==================== nubus_arb_ctrl
==> nubus_arb_ctrl/wires.png <==
Only two layers are drawn.
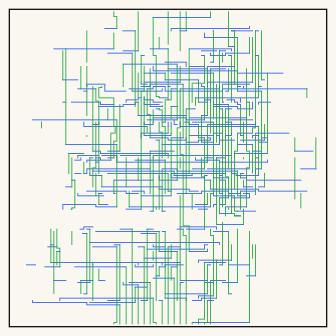
==> nubus_arb_ctrl/io_fan.png <==
Scale bar: 10 um.
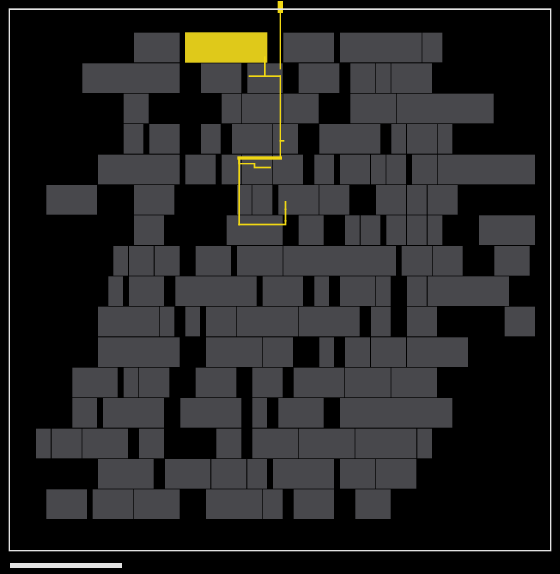
--- src/rtl/nubus_pkg.sv ---
// Shared definitions for the NuBus arbitration controller: FSM state type and
// legal parameter ranges.
package nubus_pkg;

    typedef enum logic [2:0] {
        ST_IDLE,
        ST_LOCK,
        ST_CONTEST,
        ST_SETTLE,
        ST_OWN
    } arb_state_t;

    localparam int SETTLE_CYC_MIN = 1;
    localparam int SETTLE_CYC_MAX = 15;
    localparam int ID_W_MIN       = 2;
    localparam int ID_W_MAX       = 8;

    // Settle counter must hold SETTLE_CYC-1; never narrower than one bit.
    function automatic int settle_cnt_w(input int settle_cyc);
        int w;
        w = $clog2(settle_cyc + 1);
        return (w < 1) ? 1 : w;
    endfunction

endpackage

--- src/rtl/nubus_arb_prio.sv ---
// Combinational NuBus priority resolver: per-bit ARB driver enables and the
// contest win term for a card ID against the sampled ARB lines.
module nubus_arb_prio #(
    parameter int ID_W = 4
) (
    input  logic [ID_W-1:0] id,
    input  logic [ID_W-1:0] arb_i,
    output logic [ID_W-1:0] arb_oe,
    output logic            win
);

    // A bit may drive only while no higher bit has been beaten by another card.
    always_comb begin
        logic still_in;
        still_in = 1'b1;
        arb_oe   = '0;
        for (int k = ID_W - 1; k >= 0; k--) begin
            arb_oe[k] = still_in;
            still_in  = still_in & (id[k] | ~arb_i[k]);
        end
        win = still_in;
    end

endmodule

--- src/rtl/nubus_arb_ctrl.sv ---
// NuBus distributed arbitration controller: requests the bus, contests on the
// ARB lines, holds tenure until done, and applies the fairness lockout.
module nubus_arb_ctrl
    import nubus_pkg::*;
#(
    parameter int ID_W       = 4,
    parameter int SETTLE_CYC = 2,
    parameter int FAIR       = 1
) (
    input  logic            nub_clk,
    input  logic            nub_reset,
    input  logic [ID_W-1:0] id,
    input  logic            req,
    input  logic            done,
    input  logic            rqst_i,
    input  logic            start_i,
    input  logic            ack_i,
    input  logic [ID_W-1:0] arb_i,
    output logic            rqst_o,
    output logic [ID_W-1:0] arb_o,
    output logic [ID_W-1:0] arb_oe,
    output logic            grant,
    output logic            owner,
    output logic            locked
);

    localparam int              CNT_W    = settle_cnt_w(SETTLE_CYC);
    localparam logic [CNT_W-1:0] CNT_LOAD = CNT_W'(SETTLE_CYC - 1);

    if (SETTLE_CYC < SETTLE_CYC_MIN || SETTLE_CYC > SETTLE_CYC_MAX) begin : g_bad_settle
        $error("nubus_arb_ctrl: SETTLE_CYC out of range");
    end
    if (ID_W < ID_W_MIN || ID_W > ID_W_MAX) begin : g_bad_id_w
        $error("nubus_arb_ctrl: ID_W out of range");
    end

    arb_state_t       state;
    logic [CNT_W-1:0] cnt;
    logic             lost;
    logic             rqst_q;
    logic             owner_q;
    logic             locked_q;

    logic [ID_W-1:0]  prio_oe;
    logic             win;
    logic             boundary;
    logic             driving;

    nubus_arb_prio #(
        .ID_W (ID_W)
    ) u_prio (
        .id     (id),
        .arb_i  (arb_i),
        .arb_oe (prio_oe),
        .win    (win)
    );

    // After a lost contest only the winner's last tenure cycle reopens arbitration.
    assign boundary = lost ? (ack_i & ~start_i) : ~start_i;
    assign driving  = (state == ST_SETTLE) | ((state == ST_CONTEST) & boundary);

    assign arb_oe = driving ? prio_oe : '0;
    assign arb_o  = id & arb_oe;
    assign grant  = (state == ST_SETTLE) & (cnt == '0) & req & win & ~nub_reset;
    assign rqst_o = rqst_q;
    assign owner  = owner_q;
    assign locked = locked_q;

    always_ff @(posedge nub_clk) begin
        if (nub_reset) begin
            state    <= ST_IDLE;
            cnt      <= '0;
            lost     <= 1'b0;
            rqst_q   <= 1'b0;
            owner_q  <= 1'b0;
            locked_q <= 1'b0;
        end else begin
            unique case (state)
                ST_IDLE: begin
                    if (req) begin
                        if (locked_q) begin
                            state <= ST_LOCK;
                        end else begin
                            state  <= ST_CONTEST;
                            rqst_q <= 1'b1;
                        end
                    end
                end
                ST_LOCK: begin
                    if (!rqst_i) begin
                        locked_q <= 1'b0;
                        if (req) begin
                            state  <= ST_CONTEST;
                            rqst_q <= 1'b1;
                        end else begin
                            state <= ST_IDLE;
                        end
                    end
                end
                ST_CONTEST: begin
                    if (!req) begin
                        state  <= ST_IDLE;
                        rqst_q <= 1'b0;
                        lost   <= 1'b0;
                    end else if (boundary) begin
                        state <= ST_SETTLE;
                        cnt   <= CNT_LOAD;
                        lost  <= 1'b0;
                    end
                end
                ST_SETTLE: begin
                    if (!req) begin
                        state  <= ST_IDLE;
                        rqst_q <= 1'b0;
                        lost   <= 1'b0;
                        cnt    <= '0;
                    end else if (cnt == '0) begin
                        if (win) begin
                            state   <= ST_OWN;
                            rqst_q  <= 1'b0;
                            owner_q <= 1'b1;
                        end else begin
                            state <= ST_CONTEST;
                            lost  <= 1'b1;
                        end
                    end else begin
                        cnt <= cnt - CNT_W'(1);
                    end
                end
                ST_OWN: begin
                    if (done) begin
                        state    <= ST_IDLE;
                        owner_q  <= 1'b0;
                        locked_q <= (FAIR != 0);
                    end
                end
                default: state <= ST_IDLE;
            endcase
        end
    end

endmodule
--- config.mk ---
export PLATFORM = sky130hd
export DESIGN_NAME = nubus_arb_ctrl
export DESIGN_NICKNAME = d
export VERILOG_FILES = /design/src/rtl/nubus_pkg.sv /design/src/rtl/nubus_arb_prio.sv /design/src/rtl/nubus_arb_ctrl.sv
export SDC_FILE = /design/constraint.sdc
export NUM_CORES = 1
export LEC_CHECK = 0
export CORE_UTILIZATION = 35
export DETAILED_ROUTE_END_ITERATION = 8
export GPL_TIMING_DRIVEN = 0
export HOLD_SLACK_MARGIN = 0.08
export MAX_ROUTING_LAYER = met4
export PLACE_DENSITY = 0.76
export SLEW_MARGIN = 40
export SYNTH_ARGS = -nofsm -noshare
export SYNTH_HDL_FRONTEND = slang
export SYNTH_HIERARCHICAL = 1
export SYNTH_SLANG_ARGS = --single-unit
--- constraint.sdc ---
create_clock -name nub_clk -period 1.7 [get_ports nub_clk]
set_input_delay 0.255 -clock nub_clk [delete_from_list [all_inputs] [get_ports nub_clk]]
set_output_delay 0.255 -clock nub_clk [all_outputs]
set_load 0.05 [all_outputs]
==> impl_metrics.toml <==
# synthesis and place-and-route metrics
[setup_path]
crit_chain = "nor2b_4 -> nor2_1 -> o21a_4 -> and3_4 -> buf_8"
end_kind = "primary output"
worst_setup_path_startpoint = "lost$_SDFFE_PP0P_"
critical-path-slowest-cell = "sky130_fd_sc_hd__dfxtp_1"
critical_path_depth = 5
r2r.worst_path.cells = 5
wp_data_required_ns = 1.44

[global_route]
global_route.overflow_total = 0

[timing]
timing.final.crit_share_pct = 96.1
clock_skew_ns = 0.00349
worst_slack_ns = 0.0665
slew_viol_final = 0

[power_and_ir_drop]
part_of_the_power_in_registers_pct = 34.3
power_combinational_w = 0.000264
power.share.switching_pct = 35.2
clkPwrFrac_pct = 26.0

[synth]
ys_types = 44
area_leaders = "sky130_fd_sc_hd__dfxtp_1, sky130_fd_sc_hd__a21oi_1, sky130_fd_sc_hd__nor2b_1"
flip_flops_with_a_built_in_enable = 0
post_synth_instance_area_um2 = 748

[status]
outcome = "complete, no violations"

[placed_design]
post-dp-hpwl_um = 1410

[route]
top_signal_layer_used = "met4"

[finish]
logic_area_um2 = 591

[min_path]
worstHoldStart = "req"
## Picture notes: nubus_arb_ctrl/wires.png
layer	colour	wire length
metal 1	blue	1000 um
metal 2	green	1140 um
WL per Instance: 14.5 um
number of vias in the routed layout: 821
aggregate global-route resource usage: 21.8%

## Picture notes: nubus_arb_ctrl/io_fan.png
port	colour	bits	direction	edge	end cells	wire
`locked`	yellow	1	output	north	1	36.0 um
count of buffers from port buffering: 25
I/O Pins: 27

cell families (layout without fill, tap and decap cells):
group                    Yosys count  count (layout)  synth area share [%]
buffers and inverters             13              48                  9.03
flip-flops                         9               9                  24.1
multiplexers                       2               2                  2.84
AND/OR/NAND/NOR                   40              40                  30.4
AND-OR/OR-AND                     26              26                  31.4
other                              1               1                 0.501
adder cells (fa/ha/maj)            1               1                  1.67
layout make-up:
type / count / share of cell area [%]
repair buffers: 34 / 27.2
multi-input cells: 70 / 47.8
flip-flops and latches: 9 / 15.5
clock buffers: 4 / 2.13
inverters: 6 / 1.82
plain buffers: 4 / 2.83
well taps: 27 / 2.73
state kept, by name, summed over array words and instances, names as in the netlist:
register and count:
state 3, cnt 2, lost 1, owner 1
locked 1, rqst_o 1
worst min-delay path by stage:
stage | end | cells after the start | slack (ns)
2_1_floorplan | state[1]$_SDFFE_PP0P_ | 2 | 0.43
3_3_place_gp | locked$_SDFFE_PP0P_ | 2 | 0.51
3_5_place_dp | locked$_SDFFE_PP0P_ | 2 | 0.51
4_1_cts | lost$_SDFFE_PP0P_ | 3 | 0.33
5_1_grt | lost$_SDFFE_PP0P_ | 3 | 0.38
6_report | lost$_SDFFE_PP0P_ | 3 | 0.34

==================== seg_scan_ctrl
==> seg_scan_ctrl/clocks.png <==
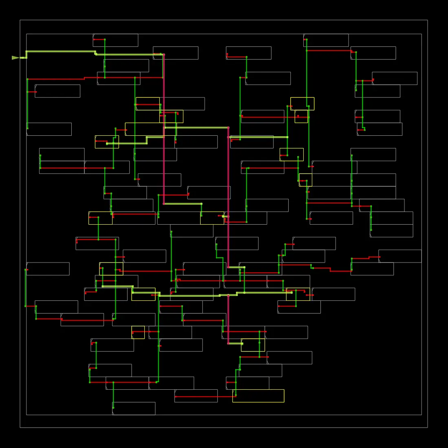
--- config.mk ---
export PLATFORM = sky130hd
export DESIGN_NAME = seg_scan_ctrl
export DESIGN_NICKNAME = d
export VERILOG_FILES = /design/src/rtl/seg_pkg.sv /design/src/rtl/seg_rr_arb2.sv /design/src/rtl/seg_scan_ctrl.sv
export SDC_FILE = /design/constraint.sdc
export NUM_CORES = 1
export LEC_CHECK = 0
export CAP_MARGIN = 0
export CORE_UTILIZATION = 53
export CTS_BUF_LIST = sky130_fd_sc_hd__clkbuf_4 sky130_fd_sc_hd__clkbuf_8
export CTS_CLUSTER_SIZE = 8
export DETAILED_ROUTE_END_ITERATION = 12
export PLACE_DENSITY_LB_ADDON = 0.15
export SLEW_MARGIN = 30
export SYNTH_ARGS = -nofsm -noshare
export SYNTH_HDL_FRONTEND = slang
export SYNTH_SLANG_ARGS = --single-unit
--- constraint.sdc ---
create_clock -name clk -period 2.46 [get_ports clk]
set_input_delay 0.492 -clock clk [delete_from_list [all_inputs] [get_ports clk]]
set_output_delay 0.492 -clock clk [all_outputs]
set_load 0.1 [all_outputs]
--- src/rtl/seg_pkg.sv ---
// Shared digit record, display constants and hex-to-segment decode for the scan controller.
// Pure combinational helpers with no latency and no flow control.
package seg_pkg;

    localparam int         NDIG      = 4;
    localparam logic [7:0] SEG_BLANK = 8'hFF;
    localparam logic [3:0] DIG_OFF   = 4'hF;

    typedef struct packed {
        logic       dp;
        logic [3:0] code;
    } digit_t;

    // Active-low {DP,G..A}; DP is forced off here and patched in by seg_encode.
    function automatic logic [7:0] seg_hex(input logic [3:0] code);
        logic [7:0] s;
        case (code)
            4'h0: s = 8'hC0;  4'h1: s = 8'hF9;  4'h2: s = 8'hA4;  4'h3: s = 8'hB0;
            4'h4: s = 8'h99;  4'h5: s = 8'h92;  4'h6: s = 8'h82;  4'h7: s = 8'hF8;
            4'h8: s = 8'h80;  4'h9: s = 8'h90;  4'hA: s = 8'h88;  4'hB: s = 8'h83;
            4'hC: s = 8'hC6;  4'hD: s = 8'hA1;  4'hE: s = 8'h86;  default: s = 8'h8E;
        endcase
        return s;
    endfunction

    function automatic logic [7:0] seg_encode(input digit_t d);
        logic [7:0] s;
        s = seg_hex(d.code);
        return {~d.dp, s[6:0]};
    endfunction

endpackage

--- src/rtl/seg_rr_arb2.sv ---
// Two-way round-robin arbiter for the digit write ports; readies are combinational from valids.
// Zero latency; a loser simply sees ready low and holds its request until granted.
module seg_rr_arb2 (
    input  logic clk,
    input  logic rst,
    input  logic a_valid_i,
    input  logic b_valid_i,
    output logic a_ready_o,
    output logic b_ready_o
);

    logic last_b_q;

    // On contention the side that did not win last goes next.
    always_comb begin
        a_ready_o = !rst && a_valid_i && (!b_valid_i ||  last_b_q);
        b_ready_o = !rst && b_valid_i && (!a_valid_i || !last_b_q);
    end

    always_ff @(posedge clk or posedge rst) begin
        if (rst) begin
            last_b_q <= 1'b1;
        end else if (a_ready_o) begin
            last_b_q <= 1'b0;
        end else if (b_ready_o) begin
            last_b_q <= 1'b1;
        end
    end

endmodule

--- src/rtl/seg_scan_ctrl.sv ---
// 4-digit multiplexed 7-segment controller: shadow/live digit buffers, dwell scan, PWM, dead time.
// Pin outputs are registered one clock behind scan state; writers are throttled by the arbiter only.
module seg_scan_ctrl
    import seg_pkg::*;
#(
    parameter int DWELL    = 150000,
    parameter int PWM_BITS = 4
) (
    input  logic                clk,
    input  logic                rst,
    input  logic                a_valid,
    output logic                a_ready,
    input  logic [1:0]          a_addr,
    input  logic [3:0]          a_code,
    input  logic                a_dp,
    input  logic                b_valid,
    output logic                b_ready,
    input  logic [1:0]          b_addr,
    input  logic [3:0]          b_code,
    input  logic                b_dp,
    input  logic [PWM_BITS-1:0] brightness,
    input  logic [3:0]          blank_mask,
    output logic [3:0]          digits,
    output logic [7:0]          segments,
    output logic                frame_tick
);

    localparam int            DW         = (DWELL > 1) ? $clog2(DWELL) : 1;
    localparam logic [DW-1:0] DWELL_LAST = DW'(DWELL - 1);

    logic [DW-1:0]       dwell_cnt_q;
    logic [1:0]          idx_q;
    logic [PWM_BITS-1:0] pwm_cnt_q;
    logic [3:0]          digits_q;
    logic [7:0]          segments_q;
    digit_t              shadow_q [NDIG];
    digit_t              shadow_d [NDIG];
    digit_t              live_q   [NDIG];
    digit_t              wr_dat;
    logic [1:0]          wr_addr;
    logic                wr_en;
    logic                deadtime;
    logic                lit;

    seg_rr_arb2 u_arb (
        .clk       (clk),
        .rst       (rst),
        .a_valid_i (a_valid),
        .b_valid_i (b_valid),
        .a_ready_o (a_ready),
        .b_ready_o (b_ready)
    );

    assign wr_en   = a_ready | b_ready;
    assign wr_addr = a_ready ? a_addr : b_addr;
    assign wr_dat  = a_ready ? digit_t'{dp: a_dp, code: a_code} : digit_t'{dp: b_dp, code: b_code};

    // Forwarded view so a write landing on the commit edge is not lost from this frame.
    always_comb begin
        shadow_d = shadow_q;
        if (wr_en) begin
            shadow_d[wr_addr] = wr_dat;
        end
    end

    assign frame_tick = (dwell_cnt_q == '0) && (idx_q == 2'd3);
    assign deadtime   = (dwell_cnt_q == DWELL_LAST);
    assign lit        = !deadtime && !blank_mask[idx_q] && (pwm_cnt_q < brightness);

    always_ff @(posedge clk or posedge rst) begin
        if (rst) begin
            dwell_cnt_q <= DWELL_LAST;
            idx_q       <= 2'd0;
            pwm_cnt_q   <= '0;
            digits_q    <= DIG_OFF;
            segments_q  <= SEG_BLANK;
            for (int i = 0; i < NDIG; i++) begin
                shadow_q[i] <= '0;
                live_q[i]   <= '0;
            end
        end else begin
            if (dwell_cnt_q == '0) begin
                dwell_cnt_q <= DWELL_LAST;
                idx_q       <= idx_q + 2'd1;
            end else begin
                dwell_cnt_q <= dwell_cnt_q - 1'b1;
            end
            pwm_cnt_q <= pwm_cnt_q + 1'b1;
            shadow_q  <= shadow_d;
            if (frame_tick) begin
                live_q <= shadow_d;
            end
            digits_q   <= lit ? ~(4'b0001 << idx_q) : DIG_OFF;
            segments_q <= seg_encode(live_q[idx_q]);
        end
    end

    assign digits   = digits_q;
    assign segments = segments_q;

endmodule

==> impl_metrics.toml <==
# synthesis and place-and-route metrics
[die]
die_area_um2 = 7620

[finish]
seqAreaFraction_pct = 41.7
biggestCellCategory = "sequential cells"

[synth]
fraction_of_the_yosys_area_taken_by_sequential_cells_pct = 50.7
post_synth_instance_area_um2 = 3860
yosys_cells = 297
postSynth.asyncResetShare_pct = 100

[power_and_ir_drop]
leakage_nw = 2.17

[global_route]
globalRouteMet3Util_pct = 5.02

[setup_path]
slowest_delay_ns = 0.43
worst_setup_path_startpoint = "dwell_cnt_q[10]$_DFF_PP0_"
critical_path_arrival_ns = 1.86
critical-path-slowest-cell = "sky130_fd_sc_hd__dfrtp_1"
path_buffers = 1

[status]
outcome = "complete, no violations"

[timing]
period_minus_slack_ns = 2.35
timing.final.crit_share_pct = 95.6

[route]
wl_met1_um = 3400

[placed_design]
post-dp-hpwl_um = 4990

[cts]
cts_tree = "built"
hold_buffers = 0

[min_path]
worstHoldStart = "pwm_cnt_q[0]$_DFF_PP0_"
Notes on seg_scan_ctrl/clocks.png above:
Clock Skew: 0.0108 ns
total CTS buffers: 9

==> placed cells by master (no fill, tap or decap), drive strengths merged, types with 3 or more instances in the layout <==
| cell type | n |
|---|---|
| a21o | 3 |
| nor2 | 13 |
| dfrtp | 53 |
| clkbuf | 13 |
| buf | 30 |
| xnor2 | 8 |
| xor2 | 8 |
| nor4 | 3 |
| nand3 | 7 |
| o32ai | 4 |
| inv | 14 |
| a21oi | 3 |
| dfstp | 24 |
| o21ai | 5 |
| mux2 | 47 |
| nor3 | 10 |
| nand2 | 29 |
| mux4 | 6 |
| clkdlybuf4s50 | 25 |
| nand3b | 5 |
| nand2b | 4 |
| nor2b | 4 |
| ha | 17 |
==> cell families after synthesis <==
family	after synthesis	share of synthesized area [%]
and+or+nand+nor	87	12.3
DFF	77	50.7
muxes	54	19.4
xor gates and xnor gates	16	3.63
buffers and inverters	22	2.59
AOI/OAI and AO/OA	24	5.84
adders and majority gates	17	5.51
==> power breakdown <==
group	switching, W	leakage (nW)	total [W]	internal, W
clock network	0.000441	0.117	0.00109	0.000650
registers	0.0000364	0.931	0.00144	0.00140
logic	0.000228	1.13	0.000435	0.000207

==================== carpma_hakemi
### config.mk
export PLATFORM = sky130hd
export DESIGN_NAME = carpma_hakemi
export DESIGN_NICKNAME = d
export VERILOG_FILES = /design/src/rtl/carpma_hakemi.sv
export SDC_FILE = /design/constraint.sdc
export NUM_CORES = 1
export LEC_CHECK = 0
export ABC_AREA = 1
export CAP_MARGIN = 20
export CELL_PAD_IN_SITES_DETAIL_PLACEMENT = 0
export CELL_PAD_IN_SITES_GLOBAL_PLACEMENT = 1
export CORE_MARGIN = 3
export CORE_UTILIZATION = 15
export DETAILED_ROUTE_END_ITERATION = 7
export PLACE_DENSITY = 0.89
export SLEW_MARGIN = 0
export SYNTH_ARGS = -nofsm -noshare
export SYNTH_HDL_FRONTEND = slang
export SYNTH_SLANG_ARGS = --single-unit
### constraint.sdc
create_clock -name clk_i -period 2.68 [get_ports clk_i]
set_input_delay 0.536 -clock clk_i [delete_from_list [all_inputs] [get_ports clk_i]]
set_output_delay 0.536 -clock clk_i [all_outputs]
set_load 0.02 [all_outputs]
### src/rtl/carpma_hakemi.sv
// Round-robin arbiter sharing one pipelined multiplier between two requesters.
// A tag pipeline matched to GECIKME routes each result back to its owner.
`timescale 1ns/1ps
module carpma_hakemi #(
   parameter int unsigned GECIKME = 1
) (
   input  logic        clk_i,
   input  logic        rst_i,
   input  logic        istek0_gecerli_i,
   output logic        istek0_hazir_o,
   input  logic [1:0]  istek0_kontrol_i,
   input  logic [31:0] istek0_deger1_i,
   input  logic [31:0] istek0_deger2_i,
   input  logic        istek1_gecerli_i,
   output logic        istek1_hazir_o,
   input  logic [1:0]  istek1_kontrol_i,
   input  logic [31:0] istek1_deger1_i,
   input  logic [31:0] istek1_deger2_i,
   output logic        yanit0_gecerli_o,
   input  logic        yanit0_hazir_i,
   output logic [31:0] yanit0_sonuc_o,
   output logic        yanit1_gecerli_o,
   input  logic        yanit1_hazir_i,
   output logic [31:0] yanit1_sonuc_o,
   output logic        carpma_durdur_o,
   output logic [1:0]  carpma_kontrol_o,
   output logic [31:0] carpma_deger1_o,
   output logic [31:0] carpma_deger2_o,
   input  logic [31:0] carpma_sonuc_i
);
   localparam logic [1:0] CARPMA_MUL = 2'b00;

   // Index 0 is the head; index GECIKME-1 describes carpma_sonuc_i.
   logic [GECIKME-1:0] gecerli_q, gecerli_d;
   logic [GECIKME-1:0] sahip_q, sahip_d;
   logic               oncelik_q, oncelik_d;
   logic               tail_gecerli, tail_sahip, durdur;
   logic               iki_istek, grant0, grant1;

   assign tail_gecerli = gecerli_q[GECIKME-1];
   assign tail_sahip   = sahip_q[GECIKME-1];
   assign durdur       = tail_gecerli & ~(tail_sahip ? yanit1_hazir_i : yanit0_hazir_i);
   assign iki_istek    = istek0_gecerli_i & istek1_gecerli_i;

   always_comb begin
      grant0 = 1'b0;
      grant1 = 1'b0;
      if (!rst_i && !durdur) begin
         if (iki_istek) begin
            grant0 = ~oncelik_q;
            grant1 = oncelik_q;
         end else begin
            grant0 = istek0_gecerli_i;
            grant1 = istek1_gecerli_i;
         end
      end
   end

   assign istek0_hazir_o   = grant0;
   assign istek1_hazir_o   = grant1;
   assign yanit0_gecerli_o = ~rst_i & tail_gecerli & ~tail_sahip;
   assign yanit1_gecerli_o = ~rst_i & tail_gecerli & tail_sahip;
   assign yanit0_sonuc_o   = carpma_sonuc_i;
   assign yanit1_sonuc_o   = carpma_sonuc_i;
   assign carpma_durdur_o  = ~rst_i & durdur;

   always_comb begin
      carpma_kontrol_o = CARPMA_MUL;
      carpma_deger1_o  = 32'd0;
      carpma_deger2_o  = 32'd0;
      if (grant0) begin
         carpma_kontrol_o = istek0_kontrol_i;
         carpma_deger1_o  = istek0_deger1_i;
         carpma_deger2_o  = istek0_deger2_i;
      end else if (grant1) begin
         carpma_kontrol_o = istek1_kontrol_i;
         carpma_deger1_o  = istek1_deger1_i;
         carpma_deger2_o  = istek1_deger2_i;
      end
   end

   always_comb begin
      gecerli_d = gecerli_q;
      sahip_d   = sahip_q;
      oncelik_d = oncelik_q;
      if (!durdur) begin
         for (int i = GECIKME - 1; i > 0; i--) begin
            gecerli_d[i] = gecerli_q[i-1];
            sahip_d[i]   = sahip_q[i-1];
         end
         gecerli_d[0] = grant0 | grant1;
         sahip_d[0]   = grant1;
         // A contested grant always happens when not stalled, so priority flips.
         if (iki_istek) oncelik_d = ~oncelik_q;
      end
   end

   always_ff @(posedge clk_i) begin
      if (rst_i) begin
         gecerli_q <= '0;
         sahip_q   <= '0;
         oncelik_q <= 1'b0;
      end else begin
         gecerli_q <= gecerli_d;
         sahip_q   <= sahip_d;
         oncelik_q <= oncelik_d;
      end
   end
endmodule

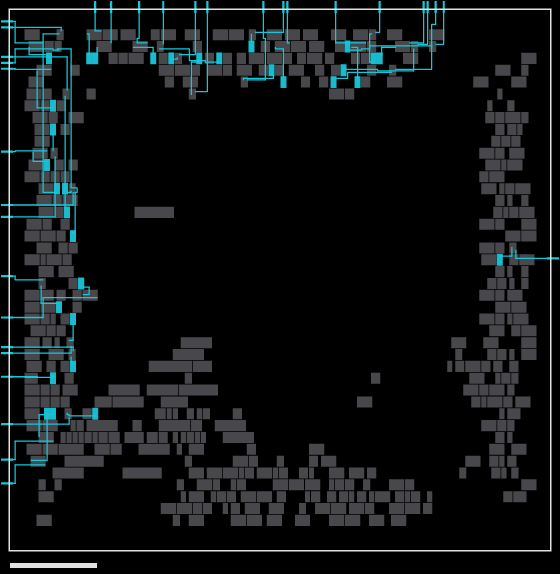
(carpma_hakemi/io_fan.png)
Scale bar: 20 um.
port	colour	bits	direction	edge	end cells	wire
`carpma_deger2_o`	cyan	32	output	16 west, 15 north, 1 east	32	757 um

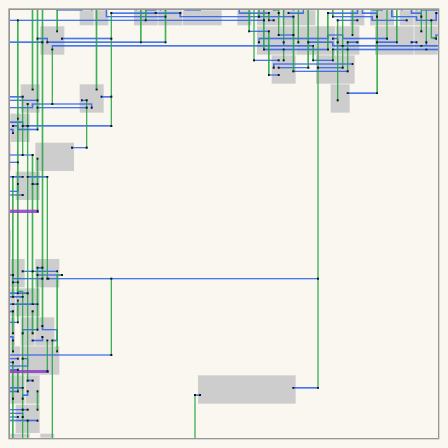
(carpma_hakemi/detail.png)
Window x 11 to 51, y 73 to 113 um. Cells in grey, sequential cells in the stronger grey; small squares are vias.
layer	colour
metal 3	purple
metal 1	blue
metal 2	green
sequential cells in the window	0
most frequent	nand4_1 (17), nand2_1 (8), clkdlybuf4s50_1 (7)
cells with their middle in the window	37

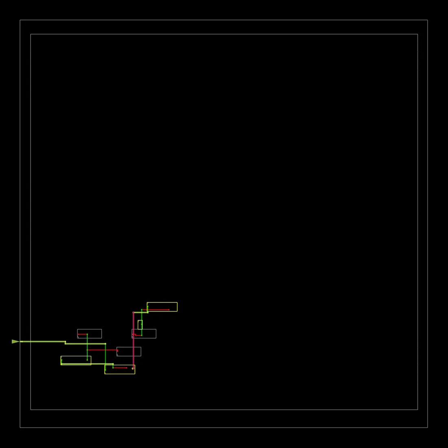
(carpma_hakemi/clocks.png)
number of sequential cells: 3
reported clock group power: 0.000240 W
# clk buffers: 4

==> impl_metrics.toml <==
# synthesis and place-and-route metrics
[route]
routed_wirelength_um = 9190
initialDrtViolationCount = 132

[die]
die.size.x_um = 124
num_rows = 42
placeableCoreArea_um2 = 13500

[setup_path]
critical_path.max_fanout = 33
slowest_delay_ns = 0.50
wp_data_required_ns = 2.14

[global_route]
global_route.overflow_total = 0
grt_first_pass_wirelength_um = 12600
global_route.usage.met1_pct = 10.9

[timing]
relSlewSlack_pct = 80.8
max_slew.worst_pin.slew_ns = 0.288
slew_viol_final = 0

[cts]
clk_pin_slew_worst_paths_ns = 0.03
hold_buffers = 0
cts_tree = "built"

[synth]
flip_flops_with_a_built_in_enable = 0
synth.yosys.chip_area_um2 = 2090
post_synth_instance_area_um2 = 2090

[power_and_ir_drop]
clkPwrFrac_pct = 25.6
power.group.top = "combinational logic"

[placed_design]
port_buffers = 208
gpl.final_weighted_congestion = 0.805

[finish]
final_cell_count_no_fill = 630
layout-drive-gt1-share_pct = 15.0
layout.filler_cells = 1469

[min_path]
timing.hold.worst.class = "flop to flop"

[status]
outcome = "complete, no violations"
-- timing repair --
action,in CTS,in global routing
gates cloned,0,1
gates resized,69,105
setup endpoints to repair,68,67
buffers inserted,0,1
pin swaps,0,0
-- logic make-up after synthesis --
| kind of cell | Yosys count | share of synthesized area [%] |
|---|---|---|
| AND/OR/NAND/NOR | 214 | 55.5 |
| flip-flops | 3 | 2.88 |
| buffers and inverters | 114 | 40.3 |
| AND-OR/OR-AND | 3 | 1.26 |
-- registers in the layout, summed over array words and instances, names as in the netlist --
| name | count |
|---|---|
| sahip_q | 1 |
| oncelik_q | 1 |
| gecerli_q | 1 |
-- final timing paths --
check                                     startpoint                   end  slack (ns)  depth (start not counted)
worst max-delay path                istek1_gecerli_i   carpma_deger1_o[15]        0.06                          7
worst min-delay path            sahip_q$_SDFFE_PP0N_  sahip_q$_SDFFE_PP0N_        0.50                          2
worst min register to register  sahip_q$_SDFFE_PP0N_  sahip_q$_SDFFE_PP0N_        0.50                          2
worst max register to register  sahip_q$_SDFFE_PP0N_  sahip_q$_SDFFE_PP0N_        1.37                          6

==================== axi_stream_out_arbiter
==> axi_stream_out_arbiter/io_fan.png <==
Scale bar: 50 um.
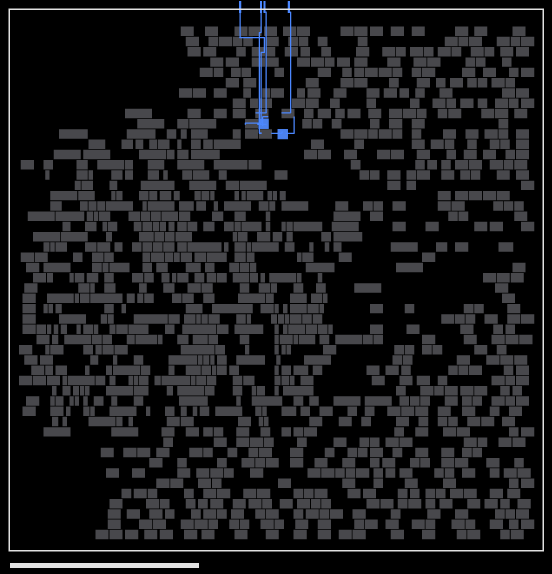
==> axi_stream_out_arbiter/wires.png <==
Only two layers are drawn.
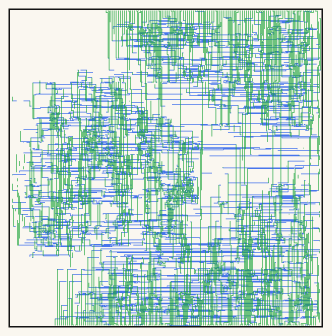
==> config.mk <==
export PLATFORM = sky130hd
export DESIGN_NAME = axi_stream_out_arbiter
export DESIGN_NICKNAME = d
export VERILOG_FILES = /design/src/rtl/axi_stream_out_arbiter_pkg.sv /design/src/rtl/axi_stream_out_arbiter_rr_arbiter.sv /design/src/rtl/axi_stream_out_arbiter.sv
export SDC_FILE = /design/constraint.sdc
export NUM_CORES = 1
export LEC_CHECK = 0
export CORE_AREA = 2 2 139 141
export DETAILED_ROUTE_END_ITERATION = 10
export DIE_AREA = 0 0 141 143
export RECOVER_POWER = 100
export REMOVE_ABC_BUFFERS = 1
export SYNTH_ARGS = -nofsm -noshare
export SYNTH_HDL_FRONTEND = slang
export SYNTH_SLANG_ARGS = --single-unit
==> constraint.sdc <==
create_clock -name clk -period 3.1 [get_ports clk]
set_input_delay 0.62 -clock clk [delete_from_list [all_inputs] [get_ports clk]]
set_output_delay 0.62 -clock clk [all_outputs]
set_load 0.005 [all_outputs]
==> src/rtl/axi_stream_out_arbiter_pkg.sv <==
// Shared types and sizing for the output-side stream arbiter.
// Pure declarations, no logic.
package axi_stream_out_arbiter_pkg;

    localparam int NUM_OUT_SRC  = 4;
    localparam int OUT_SRC_ID_W = $clog2(NUM_OUT_SRC);
    localparam int TILE_CNT_W   = 16;
    localparam int OUT_DATA_W   = 64;

    typedef enum logic {
        ARB_IDLE   = 1'b0,
        ARB_STREAM = 1'b1
    } arb_state_t;

endpackage

==> src/rtl/axi_stream_out_arbiter_rr_arbiter.sv <==
// Round-robin pick: first requester at or after ptr, cyclically.
// Latency: combinational.
// Backpressure: none, pure function of req/ptr.
module rr_arbiter #(
    parameter int N     = 4,
    parameter int IDX_W = $clog2(N)
) (
    input  logic [N-1:0]     req,
    input  logic [IDX_W-1:0] ptr,
    output logic [N-1:0]     grant,
    output logic [IDX_W-1:0] grant_idx,
    output logic             grant_vld
);

    logic [IDX_W-1:0] cand;

    always_comb begin
        grant     = '0;
        grant_idx = '0;
        grant_vld = 1'b0;
        cand      = '0;
        for (int k = 0; k < N; k++) begin
            cand = IDX_W'((int'(ptr) + k) % N);
            if (!grant_vld && req[cand]) begin
                grant[cand] = 1'b1;
                grant_idx   = cand;
                grant_vld   = 1'b1;
            end
        end
    end

endmodule

==> src/rtl/axi_stream_out_arbiter.sv <==
// Tile-granular round-robin mux of NUM_SRC streams onto one AXI-Stream output.
// Latency: one arbitration cycle per tile, then zero-latency combinational passthrough.
// Backpressure: out_ready routed straight to the granted source; other sources held off.
module axi_stream_out_arbiter
    import axi_stream_out_arbiter_pkg::*;
#(
    parameter int NUM_SRC = NUM_OUT_SRC,
    parameter int DATA_W  = OUT_DATA_W,
    parameter int CNT_W   = TILE_CNT_W,
    localparam int ID_W   = $clog2(NUM_SRC)
) (
    input  logic                      clk,
    input  logic                      rst,
    input  logic [CNT_W-1:0]          cfg_tile_beats,
    input  logic [NUM_SRC*DATA_W-1:0] src_data,
    input  logic [NUM_SRC-1:0]        src_valid,
    input  logic [NUM_SRC-1:0]        src_last,
    output logic [NUM_SRC-1:0]        src_ready,
    output logic [DATA_W-1:0]         out_data,
    output logic                      out_valid,
    output logic                      out_last,
    input  logic                      out_ready,
    output logic [ID_W-1:0]           out_src_id,
    output logic                      busy,
    output logic                      tile_done,
    output logic                      len_err,
    input  logic                      err_clear
);

    arb_state_t         state, state_nxt;
    logic [NUM_SRC-1:0] gnt_oh;
    logic [ID_W-1:0]    gnt_idx;
    logic [ID_W-1:0]    rr_ptr;
    logic [CNT_W-1:0]   beat_cnt;
    logic [CNT_W-1:0]   tile_len;

    logic [NUM_SRC-1:0] arb_oh;
    logic [ID_W-1:0]    arb_idx;
    logic               arb_vld;

    logic sel_last;
    logic end_cnt;
    logic hs;
    logic fin;

    rr_arbiter #(.N(NUM_SRC), .IDX_W(ID_W)) u_rr (
        .req       (src_valid),
        .ptr       (rr_ptr),
        .grant     (arb_oh),
        .grant_idx (arb_idx),
        .grant_vld (arb_vld)
    );

    assign end_cnt    = (beat_cnt == tile_len - CNT_W'(1));
    assign hs         = out_valid & out_ready;
    assign fin        = hs & out_last;
    assign busy       = (state == ARB_STREAM);
    assign out_src_id = gnt_idx;

    always_ff @(posedge clk) begin
        if (rst) begin
            state <= ARB_IDLE;
        end else begin
            state <= state_nxt;
        end
    end

    always_comb begin
        state_nxt = state;
        case (state)
            ARB_IDLE:   if (arb_vld) state_nxt = ARB_STREAM;
            ARB_STREAM: if (fin)     state_nxt = ARB_IDLE;
            default:    state_nxt = ARB_IDLE;
        endcase
    end

    // AND-OR mux on the registered one-hot grant keeps the data path shallow.
    always_comb begin
        out_data  = '0;
        out_valid = 1'b0;
        out_last  = 1'b0;
        src_ready = '0;
        sel_last  = 1'b0;
        if (state == ARB_STREAM) begin
            for (int i = 0; i < NUM_SRC; i++) begin
                if (gnt_oh[i]) begin
                    out_data = out_data | src_data[i*DATA_W +: DATA_W];
                end
            end
            out_valid = |(src_valid & gnt_oh);
            sel_last  = |(src_last & gnt_oh);
            src_ready = gnt_oh & {NUM_SRC{out_ready}};
            out_last  = out_valid & (sel_last | end_cnt);
        end
    end

    always_ff @(posedge clk) begin
        if (rst) begin
            gnt_oh    <= '0;
            gnt_idx   <= '0;
            rr_ptr    <= '0;
            beat_cnt  <= '0;
            tile_len  <= CNT_W'(1);
            tile_done <= 1'b0;
            len_err   <= 1'b0;
        end else begin
            tile_done <= fin;
            if (state == ARB_IDLE && arb_vld) begin
                gnt_oh   <= arb_oh;
                gnt_idx  <= arb_idx;
                beat_cnt <= '0;
                tile_len <= (cfg_tile_beats == '0) ? CNT_W'(1) : cfg_tile_beats;
            end else if (fin) begin
                beat_cnt <= '0;
                rr_ptr   <= (gnt_idx == ID_W'(NUM_SRC - 1)) ? '0 : gnt_idx + ID_W'(1);
            end else if (hs) begin
                beat_cnt <= beat_cnt + CNT_W'(1);
            end
            // A fresh mismatch wins over a same-cycle clear.
            if (fin && (sel_last != end_cnt)) begin
                len_err <= 1'b1;
            end else if (err_clear) begin
                len_err <= 1'b0;
            end
        end
    end

endmodule
==> impl_metrics.toml <==
# synthesis and place-and-route metrics
[timing]
period_minus_slack_ns = 3.22
rsz0062_at_grt = "yes"
relSlewSlack_pct = 58.0
final-setup-viol-count = 1
slew_viol_final = 0
worst_slack_ns = -0.121
finalHoldWorstSlack_ns = 0.466
final_hold_viol_count = 0

[synth]
synth_warnings = 0
post_synth_instance_area_um2 = 4390
post_synth_most_frequent_cells = "sky130_fd_sc_hd__a22oi_1, sky130_fd_sc_hd__a21boi_0, sky130_fd_sc_hd__nand2_1"
syn_area_per_cell_um2 = 7.59
ys_types = 56
yosys.area.top_type = "sky130_fd_sc_hd__a22oi_1"
synth.top_cell.area_share_pct = 23.7
area_leaders = "sky130_fd_sc_hd__a22oi_1, sky130_fd_sc_hd__dfxtp_1, sky130_fd_sc_hd__a21boi_0"
flip_flops_with_a_built_in_enable = 0
ys_ff = 43
synth.yosys.chip_area_um2 = 4390

[status]
outcome = "complete, but fails checks"
failed_checks = "negative setup slack"

[cts]
clk_pin_slew_worst_paths_ns = 0.06
numCtsBuffers = 5
clk-insertion-delay-late_ns = 0.29
clock_tree.buffer_depth = 2
htree_num_levels = 2
cts_tree = "built"
root_buffer = "sky130_fd_sc_hd__clkbuf_16"

[setup_path]
crit_chain = "or4_4 -> buf_4 -> nor4b_4 -> xnor2_1 -> a311oi_2 -> nand4_1 -> nand3_2 -> and2_4 -> buf_6"
worst_setup_path_startpoint = "tile_len[0]$_SDFFE_PP1P_"
cp_capture_point = "out_last"
critical_path.max_fanout = 6
critical-path-top-delay-family = "simple AND/OR/NAND/NOR gates"
r2r_slack_ns = 0.03
criticalPathCategory = "flop to primary output"
worstSetupStartpointType = "flop"
r2r.worst_path.cells = 14
critical_path_depth = 9
critical-path-slowest-cell = "sky130_fd_sc_hd__or4_4"
path_buffers = 2

[finish]
area_growth_pct = 106
layout-drive-gt1-share_pct = 13.0
layout.filler_cells = 1838
layout_top_cell = "sky130_fd_sc_hd__clkdlybuf4s50_1"

[power_and_ir_drop]
part_of_the_power_in_registers_pct = 23.7
seq-power_w = 0.000646
power.switching_w = 0.000901
clkPwrFrac_pct = 21.9
p_clk_w = 0.000597
power.ir.vdd_worst_v = 0.000260
power_combinational_w = 0.00148
power.group.top = "combinational logic"
power.share.switching_pct = 33.1
post-layout-total-power_w = 0.00272

[die]
num_rows = 50
die_area_um2 = 20200
die-height_um = 143

[global_route]
grt_first_pass_wirelength_um = 37600
antenna_found_initial = 2

[route]
drt_drc_violations_left = 0
initialDrtViolationCount = 370
detail_route.vias_per_cell = 5.30

[min_path]
worstHoldStart = "tile_len[15]$_SDFFE_PP0P_"
timing.hold.worst.class = "flop to flop"
min_delay_path_depth = 2

[run]
maxCapViolations = 0

[placed_design]
post-dp-hpwl_um = 21700
gpl.final_weighted_congestion = 0.899
place_area_um2 = 8580
About axi_stream_out_arbiter/io_fan.png:
port	colour	bits	direction	edge	end cells	wire
`src_last`	blue	4	input	north	2	151 um
count of buffers from port buffering: 358
I/O Pins: 359

About axi_stream_out_arbiter/wires.png:
layer	colour	wire length
metal 2	green	12800 um
metal 1	blue	11300 um
post-detailed-routing wire length: 26600 um
number of vias in the routed layout: 6350
aggregate global-route resource usage: 24.6%
WL per Instance: 22.2 um

layout make-up:
type                       instances  area (um^2)  area share (%)
inverter                           7         26.3           0.291
multi-input combinational        473         3440            38.0
clock inverter                     1         30.0           0.332
antenna                            3         7.51          0.0830
timing repair buffer             431         4250            47.0
tap                              234          293            3.24
clock buffer                       6          129            1.43
sequential                        43          871            9.63
layer usage:
layer,global-route usage [%],vias to the layer above,share of wire (%)
li1,-,3029,-
met1,33.0,3009,42
met2,41.1,290,48
met3,5.47,22,8.0
met4,4.00,0,1.3
met5,0,-,0
cell families (layout without fill, tap and decap cells):
kind of cell | count (synthesis) | after routing | synth area share (%)
multiplexers | 6 | 6 | 1.99
XOR/XNOR | 34 | 34 | 6.78
AND-OR/OR-AND | 267 | 267 | 44.4
buffers and inverters | 63 | 445 | 6.44
flip-flops | 43 | 43 | 19.6
other | 0 | 3 | 0
AND/OR/NAND/NOR | 159 | 159 | 18.8
adder cells (fa/ha/maj) | 7 | 7 | 1.99
flip-flops by register name, indices dropped and copies added, names as in the netlist:
register    cells
gnt_oh          4
tile_len       16
rr_ptr          2
len_err         1
beat_cnt       16
tile_done       1
out_src_id      2
busy            1

==================== sha1_padder
==> src/rtl/sha1_padder.sv <==
// SHA-1 message pre-processor: packs a byte stream big-endian into 512-bit blocks,
// appends 0x80 / zero fill / 64-bit bit length, and hands blocks to the core one at a time.
module sha1_padder #(
    parameter int LEN_W = 64
) (
    input  logic              clk,
    input  logic              reset,
    input  logic [7:0]        in_byte,
    input  logic              in_valid,
    input  logic              in_last,
    input  logic              in_empty,
    output logic              in_ready,
    output logic [15:0][31:0] blk_data,
    output logic              blk_start,
    output logic              blk_first,
    output logic              blk_last,
    input  logic              core_done,
    output logic              busy
);

    typedef enum logic [2:0] {IDLE, ABSORB, PAD, EMIT, WAIT, EXTRA} state_t;

    state_t             r_state;
    logic [5:0]         r_idx;
    logic [LEN_W-1:0]   r_len;
    logic [15:0][31:0]  r_buf;
    logic               r_first;
    logic               r_last;
    logic               r_pend;
    logic               r_padq;
    logic               r_ready;
    logic               r_start;
    logic               r_blk_first;
    logic               r_blk_last;
    logic               r_busy;

    logic               w_xfer;
    logic [63:0]        w_len64;

    assign w_xfer  = in_valid & r_ready;
    assign w_len64 = 64'(r_len);

    assign in_ready  = r_ready;
    assign blk_data  = r_buf;
    assign blk_start = r_start;
    assign blk_first = r_blk_first;
    assign blk_last  = r_blk_last;
    assign busy      = r_busy;

    always_ff @(posedge clk) begin
        if (reset) begin
            r_state     <= IDLE;
            r_idx       <= '0;
            r_len       <= '0;
            r_buf       <= '0;
            r_first     <= 1'b0;
            r_last      <= 1'b0;
            r_pend      <= 1'b0;
            r_padq      <= 1'b0;
            r_ready     <= 1'b1;
            r_start     <= 1'b0;
            r_blk_first <= 1'b0;
            r_blk_last  <= 1'b0;
            r_busy      <= 1'b0;
        end else begin
            r_start <= 1'b0;

            if (w_xfer) begin
                r_buf[r_idx[5:2]][{~r_idx[1:0], 3'b000} +: 8] <= in_byte;
                r_idx <= r_idx + 6'd1;
                r_len <= r_len + LEN_W'(8);
            end

            case (r_state)
                IDLE: begin
                    if (w_xfer) begin
                        r_busy  <= 1'b1;
                        r_first <= 1'b1;
                        if (in_last) begin
                            r_state <= PAD;
                            r_ready <= 1'b0;
                        end else begin
                            r_state <= ABSORB;
                        end
                    end else if (in_empty) begin
                        r_busy  <= 1'b1;
                        r_first <= 1'b1;
                        r_state <= PAD;
                        r_ready <= 1'b0;
                    end
                end

                ABSORB: begin
                    if (w_xfer) begin
                        // A full data block must go out before any padding; a last
                        // byte landing at 63 queues a padding-only block behind it.
                        if (r_idx == 6'd63) begin
                            r_state     <= EMIT;
                            r_ready     <= 1'b0;
                            r_start     <= 1'b1;
                            r_blk_first <= r_first;
                            r_blk_last  <= 1'b0;
                            r_padq      <= in_last;
                        end else if (in_last) begin
                            r_state <= PAD;
                            r_ready <= 1'b0;
                        end
                    end
                end

                PAD: begin
                    for (int b = 0; b < 64; b++) begin
                        if (6'(b) == r_idx)
                            r_buf[4'(b / 4)][5'(8 * (3 - b % 4)) +: 8] <= 8'h80;
                        else if (6'(b) > r_idx)
                            r_buf[4'(b / 4)][5'(8 * (3 - b % 4)) +: 8] <= 8'h00;
                        if (b >= 56 && r_idx <= 6'd55)
                            r_buf[4'(b / 4)][5'(8 * (3 - b % 4)) +: 8] <= w_len64[6'(8 * (63 - b)) +: 8];
                    end
                    r_last      <= (r_idx <= 6'd55);
                    r_pend      <= (r_idx > 6'd55);
                    r_padq      <= 1'b0;
                    r_state     <= EMIT;
                    r_start     <= 1'b1;
                    r_blk_first <= r_first;
                    r_blk_last  <= (r_idx <= 6'd55);
                end

                EMIT: begin
                    r_first <= 1'b0;
                    r_state <= WAIT;
                end

                WAIT: begin
                    if (core_done) begin
                        r_blk_first <= 1'b0;
                        r_blk_last  <= 1'b0;
                        if (r_last) begin
                            r_state <= IDLE;
                            r_busy  <= 1'b0;
                            r_len   <= '0;
                            r_idx   <= '0;
                            r_last  <= 1'b0;
                            r_ready <= 1'b1;
                        end else if (r_pend) begin
                            r_state <= EXTRA;
                        end else if (r_padq) begin
                            r_state <= PAD;
                            r_idx   <= '0;
                        end else begin
                            r_state <= ABSORB;
                            r_idx   <= '0;
                            r_ready <= 1'b1;
                        end
                    end
                end

                EXTRA: begin
                    for (int b = 0; b < 64; b++) begin
                        if (b < 56)
                            r_buf[4'(b / 4)][5'(8 * (3 - b % 4)) +: 8] <= 8'h00;
                        else
                            r_buf[4'(b / 4)][5'(8 * (3 - b % 4)) +: 8] <= w_len64[6'(8 * (63 - b)) +: 8];
                    end
                    r_last      <= 1'b1;
                    r_pend      <= 1'b0;
                    r_state     <= EMIT;
                    r_start     <= 1'b1;
                    r_blk_first <= r_first;
                    r_blk_last  <= 1'b1;
                end

                default: r_state <= IDLE;
            endcase
        end
    end

endmodule

==> config.mk <==
export PLATFORM = sky130hd
export DESIGN_NAME = sha1_padder
export DESIGN_NICKNAME = d
export VERILOG_FILES = /design/src/rtl/sha1_padder.sv
export SDC_FILE = /design/constraint.sdc
export NUM_CORES = 1
export LEC_CHECK = 0
export CAP_MARGIN = 5
export CELL_PAD_IN_SITES_DETAIL_PLACEMENT = 1
export CELL_PAD_IN_SITES_GLOBAL_PLACEMENT = 1
export CORE_MARGIN = 5
export CORE_UTILIZATION = 30
export DETAILED_ROUTE_END_ITERATION = 6
export PLACE_DENSITY_LB_ADDON = 0.1
export SYNTH_ARGS = -nofsm -noshare
export SYNTH_HDL_FRONTEND = slang
export SYNTH_SLANG_ARGS = --single-unit
==> constraint.sdc <==
create_clock -name clk -period 4.56 [get_ports clk]
set_input_delay 0.912 -clock clk [delete_from_list [all_inputs] [get_ports clk]]
set_output_delay 0.912 -clock clk [all_outputs]
set_load 0.005 [all_outputs]
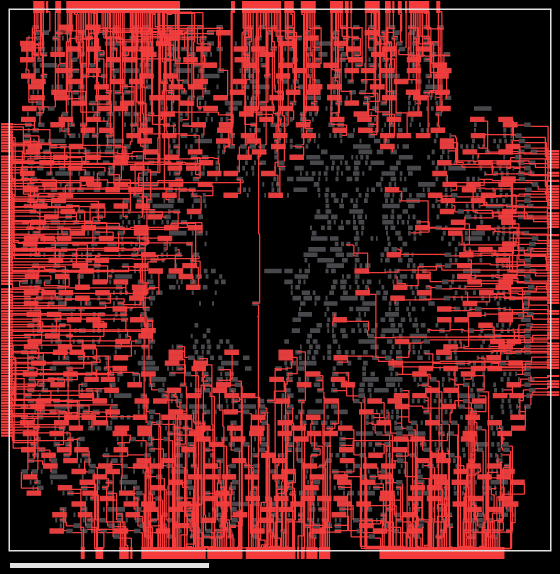
(sha1_padder/io_fan.png)
Scale bar: 100 um.
port	colour	bits	direction	edge	end cells	wire
`blk_data`	red	512	output	176 south, 146 north, 114 west, 76 east	512	30.7 mm

==> impl_metrics.toml <==
# synthesis and place-and-route metrics
[cts]
numCtsBuffers = 59
cts_repair_resize_count = 0

[synth]
yosys_cells = 2221
syn-instance-count = 2221
synth_warnings = 0
flip_flops_with_a_built_in_enable = 0
fraction_of_the_yosys_area_taken_by_sequential_cells_pct = 51.9
postSynth.asyncResetShare_pct = 0
syn_area_per_cell_um2 = 9.21

[finish]
final_area_um2 = 28400
final_cell_count_no_fill = 3589
layout_top_cell = "sky130_fd_sc_hd__dfxtp_1"
postLayoutCoreUtil_pct = 42.1
final_cell_mix = "sky130_fd_sc_hd__dfxtp_1, sky130_fd_sc_hd__clkdlybuf4s50_1, sky130_fd_sc_hd__nor2_1"

[timing]
final_hold_viol_count = 0
finalHoldWorstSlack_ns = 0.457
slew_viol_final = 0
relSlewSlack_pct = 14.4
timing.final.crit_share_pct = 72.8
final-setup-viol-count = 0

[die]
die_area_um2 = 73500

[global_route]
busiest_layer = "met2"
antenna_found_initial = 5
first_global_vias = 18600

[setup_path]
critical_path_arrival_ns = 3.85
critical-path-top-delay-family = "simple AND/OR/NAND/NOR gates"
slowest_delay_ns = 0.90
end_kind = "flop"
criticalPathCategory = "flop to flop"

[placed_design]
port_buffers = 530
place_area_um2 = 26500

[min_path]
timing.hold.worst.class = "flop to flop"

[power_and_ir_drop]
leakage_nw = 11.3
power.ir.vdd_worst_v = 0.000277

[status]
outcome = "complete, no violations"
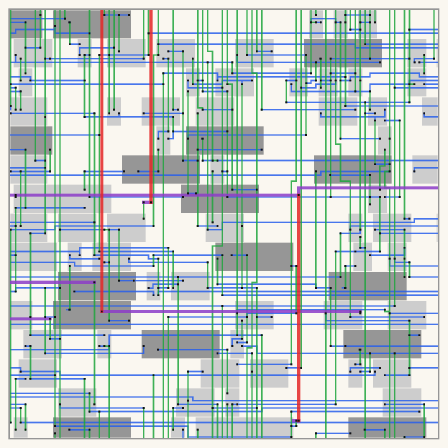
(sha1_padder/detail.png)
Window x 48 to 88, y 183 to 223 um. Cells in grey, sequential cells in the stronger grey; small squares are vias.
layer	colour
metal 2	green
metal 1	blue
metal 3	purple
metal 4	red
sequential cells in the window	15
cells with their middle in the window	76
most frequent	clkdlybuf4s50_1 (16), dfxtp_1 (15), mux2i_1 (14)
netlist names of flops here include	`blk_data` (15)

## final timing paths
| kind | start | end | slack (ns) | cells after the start |
|---|---|---|---|---|
| worst min-delay path | blk_data[486]$_SDFFE_PP0P_ | blk_data[486]$_SDFFE_PP0P_ | 0.46 | 2 |
| worst min register to register | blk_data[486]$_SDFFE_PP0P_ | blk_data[486]$_SDFFE_PP0P_ | 0.46 | 2 |
| worst max register to register | r_idx[0]$_SDFF_PP0_ | blk_data[40]$_SDFF_PP0_ | 1.24 | 6 |
| worst max-delay path | r_idx[0]$_SDFF_PP0_ | blk_data[40]$_SDFF_PP0_ | 1.24 | 6 |
## report_power, final
part	internal [W]	switching (W)
clock	0.00272	0.00196
combinational	0.000361	0.00107
sequential	0.00469	0.000118
## layout make-up
class	count	area [um^2]
Sequential cell	530	10600
Timing Repair Buffer	565	5610
Tap cell	873	1090
Inverter	12	45.0
Fill cell	7565	39000
Clock buffer	92	1780
Antenna cell	4	10.0
Multi-Input combinational cell	1501	9140
Clock inverter	12	100
## routing by layer
metal  routed length (um)  part of all wire, %
met2                45500                   51
met3                 4830                  5.4
met1                36200                   41
met5                   13                0.015
met4                 2780                  3.1

==================== puf_response_sequencer
==> config.mk <==
export PLATFORM = sky130hd
export DESIGN_NAME = puf_response_sequencer
export DESIGN_NICKNAME = d
export VERILOG_FILES = /design/src/rtl/puf_pkg.sv /design/src/rtl/puf_wait_timer.sv /design/src/rtl/puf_response_sequencer.sv
export SDC_FILE = /design/constraint.sdc
export NUM_CORES = 1
export LEC_CHECK = 0
export ABC_CLOCK_PERIOD_IN_PS = 5700
export CORE_ASPECT_RATIO = 0.5
export CORE_MARGIN = 10
export CORE_UTILIZATION = 45
export CTS_CLUSTER_SIZE = 8
export DETAILED_ROUTE_END_ITERATION = 7
export PLACE_DENSITY_LB_ADDON = 0.05
export SYNTH_ARGS = -nofsm -noshare
export SYNTH_HDL_FRONTEND = slang
export SYNTH_SLANG_ARGS = --single-unit
==> constraint.sdc <==
create_clock -name clk -period 5.7 [get_ports clk]
set_input_delay 1.14 -clock clk [delete_from_list [all_inputs] [get_ports clk]]
set_output_delay 1.14 -clock clk [all_outputs]
set_load 0.005 [all_outputs]
==> src/rtl/puf_pkg.sv <==
// Shared types and default sizes for the PUF response capture path.
package puf_pkg;

    localparam int N_BITS_DEF = 256;
    localparam int CHAL_W_DEF = 8;

    typedef enum logic [2:0] {
        IDLE,
        SETTLE,
        MEAS,
        SHIFT,
        DONE
    } state_e;

endpackage

==> src/rtl/puf_wait_timer.sv <==
// Loadable down-counter with a zero flag; shared by the settle and timeout waits.
module puf_wait_timer
    import puf_pkg::*;
#(
    parameter int W = 16
) (
    input  logic         clk,
    input  logic         rst_n,
    input  logic         load,
    input  logic [W-1:0] load_val,
    input  logic         dec,
    output logic         zero
);

    logic [W-1:0] cnt_q;
    logic [W-1:0] cnt_d;

    always_comb begin
        cnt_d = cnt_q;
        if (load) begin
            cnt_d = load_val;
        end else if (dec && (cnt_q != '0)) begin
            cnt_d = cnt_q - W'(1);
        end
    end

    always_ff @(posedge clk or negedge rst_n) begin
        if (!rst_n) begin
            cnt_q <= '0;
        end else begin
            cnt_q <= cnt_d;
        end
    end

    assign zero = (cnt_q == '0);

endmodule

==> src/rtl/puf_response_sequencer.sv <==
// Walks the challenge index through every RO pair, measures each one and
// streams the response bits into the external shift register, challenge 0 first.
module puf_response_sequencer
    import puf_pkg::*;
#(
    parameter int N_BITS         = N_BITS_DEF,
    parameter int CHAL_W         = CHAL_W_DEF,
    parameter int SETTLE_CYCLES  = 4,
    parameter int TIMEOUT_CYCLES = 65535
) (
    input  logic              clk,
    input  logic              rst_n,
    input  logic              start,
    input  logic              abort,
    output logic              busy,
    output logic              done,
    output logic              err,
    output logic [CHAL_W-1:0] chal,
    output logic              meas_start,
    input  logic              meas_done,
    input  logic              resp_bit,
    output logic              sr_s_in,
    output logic              sr_en
);

    localparam int TMR_W = (TIMEOUT_CYCLES > 255) ? $clog2(TIMEOUT_CYCLES + 1) : 8;
    // Timer is loaded with N-1 so its zero flag marks the N-th cycle in the state.
    localparam logic [TMR_W-1:0]  SETTLE_LD  = TMR_W'(SETTLE_CYCLES - 1);
    localparam logic [TMR_W-1:0]  TIMEOUT_LD = TMR_W'(TIMEOUT_CYCLES - 1);
    localparam logic [CHAL_W-1:0] LAST_CHAL  = CHAL_W'(N_BITS - 1);

    state_e            state_q, state_d;
    logic              busy_q, busy_d;
    logic              done_q, done_d;
    logic              err_q, err_d;
    logic [CHAL_W-1:0] chal_q, chal_d;
    logic              meas_start_q, meas_start_d;
    logic              sr_s_in_q, sr_s_in_d;
    logic              sr_en_q, sr_en_d;

    logic              tmr_load;
    logic [TMR_W-1:0]  tmr_load_val;
    logic              tmr_dec;
    logic              tmr_zero;

    puf_wait_timer #(
        .W (TMR_W)
    ) u_timer (
        .clk      (clk),
        .rst_n    (rst_n),
        .load     (tmr_load),
        .load_val (tmr_load_val),
        .dec      (tmr_dec),
        .zero     (tmr_zero)
    );

    always_comb begin
        state_d      = state_q;
        busy_d       = busy_q;
        done_d       = done_q;
        err_d        = err_q;
        chal_d       = chal_q;
        meas_start_d = 1'b0;
        sr_s_in_d    = sr_s_in_q;
        sr_en_d      = 1'b0;
        tmr_load     = 1'b0;
        tmr_load_val = SETTLE_LD;
        tmr_dec      = 1'b0;

        if (abort) begin
            state_d = IDLE;
            busy_d  = 1'b0;
            done_d  = 1'b0;
        end else begin
            case (state_q)
                IDLE, DONE: begin
                    if (start) begin
                        chal_d   = '0;
                        err_d    = 1'b0;
                        done_d   = 1'b0;
                        busy_d   = 1'b1;
                        tmr_load = 1'b1;
                        state_d  = SETTLE;
                    end
                end
                SETTLE: begin
                    if (tmr_zero) begin
                        meas_start_d = 1'b1;
                        tmr_load     = 1'b1;
                        tmr_load_val = TIMEOUT_LD;
                        state_d      = MEAS;
                    end else begin
                        tmr_dec = 1'b1;
                    end
                end
                MEAS: begin
                    // A response arriving on the expiry cycle still counts.
                    if (meas_done) begin
                        sr_s_in_d = resp_bit;
                        sr_en_d   = 1'b1;
                        state_d   = SHIFT;
                    end else if (tmr_zero) begin
                        err_d   = 1'b1;
                        done_d  = 1'b1;
                        busy_d  = 1'b0;
                        state_d = DONE;
                    end else begin
                        tmr_dec = 1'b1;
                    end
                end
                SHIFT: begin
                    if (chal_q == LAST_CHAL) begin
                        done_d  = 1'b1;
                        busy_d  = 1'b0;
                        state_d = DONE;
                    end else begin
                        chal_d   = chal_q + CHAL_W'(1);
                        tmr_load = 1'b1;
                        state_d  = SETTLE;
                    end
                end
                default: begin
                    state_d = IDLE;
                end
            endcase
        end
    end

    always_ff @(posedge clk or negedge rst_n) begin
        if (!rst_n) begin
            state_q      <= IDLE;
            busy_q       <= 1'b0;
            done_q       <= 1'b0;
            err_q        <= 1'b0;
            chal_q       <= '0;
            meas_start_q <= 1'b0;
            sr_s_in_q    <= 1'b0;
            sr_en_q      <= 1'b0;
        end else begin
            state_q      <= state_d;
            busy_q       <= busy_d;
            done_q       <= done_d;
            err_q        <= err_d;
            chal_q       <= chal_d;
            meas_start_q <= meas_start_d;
            sr_s_in_q    <= sr_s_in_d;
            sr_en_q      <= sr_en_d;
        end
    end

    assign busy       = busy_q;
    assign done       = done_q;
    assign err        = err_q;
    assign chal       = chal_q;
    assign meas_start = meas_start_q;
    assign sr_s_in    = sr_s_in_q;
    assign sr_en      = sr_en_q;

endmodule

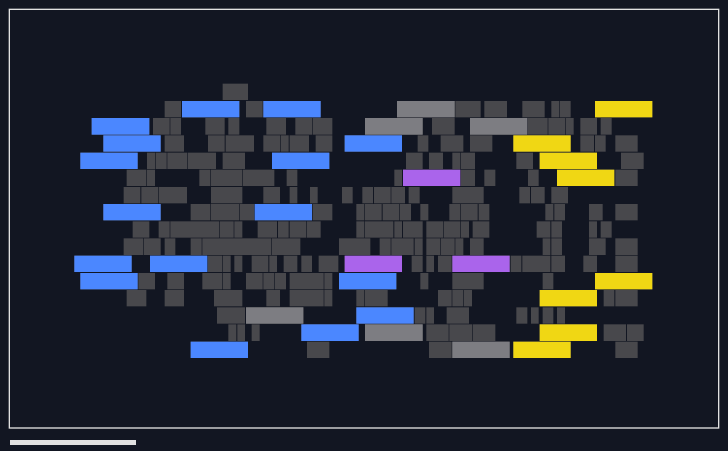
(puf_response_sequencer/flops_by_reg.png)
Scale bar: 20 um. Other sequential cells in the stronger grey, the rest of the logic in the fainter grey.
netlist name	colour	flops
`u_timer.cnt_q`	blue	16
`chal`	yellow	8
`state_q`	purple	3

==> impl_metrics.toml <==
# synthesis and place-and-route metrics
[route]
drt_drc_violations_left = 0
routed_wirelength_um = 4440
top_signal_layer_used = "met4"
avgRoutedWirePerCell_um = 16.2
detailroute.via_count = 1667

[die]
num_rows = 16
die-height_um = 66
tapCellCount = 54
placeableCoreArea_um2 = 3980
top_level_ports = 20

[cts]
clock_tree.buffer_depth = 2
root_buffer = "sky130_fd_sc_hd__clkbuf_8"
cts_tree = "built"
numClockSinks = 33
cts_repair_resize_count = 0
htree_num_levels = 2
clk_pin_slew_worst_paths_ns = 0.07

[synth]
ys_dominant_reg_cell = "sky130_fd_sc_hd__dfrtp_1"
topCombFamilyByArea = "AND-OR/OR-AND gates"
synth.yosys.chip_area_um2 = 1900
postSynth.asyncResetShare_pct = 100
flip_flops_with_a_built_in_enable = 0
synth_dominant_cell_count = "sky130_fd_sc_hd__dfrtp_1"
syn_area_per_cell_um2 = 9.67
post_synth_instance_area_um2 = 1900
ys_ff = 33
synth.cellmix.simpleShare_pct = 24.6
postSynthNetCount = 206
synth_warnings = 0

[placed_design]
place_area_um2 = 2140
dp_cells = 266
post-dp-hpwl_um = 3150

[timing]
clock_skew_ns = 0.00343
relSlewSlack_pct = 48.9
timing.final.crit_share_pct = 55.1
max_slew.worst_pin.slew_ns = 0.764

[finish]
numSequentialCells = 33
sh_comb_area_pct = 44.8
biggestCellCategory = "multi-input combinational cells"
layout_top_cell = "sky130_fd_sc_hd__dfrtp_1"
postLayoutCoreUtil_pct = 56.8
flop_area_um2 = 826
non_clock_inverter_count = 9

[setup_path]
critical-path-top-delay-family = "simple AND/OR/NAND/NOR gates"
path_buffers = 1
crit-reg2reg-capture = "u_timer.cnt_q[15]$_DFFE_PN0P_"
end_kind = "flop"
criticalPathCategory = "input pin to flop"

[power_and_ir_drop]
power.ir.vdd_worst_v = 0.000258

[global_route]
grt_usage_pct = 12.1
global_route.overflow_total = 0
antenna_found_initial = 0

[min_path]
timing.hold.worst.class = "flop to flop"

[status]
outcome = "complete, no violations"
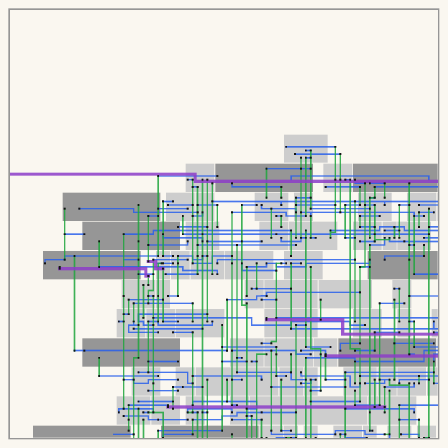
(puf_response_sequencer/detail.png)
Window x 8 to 48, y 26 to 66 um. Cells in grey, sequential cells in the stronger grey; small squares are vias.
layer	colour
metal 3	purple
metal 2	green
metal 1	blue
sequential cells in the window	8
most frequent	nor3_1 (8), a211oi_1 (8), dfrtp_1 (8)
cells with their middle in the window	57
netlist names of flops here include	`u_timer.cnt_q` (8)

[sequential cells by signal, summed over array words and instances, names as in the netlist]
signal and flops:
u_timer.cnt_q 16, meas_start 1, sr_s_in 1, done 1, err 1, state_q 3
sr_en 1, chal 8, busy 1
[where the power goes]
part / internal, W / switching, W
clock: 0.000143 / 0.0000880
combinational: 0.000160 / 0.000213
sequential: 0.000278 / 0.0000692
[worst min path at each step]
| stage | slack [ns] | start | endpoint | cells after the start |
|---|---|---|---|---|
| after floorplan | 0.48 | chal[7]$_DFFE_PN0P_ | chal[7]$_DFFE_PN0P_ | 1 |
| after global placement | 0.49 | sr_s_in$_DFFE_PN0P_ | sr_s_in$_DFFE_PN0P_ | 1 |
| after detailed placement | 0.50 | sr_s_in$_DFFE_PN0P_ | sr_s_in$_DFFE_PN0P_ | 1 |
| after CTS | 0.51 | chal[7]$_DFFE_PN0P_ | chal[7]$_DFFE_PN0P_ | 1 |
| after global routing | 0.53 | sr_s_in$_DFFE_PN0P_ | sr_s_in$_DFFE_PN0P_ | 1 |
| final | 0.51 | sr_s_in$_DFFE_PN0P_ | sr_s_in$_DFFE_PN0P_ | 1 |

==================== sprite_compositor_flat
==> src/rtl/sprite_pkg.sv <==
// Shared types, defaults and helpers for the sprite compositor.
package sprite_pkg;

  localparam int DEF_NUM_SPRITES = 8;
  localparam int DEF_COORD_W     = 10;
  localparam int DEF_HALF_MAX    = 32;

  localparam logic [7:0] BG_BLUE_BASE = 8'h7F;

  typedef struct packed {
    logic [7:0] r;
    logic [7:0] g;
    logic [7:0] b;
  } rgb_t;

  // Bit position of the (i,j) pair, i<j, in the flattened collision matrix.
  function automatic int pair_idx(input int i, input int j);
    return j * (j - 1) / 2 + i;
  endfunction

endpackage

==> src/rtl/sprite_compositor_if.sv <==
// Texture ROM request/response bus between the compositor (master) and a synchronous ROM (slave).
interface sprite_compositor_if
  import sprite_pkg::*;
#(
  parameter int NUM_SPRITES = DEF_NUM_SPRITES,
  parameter int HALF_MAX    = DEF_HALF_MAX
);
  localparam int ID_W  = $clog2(NUM_SPRITES);
  localparam int LOC_W = $clog2(2 * HALF_MAX + 1);

  logic [ID_W-1:0]  tex_id;
  logic [LOC_W-1:0] tex_row;
  logic [LOC_W-1:0] tex_col;
  rgb_t             tex_rgb;
  logic             tex_alpha;

  modport master (output tex_id, tex_row, tex_col, input  tex_rgb, tex_alpha);
  modport slave  (input  tex_id, tex_row, tex_col, output tex_rgb, tex_alpha);
endinterface

==> src/rtl/sprite_hit_test.sv <==
// Signed bounding-box test of one sprite against the current pixel, plus the pixel's local coordinates.
module sprite_hit_test
  import sprite_pkg::*;
#(
  parameter int COORD_W = DEF_COORD_W,
  parameter int LOC_W   = 7
) (
  input  logic [COORD_W-1:0] i_draw_x,
  input  logic [COORD_W-1:0] i_draw_y,
  input  logic [COORD_W-1:0] i_cx,
  input  logic [COORD_W-1:0] i_cy,
  input  logic [LOC_W-1:0]   i_half,
  input  logic               i_en,
  output logic               o_hit,
  output logic [LOC_W-1:0]   o_col,
  output logic [LOC_W-1:0]   o_row
);
  // Two guard bits keep boxes that cross 0 or the top coordinate from wrapping.
  localparam int SW = COORD_W + 2;

  logic signed [SW-1:0] w_dx;
  logic signed [SW-1:0] w_dy;
  logic signed [SW-1:0] w_half;

  assign w_dx   = $signed({2'b00, i_draw_x}) - $signed({2'b00, i_cx});
  assign w_dy   = $signed({2'b00, i_draw_y}) - $signed({2'b00, i_cy});
  assign w_half = $signed({{(SW - LOC_W){1'b0}}, i_half});

  assign o_hit = i_en && (w_dx >= -w_half) && (w_dx <= w_half)
                      && (w_dy >= -w_half) && (w_dy <= w_half);
  assign o_col = LOC_W'(w_dx + w_half);
  assign o_row = LOC_W'(w_dy + w_half);
endmodule

==> src/rtl/sprite_compositor.sv <==
// Per-pixel sprite mixer with frame-latched shadows and a 4-edge pixel pipeline.
// Optional SPRITE_COLLISION_EN adds the per-frame pairwise collision matrix.
module sprite_compositor
  import sprite_pkg::*;
#(
  parameter int NUM_SPRITES = DEF_NUM_SPRITES,
  parameter int COORD_W     = DEF_COORD_W,
  parameter int HALF_MAX    = DEF_HALF_MAX,
  localparam int LOC_W      = $clog2(2 * HALF_MAX + 1),
  localparam int ID_W       = $clog2(NUM_SPRITES),
  localparam int NPAIR      = NUM_SPRITES * (NUM_SPRITES - 1) / 2
) (
  input  logic                           Clk,
  input  logic                           Reset_n,
  input  logic                           frame_start,
  input  logic                           pix_valid,
  input  logic [COORD_W-1:0]             DrawX,
  input  logic [COORD_W-1:0]             DrawY,
  input  logic [NUM_SPRITES*COORD_W-1:0] sprite_x,
  input  logic [NUM_SPRITES*COORD_W-1:0] sprite_y,
  input  logic [NUM_SPRITES*LOC_W-1:0]   sprite_half,
  input  logic [NUM_SPRITES-1:0]         sprite_en,
  input  logic [NUM_SPRITES-1:0]         sprite_tex,
  input  logic [NUM_SPRITES*24-1:0]      sprite_rgb,
  sprite_compositor_if.master            tex,
  output logic [7:0]                     Red,
  output logic [7:0]                     Green,
  output logic [7:0]                     Blue,
  output logic                           out_valid,
  output logic [NPAIR-1:0]               coll_flags,
  output logic                           coll_valid
);
  logic [COORD_W-1:0]     r_x_sh [NUM_SPRITES];
  logic [COORD_W-1:0]     r_y_sh [NUM_SPRITES];
  logic [LOC_W-1:0]       r_half_sh [NUM_SPRITES];
  logic [NUM_SPRITES-1:0] r_en_sh, r_tex_sh, r_tex_d;
  rgb_t                   r_rgb_sh [NUM_SPRITES];
  rgb_t                   r_rgb_d [NUM_SPRITES];
  logic                   r_fs_p1;

  // tex/rgb are consumed one stage after the hit test, so they follow the
  // shadows one edge late to stay aligned with the pixel straddling frame_start.
  always_ff @(posedge Clk or negedge Reset_n) begin
    if (!Reset_n) begin
      r_fs_p1  <= 1'b0;
      r_en_sh  <= '0;
      r_tex_sh <= '0;
      r_tex_d  <= '0;
      for (int i = 0; i < NUM_SPRITES; i++) begin
        r_x_sh[i]    <= '0;
        r_y_sh[i]    <= '0;
        r_half_sh[i] <= '0;
        r_rgb_sh[i]  <= '0;
        r_rgb_d[i]   <= '0;
      end
    end else begin
      r_fs_p1 <= frame_start;
      if (frame_start) begin
        r_en_sh  <= sprite_en;
        r_tex_sh <= sprite_tex;
      end
      if (r_fs_p1) r_tex_d <= r_tex_sh;
      for (int i = 0; i < NUM_SPRITES; i++) begin
        if (frame_start) begin
          r_x_sh[i]    <= sprite_x[i*COORD_W +: COORD_W];
          r_y_sh[i]    <= sprite_y[i*COORD_W +: COORD_W];
          r_half_sh[i] <= sprite_half[i*LOC_W +: LOC_W];
          r_rgb_sh[i]  <= rgb_t'(sprite_rgb[i*24 +: 24]);
        end
        if (r_fs_p1) r_rgb_d[i] <= r_rgb_sh[i];
      end
    end
  end

  logic [NUM_SPRITES-1:0] w_hit;
  logic [LOC_W-1:0]       w_col [NUM_SPRITES];
  logic [LOC_W-1:0]       w_row [NUM_SPRITES];

  for (genvar gi = 0; gi < NUM_SPRITES; gi++) begin : g_hit
    sprite_hit_test #(.COORD_W(COORD_W), .LOC_W(LOC_W)) u_hit (
      .i_draw_x (DrawX),
      .i_draw_y (DrawY),
      .i_cx     (r_x_sh[gi]),
      .i_cy     (r_y_sh[gi]),
      .i_half   (r_half_sh[gi]),
      .i_en     (r_en_sh[gi]),
      .o_hit    (w_hit[gi]),
      .o_col    (w_col[gi]),
      .o_row    (w_row[gi])
    );
  end

  logic [NUM_SPRITES-1:0] r_hit_p1;
  logic [LOC_W-1:0]       r_col_p1 [NUM_SPRITES];
  logic [LOC_W-1:0]       r_row_p1 [NUM_SPRITES];
  logic [7:0]             r_bg_p1, r_bg_p2, r_bg_p3, r_bg_p4;
  logic                   r_vld_p1, r_vld_p2, r_vld_p3, r_vld_p4;
  logic [ID_W-1:0]        r_id_p2, r_id_p3;
  logic [LOC_W-1:0]       r_col_p2, r_row_p2, r_col_p3, r_row_p3;
  logic                   r_any_p2, r_any_p3, r_any_p4;
  logic                   r_tex_p2, r_tex_p3, r_tex_p4;
  rgb_t                   r_rgb_p2, r_rgb_p3, r_rgb_p4;
  logic [ID_W-1:0]        w_win;
  logic                   w_any;
  rgb_t                   w_mix;

  always_comb begin
    w_win = '0;
    w_any = 1'b0;
    for (int i = NUM_SPRITES - 1; i >= 0; i--) begin
      if (r_hit_p1[i]) begin
        w_win = ID_W'(i);
        w_any = 1'b1;
      end
    end
  end

  // Transparent texels fall through to background, never to a lower layer.
  always_comb begin
    w_mix = '0;
    if (r_vld_p4) begin
      if (r_any_p4 && !r_tex_p4)      w_mix = r_rgb_p4;
      else if (r_any_p4 && tex.tex_alpha) w_mix = tex.tex_rgb;
      else                            w_mix.b = r_bg_p4;
    end
  end

  always_ff @(posedge Clk or negedge Reset_n) begin
    if (!Reset_n) begin
      r_hit_p1 <= '0; r_bg_p1 <= '0; r_vld_p1 <= 1'b0;
      for (int i = 0; i < NUM_SPRITES; i++) begin
        r_col_p1[i] <= '0;
        r_row_p1[i] <= '0;
      end
      r_id_p2 <= '0; r_col_p2 <= '0; r_row_p2 <= '0; r_any_p2 <= 1'b0;
      r_tex_p2 <= 1'b0; r_rgb_p2 <= '0; r_bg_p2 <= '0; r_vld_p2 <= 1'b0;
      r_id_p3 <= '0; r_col_p3 <= '0; r_row_p3 <= '0; r_any_p3 <= 1'b0;
      r_tex_p3 <= 1'b0; r_rgb_p3 <= '0; r_bg_p3 <= '0; r_vld_p3 <= 1'b0;
      r_any_p4 <= 1'b0; r_tex_p4 <= 1'b0; r_rgb_p4 <= '0; r_bg_p4 <= '0; r_vld_p4 <= 1'b0;
      Red <= '0; Green <= '0; Blue <= '0; out_valid <= 1'b0;
    end else begin
      // p1: hit mask and per-sprite local coordinates
      r_hit_p1 <= w_hit;
      r_bg_p1  <= BG_BLUE_BASE - {1'b0, DrawX[9:3]};
      r_vld_p1 <= pix_valid;
      for (int i = 0; i < NUM_SPRITES; i++) begin
        r_col_p1[i] <= w_col[i];
        r_row_p1[i] <= w_row[i];
      end
      // p2: priority winner
      r_id_p2  <= w_win;
      r_col_p2 <= r_col_p1[w_win];
      r_row_p2 <= r_row_p1[w_win];
      r_any_p2 <= w_any;
      r_tex_p2 <= r_tex_d[w_win];
      r_rgb_p2 <= r_rgb_d[w_win];
      r_bg_p2  <= r_bg_p1;
      r_vld_p2 <= r_vld_p1;
      // p3: texture request presented to the ROM
      r_id_p3  <= r_id_p2;  r_col_p3 <= r_col_p2; r_row_p3 <= r_row_p2;
      r_any_p3 <= r_any_p2; r_tex_p3 <= r_tex_p2; r_rgb_p3 <= r_rgb_p2;
      r_bg_p3  <= r_bg_p2;  r_vld_p3 <= r_vld_p2;
      // p4: wait for ROM data
      r_any_p4 <= r_any_p3; r_tex_p4 <= r_tex_p3; r_rgb_p4 <= r_rgb_p3;
      r_bg_p4  <= r_bg_p3;  r_vld_p4 <= r_vld_p3;
      // out: mixed pixel
      Red       <= w_mix.r;
      Green     <= w_mix.g;
      Blue      <= w_mix.b;
      out_valid <= r_vld_p4;
    end
  end

  assign tex.tex_id  = r_id_p3;
  assign tex.tex_row = r_row_p3;
  assign tex.tex_col = r_col_p3;

`ifdef SPRITE_COLLISION_EN
  logic [NPAIR-1:0] w_pairs;
  logic [NPAIR-1:0] r_acc;

  always_comb begin
    w_pairs = '0;
    for (int j = 1; j < NUM_SPRITES; j++) begin
      for (int i = 0; i < j; i++) begin
        if (pix_valid && w_hit[i] && w_hit[j]) w_pairs[pair_idx(i, j)] = 1'b1;
      end
    end
  end

  // The pixel sharing the frame_start edge is reported now and also seeds the new frame.
  always_ff @(posedge Clk or negedge Reset_n) begin
    if (!Reset_n) begin
      r_acc      <= '0;
      coll_flags <= '0;
      coll_valid <= 1'b0;
    end else begin
      coll_valid <= frame_start;
      if (frame_start) begin
        coll_flags <= r_acc | w_pairs;
        r_acc      <= w_pairs;
      end else begin
        r_acc      <= r_acc | w_pairs;
      end
    end
  end
`else
  assign coll_flags = '0;
  assign coll_valid = 1'b0;
`endif

endmodule

==> src/flat_wrapper.sv <==
// flat-port wrapper written by rule: the top's interface ports become plain ports
module sprite_compositor_flat import sprite_pkg::*;
#(
  parameter int NUM_SPRITES = DEF_NUM_SPRITES,
  parameter int COORD_W     = DEF_COORD_W,
  parameter int HALF_MAX    = DEF_HALF_MAX,
  localparam int LOC_W      = $clog2(2 * HALF_MAX + 1),
  localparam int ID_W       = $clog2(NUM_SPRITES),
  localparam int NPAIR      = NUM_SPRITES * (NUM_SPRITES - 1) / 2
)
  (Clk, Reset_n, frame_start, pix_valid, DrawX, DrawY, sprite_x, sprite_y, sprite_half, sprite_en, sprite_tex, sprite_rgb, Red, Green, Blue, out_valid, coll_flags, coll_valid, tex_tex_id, tex_tex_row, tex_tex_col, tex_tex_rgb, tex_tex_alpha);
  sprite_compositor_if #(.NUM_SPRITES(NUM_SPRITES), .HALF_MAX(HALF_MAX)) tex_i ();
  input  logic Clk;
  input  logic Reset_n;
  input  logic frame_start;
  input  logic pix_valid;
  input  logic [COORD_W-1:0] DrawX;
  input  logic [COORD_W-1:0] DrawY;
  input  logic [NUM_SPRITES*COORD_W-1:0] sprite_x;
  input  logic [NUM_SPRITES*COORD_W-1:0] sprite_y;
  input  logic [NUM_SPRITES*LOC_W-1:0] sprite_half;
  input  logic [NUM_SPRITES-1:0] sprite_en;
  input  logic [NUM_SPRITES-1:0] sprite_tex;
  input  logic [NUM_SPRITES*24-1:0] sprite_rgb;
  output logic [7:0] Red;
  output logic [7:0] Green;
  output logic [7:0] Blue;
  output logic out_valid;
  output logic [NPAIR-1:0] coll_flags;
  output logic coll_valid;
  output wire logic [$bits(tex_i.tex_id)-1:0] tex_tex_id;
  output wire logic [$bits(tex_i.tex_row)-1:0] tex_tex_row;
  output wire logic [$bits(tex_i.tex_col)-1:0] tex_tex_col;
  input wire logic [$bits(tex_i.tex_rgb)-1:0] tex_tex_rgb;
  input wire logic [$bits(tex_i.tex_alpha)-1:0] tex_tex_alpha;
  assign tex_tex_id = tex_i.tex_id;
  assign tex_tex_row = tex_i.tex_row;
  assign tex_tex_col = tex_i.tex_col;
  assign tex_i.tex_rgb = tex_tex_rgb;
  assign tex_i.tex_alpha = tex_tex_alpha;
  sprite_compositor #(.NUM_SPRITES(NUM_SPRITES), .COORD_W(COORD_W), .HALF_MAX(HALF_MAX)) u_core (.Clk(Clk), .Reset_n(Reset_n), .frame_start(frame_start), .pix_valid(pix_valid), .DrawX(DrawX), .DrawY(DrawY), .sprite_x(sprite_x), .sprite_y(sprite_y), .sprite_half(sprite_half), .sprite_en(sprite_en), .sprite_tex(sprite_tex), .sprite_rgb(sprite_rgb), .tex(tex_i), .Red(Red), .Green(Green), .Blue(Blue), .out_valid(out_valid), .coll_flags(coll_flags), .coll_valid(coll_valid));
endmodule
==> config.mk <==
export PLATFORM = sky130hd
export DESIGN_NAME = sprite_compositor_flat
export DESIGN_NICKNAME = d
export VERILOG_FILES = /design/src/rtl/sprite_pkg.sv /design/src/rtl/sprite_compositor_if.sv /design/src/rtl/sprite_hit_test.sv /design/src/rtl/sprite_compositor.sv /design/src/flat_wrapper.sv
export SDC_FILE = /design/constraint.sdc
export NUM_CORES = 2
export LEC_CHECK = 0
export CORE_UTILIZATION = 45
export DETAILED_ROUTE_END_ITERATION = 8
export PLACE_DENSITY = 0.66
export SLEW_MARGIN = 10
export SYNTH_ARGS = -nofsm -noshare
export SYNTH_HDL_FRONTEND = slang
export SYNTH_HIERARCHICAL = 1
export SYNTH_SLANG_ARGS = --single-unit
export TNS_END_PERCENT = 20
==> constraint.sdc <==
create_clock -name Clk -period 6.2 [get_ports Clk]
set_input_delay 1.24 -clock Clk [delete_from_list [all_inputs] [get_ports Clk]]
set_output_delay 1.24 -clock Clk [all_outputs]
set_load 0.02 [all_outputs]
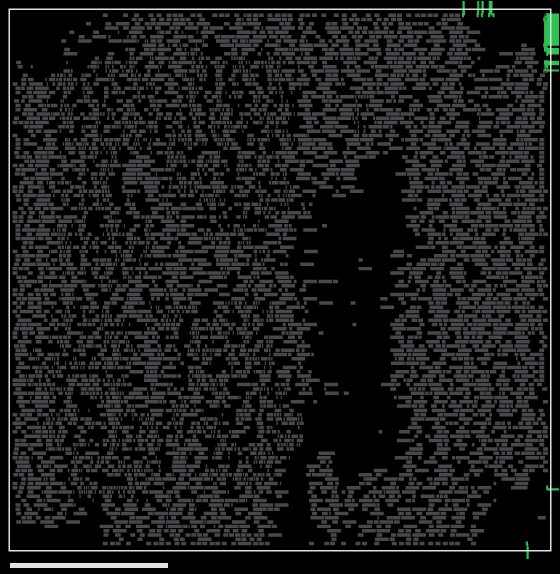
(sprite_compositor_flat/io_fan.png)
Scale bar: 100 um.
port	colour	bits	direction	edge	end cells	wire
`coll_flags`	green	28	output	22 east, 5 north, 1 south	28	89.8 um
I/O Pins: 544
count of buffers from port buffering: 514

==> impl_metrics.toml <==
# synthesis and place-and-route metrics
[status]
failed_checks = "design-rule violations"
outcome = "complete, but fails checks"

[run]
warning_count = 152

[placed_design]
gpl.final_weighted_congestion = 0.967
post-dp-hpwl_um = 112000

[setup_path]
worstSetupStartpointType = "input pin"
criticalPathCategory = "input pin to flop"
crit_chain = "clkdlybuf4s50_1 -> buf_4 -> inv_1 -> ha_1 -> inv_1 -> fa_1 -> a21o_1 -> a221o_1 -> o311a_2 -> o21ai_0 -> nand2b_1 -> inv_1 -> ha_1 -> nand2_1 -> nand3_1 -> a21oi_1 -> nor2_1 -> o2111a_1"
critical_path_arrival_ns = 5.33
critical_path.most_common_cell = "sky130_fd_sc_hd__inv_1"
worstReg2RegStart = "u_core/r_y_sh[50]$_DFFE_PN0P_"
cp_capture_point = "u_core/r_hit_p1[4]$_DFF_PN0_"
slowest_delay_ns = 0.94
critical_path_depth = 18

[route]
detailroute.via_count = 36900
top_signal_layer_used = "met5"
drt_drc_violations_left = 184
wl_met3_um = 7940
dr_wl_met2_um = 72200
drtPass1Iterations = 7
initialDrtViolationCount = 2088

[global_route]
grt_max_degree = 157
busiest_layer = "met2"
grt_first_pass_wirelength_um = 227000
grt_usage_pct = 25.6
first_global_vias = 37500
use_met2_pct = 43.1
global_route.usage.met1_pct = 33.0

[cts]
clk_pin_slew_worst_paths_ns = 0.08
clk-insertion-delay-late_ns = 0.72
clock_tree.buffer_depth = 3
hold_buffers = 0
htree_num_levels = 3
numClockSinks = 914

[finish]
layout-drive-gt1-share_pct = 17.6
n_antenna_cell = 7
layout.buffer.nonclock.area_share_pct = 9.22
final.clkbuf_count = 140
sh_comb_area_pct = 43.1
biggestCellCategory = "multi-input combinational cells"
area_share_clock_buf_inv_pct = 5.50

[power_and_ir_drop]
power.share.combinational_pct = 32.5
power.ir.vdd_worst_v = 0.000236
part_of_the_power_in_registers_pct = 37.7
seq-power_w = 0.00785
p_clk_w = 0.00619

[synth]
post_synth_instance_area_um2 = 52000
synth.yosys.chip_area_um2 = 52000
yosys_cells = 4585
ys_dominant_reg_cell = "sky130_fd_sc_hd__dfrtp_1"
area_leaders = "sky130_fd_sc_hd__dfrtp_1, sky130_fd_sc_hd__mux2_2, sky130_fd_sc_hd__ha_1"
synth_warnings = 6
syn-instance-count = 4585
aoi_share_pct = 10.6
synth_dominant_cell_count = "sky130_fd_sc_hd__dfrtp_1"

[timing]
clock_skew_ns = 0.0532
period_minus_slack_ns = 4.72
relSlewSlack_pct = 20.2
final_hold_viol_count = 0

[die]
initCoreUtil_pct = 45.4

[min_path]
worstHoldStart = "u_core/r_row_p2[1]$_DFF_PN0_"
-- flip-flops by register name (all words and copies together) (netlist names), 8 cells and up --
name,flops
u_core/r_rgb_p3,24
u_core/r_tex_d,8
u_core/r_rgb_p2,24
u_core/Blue,8
u_core/Red,8
u_core/r_rgb_d,192
u_core/r_half_sh,56
u_core/r_rgb_p4,24
u_core/r_hit_p1,8
u_core/r_x_sh,80
u_core/r_rgb_sh,192
u_core/r_tex_sh,8
u_core/r_row_p1,56
u_core/Green,8
u_core/r_y_sh,80
u_core/r_en_sh,8
u_core/r_col_p1,56
-- through the flow --
| stage | instances | total power [W] | hold WS [ns] | utilization, % |
|---|---|---|---|---|
| after floorplan | 4613 | 0.0121 | 0.331 | - |
| after global placement | 6524 | 0.0146 | 0.332 | 51.4 |
| after detailed placement | 6524 | 0.0147 | 0.335 | 51.4 |
| after CTS | 6703 | 0.0210 | 0.319 | 54.4 |
| after global routing | 6704 | 0.0220 | 0.321 | 54.4 |
| final | 6710 | 0.0208 | 0.315 | 54.5 |

==================== issue_ctrl_flat
File: src/rtl/issue_if.sv
// rtl/issue_if.sv - issue buffer head to issue_ctrl bundle
// Purpose: carries the two head entries of the issue buffer (slot A, slot B)
//          and the pop/issue decision back to the buffer and the pipes.
// Signals:
//   i_is_valid[1:0]            head validity (bit1 = slot A, bit0 = slot B)
//   a_*/b_*                    decoded fields of slot A / slot B
//   o_usingNUM[1:0]            entries consumed this cycle
//   o_issue_a / o_issue_b      per-pipe issue strobes
// Modports: master = issue buffer side, slave = issue_ctrl.
interface issue_if;
    logic [1:0] i_is_valid;
    logic [4:0] a_rf_rd;
    logic [4:0] b_rf_rd;
    logic       a_rf_we;
    logic       b_rf_we;
    logic [4:0] a_rf_raddr1;
    logic [4:0] a_rf_raddr2;
    logic [4:0] b_rf_raddr1;
    logic [4:0] b_rf_raddr2;
    logic       a_is_load;
    logic       b_is_load;
    logic       a_is_mem;
    logic       b_is_mem;
    logic       a_is_br;
    logic       b_is_br;
    logic       a_is_muldiv;
    logic       b_is_muldiv;
    logic       a_is_serial;
    logic       b_is_serial;
    logic [1:0] o_usingNUM;
    logic       o_issue_a;
    logic       o_issue_b;

    modport master (
        output i_is_valid, a_rf_rd, b_rf_rd, a_rf_we, b_rf_we,
               a_rf_raddr1, a_rf_raddr2, b_rf_raddr1, b_rf_raddr2,
               a_is_load, b_is_load, a_is_mem, b_is_mem, a_is_br, b_is_br,
               a_is_muldiv, b_is_muldiv, a_is_serial, b_is_serial,
        input  o_usingNUM, o_issue_a, o_issue_b
    );

    modport slave (
        input  i_is_valid, a_rf_rd, b_rf_rd, a_rf_we, b_rf_we,
               a_rf_raddr1, a_rf_raddr2, b_rf_raddr1, b_rf_raddr2,
               a_is_load, b_is_load, a_is_mem, b_is_mem, a_is_br, b_is_br,
               a_is_muldiv, b_is_muldiv, a_is_serial, b_is_serial,
        output o_usingNUM, o_issue_a, o_issue_b
    );
endinterface

File: src/rtl/issue_ctrl.sv
// rtl/issue_ctrl.sv - dual-issue scheduler with load-use interlock and serializing drain
// Purpose: decides each cycle whether 0, 1 (slot A) or 2 head entries issue to
//          pipes A/B, tracks in-flight load destinations, and holds issue for
//          SERIAL_DRAIN unstalled cycles after a serializing instruction.
// Ports:
//   clk, rstn (async, active low)
//   ib            issue_if.slave: head entries in, o_usingNUM/o_issue_a/o_issue_b out
//   flush_BR      branch flush (clears scoreboard and drain state)
//   stall_DCache, stall_div   pipeline stalls
//   o_serial_busy drain FSM not in NORMAL
//   o_cnt_dual, o_cnt_single, o_cnt_zero   perf counters (only with ISSUE_PERF_CNT_EN)
// Optional feature macro: ISSUE_PERF_CNT_EN
module issue_ctrl #(
    parameter int LOAD_LAT     = 2,
    parameter int SERIAL_DRAIN = 3
) (
    input  logic        clk,
    input  logic        rstn,
    issue_if.slave      ib,
    input  logic        flush_BR,
    input  logic        stall_DCache,
    input  logic        stall_div,
    output logic        o_serial_busy
`ifdef ISSUE_PERF_CNT_EN
    ,
    output logic [31:0] o_cnt_dual,
    output logic [31:0] o_cnt_single,
    output logic [31:0] o_cnt_zero
`endif
);

    localparam int          SB_N       = LOAD_LAT - 1;
    localparam logic [3:0]  DRAIN_INIT = 4'(SERIAL_DRAIN);

    typedef enum logic {S_NORMAL, S_DRAIN} state_t;

    state_t          state, state_nxt;
    logic [3:0]      cnt, cnt_nxt;
    logic [SB_N-1:0] sb_vld;
    logic [4:0]      sb_rd [SB_N];

    logic stall;
    logic hit_a, hit_b, sb_any, pair_block;
    logic issue_a, issue_b;
    logic push_a, push_b;
    logic unused_br;

    // Slot B branch-ness never restricts the pair: only A's branch splits it.
    assign unused_br = ib.b_is_br;

    assign stall = stall_DCache | stall_div;

    // r0 is hard-wired zero, so it never creates a dependency.
    function automatic logic reg_match(input logic [4:0] dst, input logic [4:0] src);
        return (dst != 5'd0) && (dst == src);
    endfunction

    always_comb begin
        hit_a  = 1'b0;
        hit_b  = 1'b0;
        sb_any = 1'b0;
        for (int i = 0; i < SB_N; i++) begin
            if (sb_vld[i]) begin
                sb_any = 1'b1;
                if (reg_match(sb_rd[i], ib.a_rf_raddr1) || reg_match(sb_rd[i], ib.a_rf_raddr2))
                    hit_a = 1'b1;
                if (reg_match(sb_rd[i], ib.b_rf_raddr1) || reg_match(sb_rd[i], ib.b_rf_raddr2))
                    hit_b = 1'b1;
            end
        end

        pair_block = (ib.a_rf_we && (reg_match(ib.a_rf_rd, ib.b_rf_raddr1) ||
                                     reg_match(ib.a_rf_rd, ib.b_rf_raddr2)))
                   || (ib.a_is_mem && ib.b_is_mem)
                   || ib.a_is_br
                   || (ib.a_is_muldiv && ib.b_is_muldiv)
                   || ib.a_is_serial || ib.b_is_serial;

        // rstn gates the strobes so outputs are quiet during reset.
        issue_a = rstn && ib.i_is_valid[1] && !stall && !flush_BR && (state == S_NORMAL)
                  && !hit_a && !(ib.a_is_serial && sb_any);
        issue_b = issue_a && ib.i_is_valid[0] && !hit_b && !pair_block;
    end

    assign ib.o_issue_a  = issue_a;
    assign ib.o_issue_b  = issue_b;
    assign ib.o_usingNUM = 2'(issue_a) + 2'(issue_b);
    assign o_serial_busy = (state != S_NORMAL);

    // A memory pair never co-issues, so at most one of these is set.
    assign push_a = issue_a && ib.a_is_load && ib.a_rf_we && (ib.a_rf_rd != 5'd0);
    assign push_b = issue_b && ib.b_is_load && ib.b_rf_we && (ib.b_rf_rd != 5'd0);

    always_ff @(posedge clk or negedge rstn) begin
        if (!rstn) begin
            sb_vld <= '0;
            for (int i = 0; i < SB_N; i++) sb_rd[i] <= 5'd0;
        end else if (flush_BR) begin
            sb_vld <= '0;
        end else if (!stall) begin
            sb_vld[0] <= push_a | push_b;
            sb_rd[0]  <= push_b ? ib.b_rf_rd : ib.a_rf_rd;
            for (int i = 1; i < SB_N; i++) begin
                sb_vld[i] <= sb_vld[i-1];
                sb_rd[i]  <= sb_rd[i-1];
            end
        end
    end

    always_ff @(posedge clk or negedge rstn) begin
        if (!rstn) begin
            state <= S_NORMAL;
            cnt   <= 4'd0;
        end else begin
            state <= state_nxt;
            cnt   <= cnt_nxt;
        end
    end

    always_comb begin
        state_nxt = state;
        cnt_nxt   = cnt;
        if (flush_BR) begin
            state_nxt = S_NORMAL;
            cnt_nxt   = 4'd0;
        end else begin
            case (state)
                S_NORMAL: begin
                    if (issue_a && ib.a_is_serial) begin
                        state_nxt = S_DRAIN;
                        cnt_nxt   = DRAIN_INIT;
                    end
                end
                S_DRAIN: begin
                    // The last drain cycle is the one that observes cnt == 1.
                    if (!stall) begin
                        if (cnt == 4'd1) begin
                            state_nxt = S_NORMAL;
                            cnt_nxt   = 4'd0;
                        end else begin
                            cnt_nxt = cnt - 4'd1;
                        end
                    end
                end
                default: begin
                    state_nxt = S_NORMAL;
                    cnt_nxt   = 4'd0;
                end
            endcase
        end
    end

`ifdef ISSUE_PERF_CNT_EN
    always_ff @(posedge clk or negedge rstn) begin
        if (!rstn) begin
            o_cnt_dual   <= 32'd0;
            o_cnt_single <= 32'd0;
            o_cnt_zero   <= 32'd0;
        end else if (ib.o_usingNUM == 2'd2) begin
            o_cnt_dual <= o_cnt_dual + 32'd1;
        end else if (ib.o_usingNUM == 2'd1) begin
            o_cnt_single <= o_cnt_single + 32'd1;
        end else if (ib.i_is_valid != 2'b00) begin
            o_cnt_zero <= o_cnt_zero + 32'd1;
        end
    end
`endif

endmodule

File: src/flat_wrapper.sv
// flat-port wrapper written by rule: the top's interface ports become plain ports
module issue_ctrl_flat 
#(
    parameter int LOAD_LAT     = 2,
    parameter int SERIAL_DRAIN = 3
)
  (clk, rstn, flush_BR, stall_DCache, stall_div, o_serial_busy, ib_i_is_valid, ib_a_rf_rd, ib_b_rf_rd, ib_a_rf_we, ib_b_rf_we, ib_a_rf_raddr1, ib_a_rf_raddr2, ib_b_rf_raddr1, ib_b_rf_raddr2, ib_a_is_load, ib_b_is_load, ib_a_is_mem, ib_b_is_mem, ib_a_is_br, ib_b_is_br, ib_a_is_muldiv, ib_b_is_muldiv, ib_a_is_serial, ib_b_is_serial, ib_o_usingNUM, ib_o_issue_a, ib_o_issue_b);
  issue_if ib_i ();
  input  logic clk;
  input  logic rstn;
  input  logic flush_BR;
  input  logic stall_DCache;
  input  logic stall_div;
  output logic o_serial_busy;
  input wire logic [$bits(ib_i.i_is_valid)-1:0] ib_i_is_valid;
  input wire logic [$bits(ib_i.a_rf_rd)-1:0] ib_a_rf_rd;
  input wire logic [$bits(ib_i.b_rf_rd)-1:0] ib_b_rf_rd;
  input wire logic [$bits(ib_i.a_rf_we)-1:0] ib_a_rf_we;
  input wire logic [$bits(ib_i.b_rf_we)-1:0] ib_b_rf_we;
  input wire logic [$bits(ib_i.a_rf_raddr1)-1:0] ib_a_rf_raddr1;
  input wire logic [$bits(ib_i.a_rf_raddr2)-1:0] ib_a_rf_raddr2;
  input wire logic [$bits(ib_i.b_rf_raddr1)-1:0] ib_b_rf_raddr1;
  input wire logic [$bits(ib_i.b_rf_raddr2)-1:0] ib_b_rf_raddr2;
  input wire logic [$bits(ib_i.a_is_load)-1:0] ib_a_is_load;
  input wire logic [$bits(ib_i.b_is_load)-1:0] ib_b_is_load;
  input wire logic [$bits(ib_i.a_is_mem)-1:0] ib_a_is_mem;
  input wire logic [$bits(ib_i.b_is_mem)-1:0] ib_b_is_mem;
  input wire logic [$bits(ib_i.a_is_br)-1:0] ib_a_is_br;
  input wire logic [$bits(ib_i.b_is_br)-1:0] ib_b_is_br;
  input wire logic [$bits(ib_i.a_is_muldiv)-1:0] ib_a_is_muldiv;
  input wire logic [$bits(ib_i.b_is_muldiv)-1:0] ib_b_is_muldiv;
  input wire logic [$bits(ib_i.a_is_serial)-1:0] ib_a_is_serial;
  input wire logic [$bits(ib_i.b_is_serial)-1:0] ib_b_is_serial;
  output wire logic [$bits(ib_i.o_usingNUM)-1:0] ib_o_usingNUM;
  output wire logic [$bits(ib_i.o_issue_a)-1:0] ib_o_issue_a;
  output wire logic [$bits(ib_i.o_issue_b)-1:0] ib_o_issue_b;
  assign ib_i.i_is_valid = ib_i_is_valid;
  assign ib_i.a_rf_rd = ib_a_rf_rd;
  assign ib_i.b_rf_rd = ib_b_rf_rd;
  assign ib_i.a_rf_we = ib_a_rf_we;
  assign ib_i.b_rf_we = ib_b_rf_we;
  assign ib_i.a_rf_raddr1 = ib_a_rf_raddr1;
  assign ib_i.a_rf_raddr2 = ib_a_rf_raddr2;
  assign ib_i.b_rf_raddr1 = ib_b_rf_raddr1;
  assign ib_i.b_rf_raddr2 = ib_b_rf_raddr2;
  assign ib_i.a_is_load = ib_a_is_load;
  assign ib_i.b_is_load = ib_b_is_load;
  assign ib_i.a_is_mem = ib_a_is_mem;
  assign ib_i.b_is_mem = ib_b_is_mem;
  assign ib_i.a_is_br = ib_a_is_br;
  assign ib_i.b_is_br = ib_b_is_br;
  assign ib_i.a_is_muldiv = ib_a_is_muldiv;
  assign ib_i.b_is_muldiv = ib_b_is_muldiv;
  assign ib_i.a_is_serial = ib_a_is_serial;
  assign ib_i.b_is_serial = ib_b_is_serial;
  assign ib_o_usingNUM = ib_i.o_usingNUM;
  assign ib_o_issue_a = ib_i.o_issue_a;
  assign ib_o_issue_b = ib_i.o_issue_b;
  issue_ctrl #(.LOAD_LAT(LOAD_LAT), .SERIAL_DRAIN(SERIAL_DRAIN)) u_core (.clk(clk), .rstn(rstn), .ib(ib_i), .flush_BR(flush_BR), .stall_DCache(stall_DCache), .stall_div(stall_div), .o_serial_busy(o_serial_busy));
endmodule
File: config.mk
export PLATFORM = sky130hd
export DESIGN_NAME = issue_ctrl_flat
export DESIGN_NICKNAME = d
export VERILOG_FILES = /design/src/rtl/issue_if.sv /design/src/rtl/issue_ctrl.sv /design/src/flat_wrapper.sv
export SDC_FILE = /design/constraint.sdc
export NUM_CORES = 1
export LEC_CHECK = 0
export CAP_MARGIN = 15
export CORE_ASPECT_RATIO = 1.25
export CORE_UTILIZATION = 41
export DETAILED_ROUTE_END_ITERATION = 8
export PLACE_DENSITY = 0.86
export SYNTH_ARGS = -nofsm -noshare
export SYNTH_HDL_FRONTEND = slang
export SYNTH_SLANG_ARGS = --single-unit
File: constraint.sdc
create_clock -name clk -period 2.92 [get_ports clk]
set_input_delay 0.292 -clock clk [delete_from_list [all_inputs] [get_ports clk]]
set_output_delay 0.292 -clock clk [all_outputs]
set_load 0.005 [all_outputs]
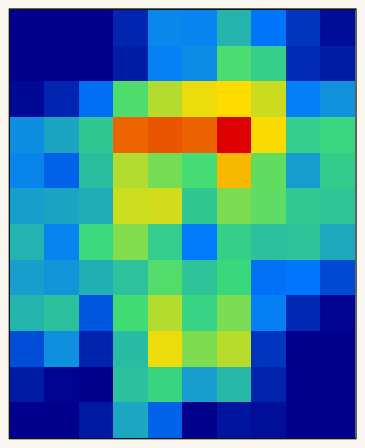
(issue_ctrl_flat/metal_density.png)
10 x 12 tiles, from dark blue (low) to red (high), scaled to the fullest tile. Values are wire area over tile area, all layers added.
nearly empty tiles	16%
tiles over half the peak	23%
emptiest ninth of the die	south-east

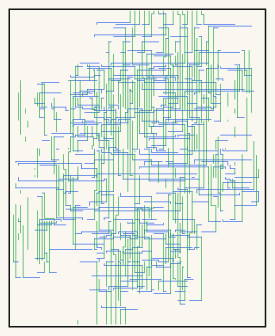
(issue_ctrl_flat/wires.png)
Only two layers are drawn.
layer	colour	wire length
metal 2	green	1800 um
metal 1	blue	1220 um
aggregate global-route resource usage: 23.4%
post-detailed-routing wire length: 3250 um
WL per Instance: 14.2 um
number of vias in the routed layout: 1223

==> impl_metrics.toml <==
# synthesis and place-and-route metrics
[finish]
layout_top_cell = "sky130_fd_sc_hd__clkdlybuf4s50_1"
largest_register = "u_core.sb_rd"

[timing]
finalHoldWorstSlack_ns = 0.362
relSlewSlack_pct = 56.6
final_hold_viol_count = 0

[synth]
synth.yosys.chip_area_um2 = 1140
syn_area_per_cell_um2 = 8.61
yosys_cells = 133
postSynthNetCount = 185

[power_and_ir_drop]
clkPwrFrac_pct = 19.4
power.share.combinational_pct = 44.0

[setup_path]
worstReg2RegStart = "u_core.sb_rd[2]$_DFFE_PN0P_"
crit-reg2reg-capture = "u_core.sb_rd[2]$_DFFE_PN0P_"
cp_capture_point = "ib_o_usingNUM[0]"

[cts]
numCtsBuffers = 3
hold_buffers = 0

[die]
placeableCoreArea_um2 = 2650
top_level_ports = 54
die-height_um = 61.1

[placed_design]
place_area_um2 = 1740

[global_route]
busiest_layer = "met2"

[status]
outcome = "complete, no violations"
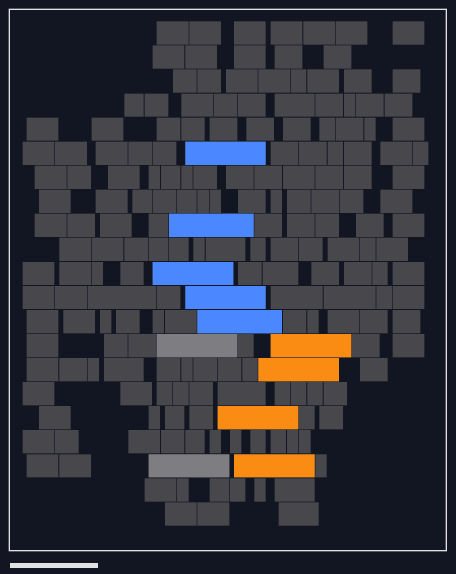
(issue_ctrl_flat/flops_by_reg.png)
Scale bar: 10 um. Other sequential cells in the stronger grey, the rest of the logic in the fainter grey.
netlist name	colour	flops
`u_core.cnt`	orange	4
`u_core.sb_rd`	blue	5
final cell utilization of the core: 68.4%
power of the sequential group: 0.000187 W

==> worst max-delay path, cell delays in order <==
cell                              delay [ns]
sky130_fd_sc_hd__clkdlybuf4s50_1        0.43
sky130_fd_sc_hd__or4_1                  0.54
sky130_fd_sc_hd__o21ai_2                0.18
sky130_fd_sc_hd__o22ai_2                0.14
sky130_fd_sc_hd__nor4_4                 0.18
sky130_fd_sc_hd__ha_1                   0.28
sky130_fd_sc_hd__clkdlybuf4s50_1        0.45
==> cell families (layout without fill, tap and decap cells) <==
| logic type | after synthesis | count (layout) | synth area share, % |
|---|---|---|---|
| and+or+nand+nor | 53 | 53 | 26.8 |
| xor gates and xnor gates | 30 | 30 | 23.0 |
| AOI/OAI and AO/OA | 25 | 25 | 17.3 |
| DFF | 11 | 11 | 24.0 |
| buffers and inverters | 11 | 73 | 5.68 |
| adders and majority gates | 3 | 3 | 3.28 |
==> layout make-up <==
type / instances / area, um^2
flip-flops and latches: 11 / 278
well taps: 34 / 42.5
multi-input cells: 111 / 827
repair buffers: 67 / 633
fillers: 197 / 840
clock buffers: 4 / 26.3
inverters: 2 / 7.51

==================== mem_stage_module
==> mem_stage_module/flops_by_reg.png <==
Scale bar: 100 um. Other sequential cells in the stronger grey, the rest of the logic in the fainter grey.
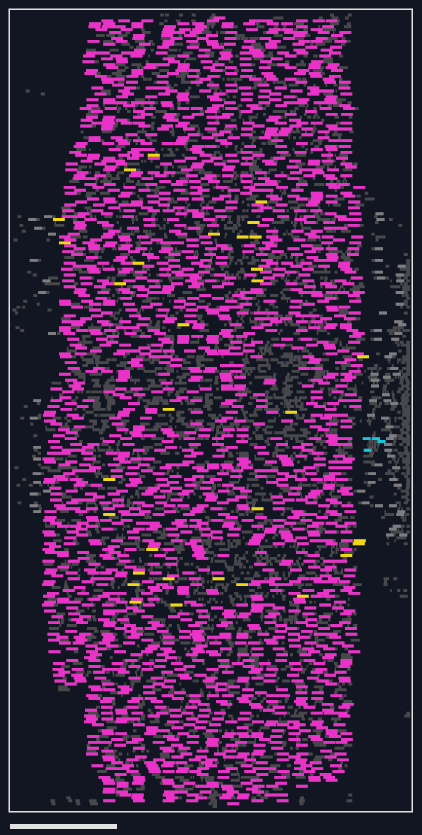
==> mem_stage_module/clocks.png <==
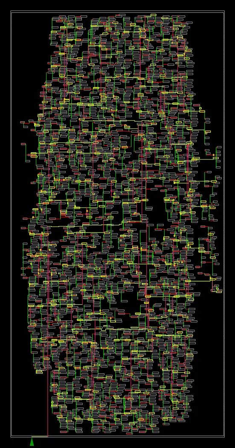
[src/rtl/mem_stage_module.sv]
// Memory pipeline stage: word-addressed data memory with programmable wait states,
// upstream freeze via ready, forwarding taps and the MEM/WB pipeline register.
module mem_stage_module #(
    parameter int DEPTH     = 64,
    parameter int BASE_ADDR = 1024,
    parameter int LATENCY   = 2
) (
    input  logic        clk,
    input  logic        rst,
    input  logic        wb_en_in,
    input  logic        mem_r_en_in,
    input  logic        mem_w_en_in,
    input  logic [31:0] alu_res_in,
    input  logic [31:0] val_Rm_in,
    input  logic [3:0]  dest_in,
    output logic        ready,
    output logic        wb_en_hazard,
    output logic [3:0]  dest_hazard,
    output logic [31:0] MEM_wb_value,
    output logic        wb_en_out,
    output logic        mem_r_en_out,
    output logic [31:0] alu_res_out,
    output logic [31:0] mem_data_out,
    output logic [3:0]  dest_out
);

    localparam int          AW       = $clog2(DEPTH);
    localparam logic [31:0] BASE     = 32'(BASE_ADDR);
    localparam logic [31:0] SPAN     = 32'(4 * DEPTH);
    localparam logic [3:0]  CNT_INIT = (LATENCY >= 2) ? 4'(LATENCY - 2) : 4'd0;

    typedef enum logic [1:0] {IDLE, BUSY, DONE} state_t;

    state_t      state;
    logic [3:0]  cnt;
    logic [31:0] mem [DEPTH];
    logic [31:0] rd_buf;
    logic [31:0] offset;
    logic        in_range;
    logic [AW-1:0] idx;
    logic [31:0] rd_word;
    logic        req;
    logic        access;
    logic        do_write;

    assign offset   = alu_res_in - BASE;
    assign in_range = offset < SPAN;
    assign idx      = offset[AW+1:2];
    assign rd_word  = in_range ? mem[idx] : 32'd0;
    assign req      = mem_r_en_in | mem_w_en_in;

    assign wb_en_hazard = wb_en_in;
    assign dest_hazard  = dest_in;
    assign MEM_wb_value = alu_res_in;

    // The array is touched in the last stalled cycle, so ready stays low for exactly LATENCY cycles.
    assign access   = ((state == IDLE) && req && (LATENCY <= 1)) ||
                      ((state == BUSY) && (cnt == 4'd0));
    assign do_write = access && mem_w_en_in && in_range && !rst;

    always_comb begin
        ready = 1'b0;
        case (state)
            IDLE:    ready = !req || (LATENCY == 0);
            DONE:    ready = 1'b1;
            default: ready = 1'b0;
        endcase
    end

    always_ff @(posedge clk) begin
        if (do_write)
            mem[idx] <= val_Rm_in;
    end

    always_ff @(posedge clk) begin
        if (access)
            rd_buf <= rd_word;
    end

    always_ff @(posedge clk) begin
        if (rst) begin
            state <= IDLE;
            cnt   <= 4'd0;
        end else begin
            case (state)
                IDLE: begin
                    if (req && (LATENCY != 0)) begin
                        if (LATENCY == 1) begin
                            state <= DONE;
                        end else begin
                            state <= BUSY;
                            cnt   <= CNT_INIT;
                        end
                    end
                end
                BUSY: begin
                    if (cnt != 4'd0)
                        cnt <= cnt - 4'd1;
                    else
                        state <= DONE;
                end
                // Upstream is still frozen here, so the request is still visible; never re-issue it.
                DONE:    state <= IDLE;
                default: state <= IDLE;
            endcase
        end
    end

    always_ff @(posedge clk) begin
        if (rst) begin
            wb_en_out    <= 1'b0;
            mem_r_en_out <= 1'b0;
            alu_res_out  <= 32'd0;
            mem_data_out <= 32'd0;
            dest_out     <= 4'd0;
        end else if (ready) begin
            wb_en_out    <= wb_en_in;
            mem_r_en_out <= mem_r_en_in;
            alu_res_out  <= alu_res_in;
            mem_data_out <= mem_r_en_in ? ((state == DONE) ? rd_buf : rd_word) : 32'd0;
            dest_out     <= dest_in;
        end else begin
            // Stall bubble: suppress write-back while data fields hold.
            wb_en_out    <= 1'b0;
            mem_r_en_out <= 1'b0;
            dest_out     <= 4'd0;
        end
    end

endmodule

[config.mk]
export PLATFORM = sky130hd
export DESIGN_NAME = mem_stage_module
export DESIGN_NICKNAME = d
export VERILOG_FILES = /design/src/rtl/mem_stage_module.sv
export SDC_FILE = /design/constraint.sdc
export NUM_CORES = 2
export LEC_CHECK = 0
export ABC_AREA = 0
export CORE_ASPECT_RATIO = 2
export CORE_UTILIZATION = 30
export CTS_CLUSTER_DIAMETER = 40
export CTS_CLUSTER_SIZE = 8
export DETAILED_ROUTE_END_ITERATION = 6
export MAX_ROUTING_LAYER = met4
export PLACE_DENSITY = 0.41
export SLEW_MARGIN = 40
export SYNTH_ARGS = -nofsm -noshare
export SYNTH_HDL_FRONTEND = slang
export SYNTH_SLANG_ARGS = --single-unit
[constraint.sdc]
create_clock -name clk -period 4.3 [get_ports clk]
set_clock_uncertainty 0.2 [all_clocks]
set_input_delay 0.43 -clock clk [delete_from_list [all_inputs] [get_ports clk]]
set_output_delay 0.43 -clock clk [all_outputs]
set_load 0.02 [all_outputs]
==> impl_metrics.toml <==
# synthesis and place-and-route metrics
[die]
die.size.x_um = 374
die-height_um = 746
top_level_ports = 181
num_rows = 272
die_area_um2 = 279000
placeableCoreArea_um2 = 275000
tapCellCount = 3562

[setup_path]
worst_setup_path_startpoint = "alu_res_in[4]"
critical_path_arrival_ns = 4.35
critical_path_depth = 9
wp_data_required_ns = 4.72
r2r.worst_path.cells = 11
end_kind = "flop"
crit-reg2reg-capture = "mem[30][12]$_DFFE_PP_"
slowest_delay_ns = 0.60
cp_capture_point = "rd_buf[6]$_DFFE_PP_"

[route]
detail_route.vias_per_cell = 5.54
avgRoutedWirePerCell_um = 38.6
initialDrtViolationCount = 5140
detailroute.via_count = 49700
antenna_violation_net_count_after_detailed_routing = 0
routed_wirelength_um = 346000

[finish]
layout.buffer.nonclock.area_share_pct = 8.15
n_antenna_cell = 19
buffers_excl_clock = 744
area_share_clock_buf_inv_pct = 8.67
final_cell_mix = "sky130_fd_sc_hd__edfxtp_1, sky130_fd_sc_hd__clkbuf_16, sky130_fd_sc_hd__buf_4"
final_cell_count_no_fill = 8973
layout.filler_cells = 25200
final_area_um2 = 103000
layout-drive-gt1-share_pct = 25.1

[global_route]
grt_first_pass_wirelength_um = 461000
grt_max_degree = 85
antenna_found_initial = 15

[synth]
ys_ff = 2156
yosys_cells = 4597
postSynth.asyncResetShare_pct = 0
synth.top_cell.area_share_pct = 75.2
post_synth_most_frequent_cells = "sky130_fd_sc_hd__edfxtp_1, sky130_fd_sc_hd__o22ai_1, sky130_fd_sc_hd__mux2_2"
syn-instance-count = 4597
yosys.area.top_type = "sky130_fd_sc_hd__edfxtp_1"
ys_dominant_reg_cell = "sky130_fd_sc_hd__edfxtp_1"
area_leaders = "sky130_fd_sc_hd__edfxtp_1, sky130_fd_sc_hd__mux2_2, sky130_fd_sc_hd__mux4_2"
synth_warnings = 0
flip_flops_with_a_built_in_enable = 2080

[cts]
hold_buffers = 64
post_cts_buffers = 0
htree_num_levels = 5
cts_tree = "built"
numCtsBuffers = 323

[placed_design]
gpl.final_weighted_congestion = 0.910
post-dp-hpwl_um = 231000
place_area_um2 = 93600
dp_cells = 8489

[timing]
final_hold_viol_count = 0
rsz0062_at_grt = "no"
final.setup.tns_ns = 0
final-setup-viol-count = 0
max_freq_ghz = 0.254
relSlewSlack_pct = 39.2
timing.final.crit_share_pct = 91.4

[power_and_ir_drop]
leakage_nw = 33.2
post-layout-total-power_w = 0.0497

[run]
maxCapViolations = 0

[min_path]
worstHoldStart = "val_Rm_in[27]"
timing.hold.worst.class = "input pin to flop"

[status]
outcome = "complete, no violations"
## Picture notes: mem_stage_module/flops_by_reg.png
netlist name	colour	flops
`cnt`	cyan	4
`rd_buf`	yellow	32
`mem`	magenta	2048
not coloured	72
power of the sequential group: 0.0232 W
fraction of area in registers: 62.0%
area of all sequential standard cells: 64000 um^2
final cell utilization of the core: 37.6%

## Picture notes: mem_stage_module/clocks.png
clock sink total: 2156
# clk buffers: 373

layer usage:
metal / track usage (%) / vias to the layer above / wire length [um]
met5: - / - / 0
met4: 11.6 / 0 / 18100
met3: 3.23 / 612 / 16400
met2: 45.2 / 2007 / 186000
met1: 27.1 / 26800 / 126000
li1: - / 20300 / -
cell families (layout without fill, tap and decap cells):
kind of cell / after synthesis / after routing / synth area share (%)
flops: 2156 / 2156 / 77.1
compound gates: 1069 / 1069 / 9.13
simple gates: 466 / 466 / 2.44
other cells: 0 / 19 / 0
buf+inv: 361 / 1156 / 2.86
fa+ha+maj: 2 / 2 / 0.0301
mux: 543 / 543 / 8.45
flip-flops by register name (all words and copies together) (netlist names):
register	flops
mem	2048
alu_res_out	32
mem_data_out	32
rd_buf	32
cnt	4
dest_out	4
state	2
mem_r_en_out	1
wb_en_out	1
power by group:
part,internal (W),switching (W),leakage [nW]
clock network,0.0142,0.00910,4.37
logic,0.000960,0.00224,9.46
registers,0.0231,0.0000688,19.3
total,0.0383,0.0114,33.2

==================== sdram_ctrl_2m32
File: src/rtl/sdram_ctrl_2m32.sv
// Single-access SDRAM controller for a 2M x 32 part (4 banks x 2048 rows x 256 columns).
// Every access uses auto-precharge at CAS latency 2; auto refresh has priority over requests.
module sdram_ctrl_2m32 #(
    parameter int unsigned T_INIT = 20000,
    parameter int unsigned T_REFI = 1500,
    parameter int unsigned T_RP   = 2,
    parameter int unsigned T_RCD  = 2,
    parameter int unsigned T_RFC  = 7,
    parameter int unsigned T_WR   = 2,
    parameter int unsigned T_MRD  = 2
) (
    input  logic        MainClk,
    input  logic        Reset,
    input  logic        cmd_valid,
    output logic        cmd_ready,
    input  logic        cmd_write,
    input  logic [20:0] cmd_addr,
    input  logic [31:0] cmd_wdata,
    input  logic [3:0]  cmd_mask,
    output logic        rsp_valid,
    output logic [31:0] rsp_data,
    output logic        init_done,
    output logic [10:0] sdram_ADDR,
    output logic [1:0]  sdram_BA,
    output logic        sdram_CSn,
    output logic        sdram_RASn,
    output logic        sdram_CASn,
    output logic        sdram_WEn,
    output logic        sdram_CKE,
    output logic [3:0]  sdram_DQM,
    input  logic [31:0] sdram_DQ_read,
    output logic [31:0] sdram_DQ_write,
    output logic [31:0] sdram_DQ_writeEnable
);

    localparam int unsigned CW = 16;

    // {CSn, RASn, CASn, WEn}
    localparam logic [3:0] CMD_INHIBIT = 4'b1111;
    localparam logic [3:0] CMD_NOP     = 4'b0111;
    localparam logic [3:0] CMD_ACT     = 4'b0011;
    localparam logic [3:0] CMD_READ    = 4'b0101;
    localparam logic [3:0] CMD_WRITE   = 4'b0100;
    localparam logic [3:0] CMD_PRE     = 4'b0010;
    localparam logic [3:0] CMD_REF     = 4'b0001;
    localparam logic [3:0] CMD_MRS     = 4'b0000;

    typedef enum logic [3:0] {
        INIT_WAIT,
        INIT_PRE,
        INIT_REF1,
        INIT_REF2,
        INIT_MRS,
        IDLE,
        REFRESH,
        ACT,
        RW,
        PRE_WAIT
    } state_t;

    state_t          state_q, state_d;
    logic [CW-1:0]   cnt_q, cnt_d;
    logic [CW-1:0]   ref_cnt_q, ref_cnt_d;
    logic            ref_pend_q, ref_pend_d;
    logic            init_done_q, init_done_d;

    logic            req_write_q, req_write_d;
    logic [1:0]      req_ba_q, req_ba_d;
    logic [7:0]      req_col_q, req_col_d;
    logic [31:0]     req_wdata_q, req_wdata_d;
    logic [3:0]      req_mask_q, req_mask_d;

    logic [3:0]      cmd_q, cmd_d;
    logic [10:0]     addr_q, addr_d;
    logic [1:0]      ba_q, ba_d;
    logic [3:0]      dqm_q, dqm_d;
    logic [31:0]     dq_out_q, dq_out_d;
    logic [31:0]     dq_oe_q, dq_oe_d;
    logic            cke_q;

    logic [1:0]      rd_pipe_q, rd_pipe_d;
    logic            rsp_valid_q, rsp_valid_d;
    logic [31:0]     rsp_data_q, rsp_data_d;

    always_comb begin
        state_d     = state_q;
        cnt_d       = cnt_q;
        ref_cnt_d   = ref_cnt_q;
        ref_pend_d  = ref_pend_q;
        init_done_d = init_done_q;
        req_write_d = req_write_q;
        req_ba_d    = req_ba_q;
        req_col_d   = req_col_q;
        req_wdata_d = req_wdata_q;
        req_mask_d  = req_mask_q;
        cmd_d       = CMD_NOP;
        addr_d      = '0;
        ba_d        = '0;
        dqm_d       = 4'hF;
        dq_out_d    = '0;
        dq_oe_d     = '0;

        // A re-expiry while still pending simply leaves the flag set.
        if (init_done_q) begin
            if (ref_cnt_q == '0) begin
                ref_cnt_d  = CW'(T_REFI - 1);
                ref_pend_d = 1'b1;
            end else begin
                ref_cnt_d = ref_cnt_q - 1'b1;
            end
        end

        unique case (state_q)
            INIT_WAIT: begin
                if (cnt_q == CW'(T_INIT - 1)) begin
                    cmd_d      = CMD_PRE;
                    addr_d[10] = 1'b1;
                    cnt_d      = CW'(T_RP - 1);
                    state_d    = INIT_PRE;
                end else begin
                    cnt_d = cnt_q + 1'b1;
                end
            end
            INIT_PRE: begin
                if (cnt_q == '0) begin
                    cmd_d   = CMD_REF;
                    cnt_d   = CW'(T_RFC - 1);
                    state_d = INIT_REF1;
                end else begin
                    cnt_d = cnt_q - 1'b1;
                end
            end
            INIT_REF1: begin
                if (cnt_q == '0) begin
                    cmd_d   = CMD_REF;
                    cnt_d   = CW'(T_RFC - 1);
                    state_d = INIT_REF2;
                end else begin
                    cnt_d = cnt_q - 1'b1;
                end
            end
            INIT_REF2: begin
                if (cnt_q == '0) begin
                    cmd_d   = CMD_MRS;
                    addr_d  = 11'h020;  // burst length 1, sequential, CAS latency 2
                    cnt_d   = CW'(T_MRD - 1);
                    state_d = INIT_MRS;
                end else begin
                    cnt_d = cnt_q - 1'b1;
                end
            end
            INIT_MRS: begin
                if (cnt_q == '0) begin
                    init_done_d = 1'b1;
                    ref_cnt_d   = CW'(T_REFI - 1);
                    ref_pend_d  = 1'b0;
                    state_d     = IDLE;
                end else begin
                    cnt_d = cnt_q - 1'b1;
                end
            end
            IDLE: begin
                if (ref_pend_q) begin
                    cmd_d      = CMD_REF;
                    ref_pend_d = (ref_cnt_q == '0);
                    cnt_d      = CW'(T_RFC - 1);
                    state_d    = REFRESH;
                end else if (cmd_valid) begin
                    req_write_d = cmd_write;
                    req_ba_d    = cmd_addr[20:19];
                    req_col_d   = cmd_addr[7:0];
                    req_wdata_d = cmd_wdata;
                    req_mask_d  = cmd_mask;
                    cmd_d       = CMD_ACT;
                    ba_d        = cmd_addr[20:19];
                    addr_d      = cmd_addr[18:8];
                    cnt_d       = CW'(T_RCD - 1);
                    state_d     = ACT;
                end
            end
            REFRESH: begin
                if (cnt_q == '0) begin
                    state_d = IDLE;
                end else begin
                    cnt_d = cnt_q - 1'b1;
                end
            end
            ACT: begin
                if (cnt_q == '0) begin
                    ba_d    = req_ba_q;
                    addr_d  = {1'b1, 2'b00, req_col_q};
                    state_d = RW;
                    if (req_write_q) begin
                        cmd_d    = CMD_WRITE;
                        dqm_d    = ~req_mask_q;
                        dq_out_d = req_wdata_q;
                        dq_oe_d  = '1;
                        cnt_d    = CW'(T_WR - 1);
                    end else begin
                        cmd_d = CMD_READ;
                        dqm_d = 4'h0;
                        cnt_d = CW'(2);  // hold off precharge wait until read data is back
                    end
                end else begin
                    cnt_d = cnt_q - 1'b1;
                end
            end
            RW: begin
                if (cnt_q == '0) begin
                    cnt_d   = CW'(T_RP - 1);
                    state_d = PRE_WAIT;
                end else begin
                    cnt_d = cnt_q - 1'b1;
                end
            end
            PRE_WAIT: begin
                if (cnt_q == '0) begin
                    state_d = IDLE;
                end else begin
                    cnt_d = cnt_q - 1'b1;
                end
            end
            default: begin
                cnt_d   = '0;
                state_d = INIT_WAIT;
            end
        endcase
    end

    // Read data returns two cycles after the READ is on the pins.
    always_comb begin
        rd_pipe_d   = {rd_pipe_q[0], cmd_q == CMD_READ};
        rsp_valid_d = rd_pipe_q[1];
        rsp_data_d  = rd_pipe_q[1] ? sdram_DQ_read : rsp_data_q;
    end

    always_ff @(posedge MainClk) begin
        if (Reset) begin
            state_q     <= INIT_WAIT;
            cnt_q       <= '0;
            ref_cnt_q   <= '0;
            ref_pend_q  <= 1'b0;
            init_done_q <= 1'b0;
            req_write_q <= 1'b0;
            req_ba_q    <= '0;
            req_col_q   <= '0;
            req_wdata_q <= '0;
            req_mask_q  <= '0;
            cmd_q       <= CMD_INHIBIT;
            addr_q      <= '0;
            ba_q        <= '0;
            dqm_q       <= 4'hF;
            dq_out_q    <= '0;
            dq_oe_q     <= '0;
            cke_q       <= 1'b0;
            rd_pipe_q   <= '0;
            rsp_valid_q <= 1'b0;
            rsp_data_q  <= '0;
        end else begin
            state_q     <= state_d;
            cnt_q       <= cnt_d;
            ref_cnt_q   <= ref_cnt_d;
            ref_pend_q  <= ref_pend_d;
            init_done_q <= init_done_d;
            req_write_q <= req_write_d;
            req_ba_q    <= req_ba_d;
            req_col_q   <= req_col_d;
            req_wdata_q <= req_wdata_d;
            req_mask_q  <= req_mask_d;
            cmd_q       <= cmd_d;
            addr_q      <= addr_d;
            ba_q        <= ba_d;
            dqm_q       <= dqm_d;
            dq_out_q    <= dq_out_d;
            dq_oe_q     <= dq_oe_d;
            cke_q       <= 1'b1;
            rd_pipe_q   <= rd_pipe_d;
            rsp_valid_q <= rsp_valid_d;
            rsp_data_q  <= rsp_data_d;
        end
    end

    assign cmd_ready = (state_q == IDLE) && !ref_pend_q;
    assign init_done = init_done_q;
    assign rsp_valid = rsp_valid_q;
    assign rsp_data  = rsp_data_q;

    assign {sdram_CSn, sdram_RASn, sdram_CASn, sdram_WEn} = cmd_q;
    assign sdram_ADDR           = addr_q;
    assign sdram_BA             = ba_q;
    assign sdram_CKE            = cke_q;
    assign sdram_DQM            = dqm_q;
    assign sdram_DQ_write       = dq_out_q;
    assign sdram_DQ_writeEnable = dq_oe_q;

endmodule

File: config.mk
export PLATFORM = sky130hd
export DESIGN_NAME = sdram_ctrl_2m32
export DESIGN_NICKNAME = d
export VERILOG_FILES = /design/src/rtl/sdram_ctrl_2m32.sv
export SDC_FILE = /design/constraint.sdc
export NUM_CORES = 1
export LEC_CHECK = 0
export CORE_MARGIN = 2
export CORE_UTILIZATION = 35
export CTS_CLUSTER_DIAMETER = 40
export DETAILED_ROUTE_END_ITERATION = 16
export SYNTH_ARGS = -nofsm -noshare
export SYNTH_HDL_FRONTEND = slang
export SYNTH_SLANG_ARGS = --single-unit
File: constraint.sdc
create_clock -name MainClk -period 2.2 [get_ports MainClk]
set_input_delay 0.33 -clock MainClk [delete_from_list [all_inputs] [get_ports MainClk]]
set_output_delay 0.33 -clock MainClk [all_outputs]
set_load 0.02 [all_outputs]
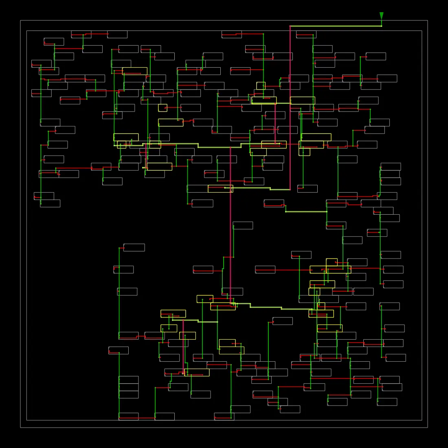
(sdram_ctrl_2m32/clocks.png)
Clock Skew: 0.0146 ns
reported clock group power: 0.00317 W
Worst-Skew Late Latency: 0.44 ns

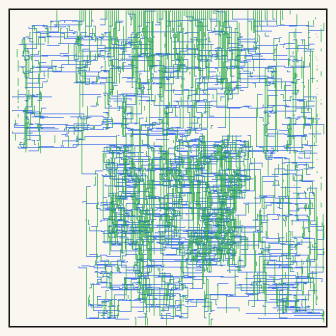
(sdram_ctrl_2m32/wires.png)
Only two layers are drawn.
layer	colour	wire length
metal 2	green	10800 um
metal 1	blue	9220 um

==> impl_metrics.toml <==
# synthesis and place-and-route metrics
[status]
outcome = "complete, no violations"

[setup_path]
end_kind = "flop"
slowest_delay_ns = 0.56
crit-reg2reg-capture = "cnt_q[15]$_SDFFE_PP0P_"
worst_setup_path_startpoint = "cnt_q[2]$_SDFFE_PP0P_"

[finish]
final_cell_mix = "sky130_fd_sc_hd__clkdlybuf4s50_1, sky130_fd_sc_hd__dfxtp_1, sky130_fd_sc_hd__nand2_1"
layout_top_cell = "sky130_fd_sc_hd__clkdlybuf4s50_1"
n_antenna_cell = 0

[die]
die-height_um = 151
die_area_um2 = 22700
num_rows = 53
die.size.x_um = 151

[power_and_ir_drop]
power.internal_w = 0.00709
power_combinational_w = 0.00447
leakage_nw = 3.95
power.share.switching_pct = 37.3
power.ir.vdd_worst_v = 0.000728
post-layout-total-power_w = 0.0113
pwr_density_nw_per_um2 = 1040

[min_path]
worstHoldEndpoint = "ref_cnt_q[0]$_SDFF_PP0_"
worstHoldStart = "Reset"

[global_route]
global_route.overflow_total = 0
grt_first_pass_wirelength_um = 34000
antenna_found_initial = 0
first_global_vias = 6383
grt_usage_pct = 19.1

[placed_design]
placement.setup.worst_slack_ns = 0.0296
gpl.final_weighted_congestion = 0.936

[timing]
max_slew.worst_pin.slew_ns = 0.601
final-setup-viol-count = 0

[route]
detail_route.vias_per_cell = 5.07
antenna_violation_net_count_after_detailed_routing = 0
avgRoutedWirePerCell_um = 16.2
drt_drc_violations_left = 0
routed_wirelength_um = 22300
drtPass1Iterations = 5

[run]
warning_count = 29

[synth]
post_synth_mux_area_share_pct = 4.52
area_leaders = "sky130_fd_sc_hd__dfxtp_1, sky130_fd_sc_hd__nand2_1, sky130_fd_sc_hd__a21oi_1"
synth.top_cell.area_share_pct = 46.5
syn-instance-count = 871
syn_area_per_cell_um2 = 8.65
aoi_share_pct = 15.4
topCombFamilyByArea = "simple AND/OR/NAND/NOR gates"

[cts]
numClockSinks = 175
cts_tree = "built"
## cell type report
type	count	area (um^2)	share of cell area [%]
Clock buffer	17	425	3.92
Timing Repair Buffer	288	2760	25.4
Sequential cell	175	3510	32.4
Inverter	21	78.8	0.727
Multi-Input combinational cell	587	3520	32.5
Clock inverter	15	206	1.90
Tap cell	275	344	3.17
## what timing repair did
item	in CTS	in global routing
endpoints found under the setup margin	1	22
resized	2	12
pin swaps	0	1
endpoints found under the hold margin	0	0
## through the flow
step	util (%)	hold WS [ns]	instance area, um^2
after CTS	51.1	0.163	10800
after global placement	48.1	0.423	10200
after floorplan	-	0.358	7530
final	51.4	0.183	10800
after global routing	51.4	0.187	10800
after detailed placement	48.1	0.433	10200
## worst max-delay path: cells and delay by family (launching register included)
family / cells / cell delay (ns)
compound gates: 2 / 0.51
flops: 1 / 0.48
simple gates: 3 / 1.08
## metal layers
layer  global-route usage (%)  part of all wire, %  routed length, um  vias to the layer above
li1                         -                    -                  -                     3415
met1                     23.5                   41               9220                     3250
met2                     32.5                   49              10800                      287
met3                     4.52                  7.6               1700                       36
met4                     6.78                  2.3                514                        0
met5                        0                    0                  0                        -


==> notes/layouts.md <==
Pictures saved along the way, in no particular order.

I/O nets highlighted.
shot_01.png
Scale bar: 100 um.
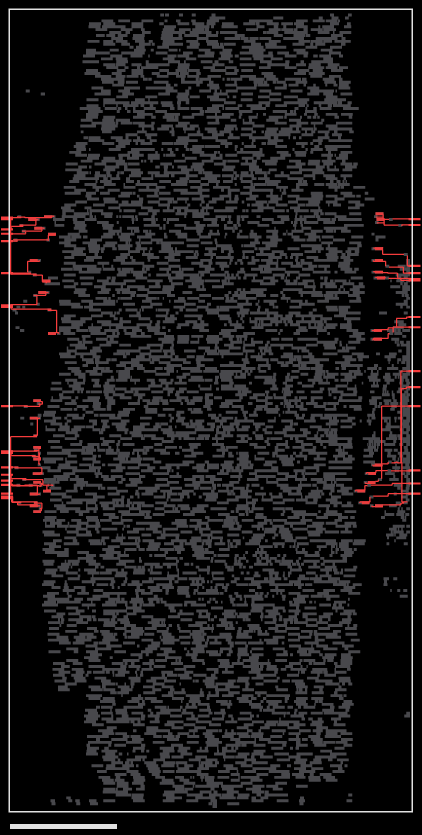
shot_02.png
Scale bar: 50 um.
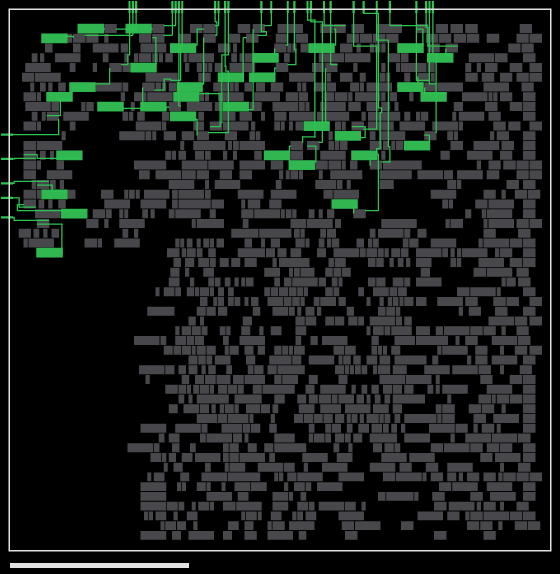
shot_03.png
Scale bar: 20 um.
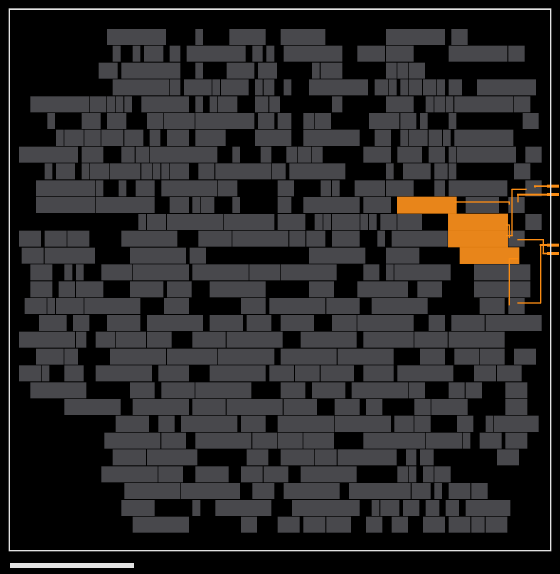
shot_04.png
Scale bar: 20 um.
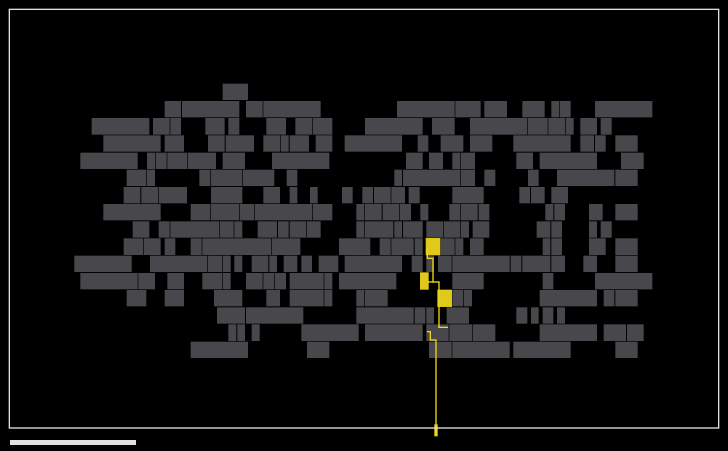
shot_05.png
Scale bar: 10 um.
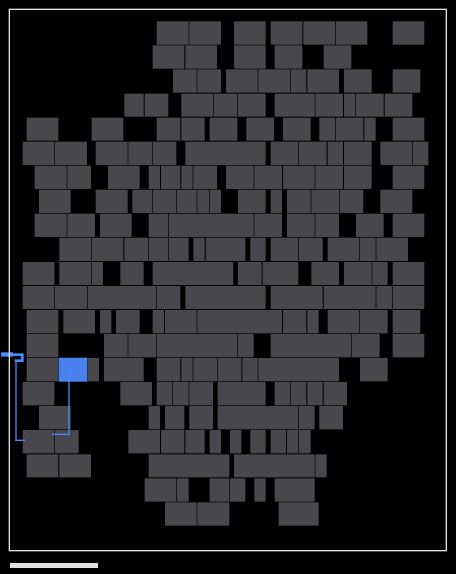
shot_01.png is mem_stage_module.
shot_03.png is seg_scan_ctrl.
shot_05.png is issue_ctrl_flat.
shot_02.png is sdram_ctrl_2m32.
shot_04.png is puf_response_sequencer.
- smallest die: shot_05.png
- most cells: shot_01.png

Key to shot_05.png:
port	colour	bits	direction	edge	end cells	wire
`ib_b_is_serial`	blue	1	input	west	1	21.2 um


## Gallery

The clock network.
(a)
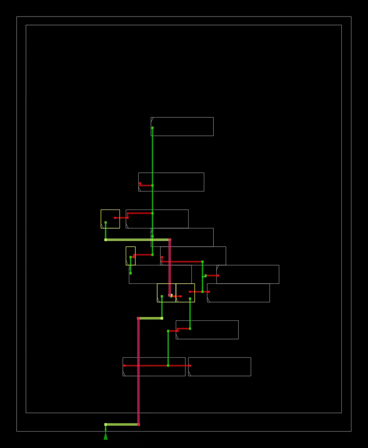
(b)
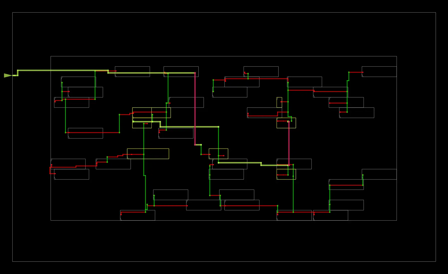
(c)
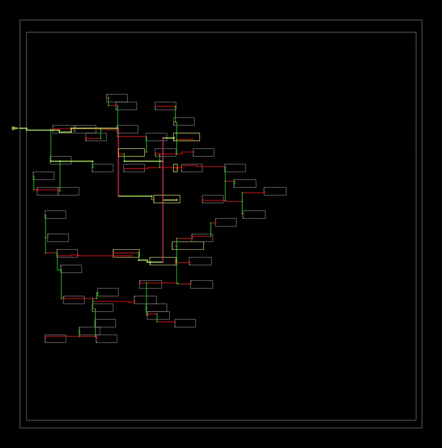
(d)
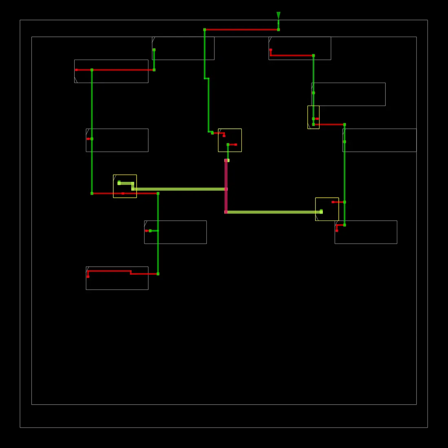
(e)
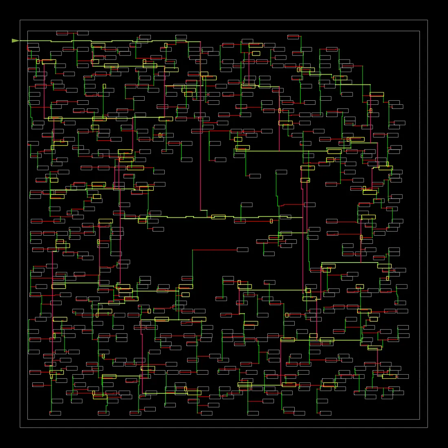
issue_ctrl_flat: (a)
sha1_padder: (e)
axi_stream_out_arbiter: (c)
nubus_arb_ctrl: (d)
puf_response_sequencer: (b)
Of these, most sequential cells: (e)
Of these, most clock buffers: (e)

No activity file was given, so power comes from the tool's default toggle rates.
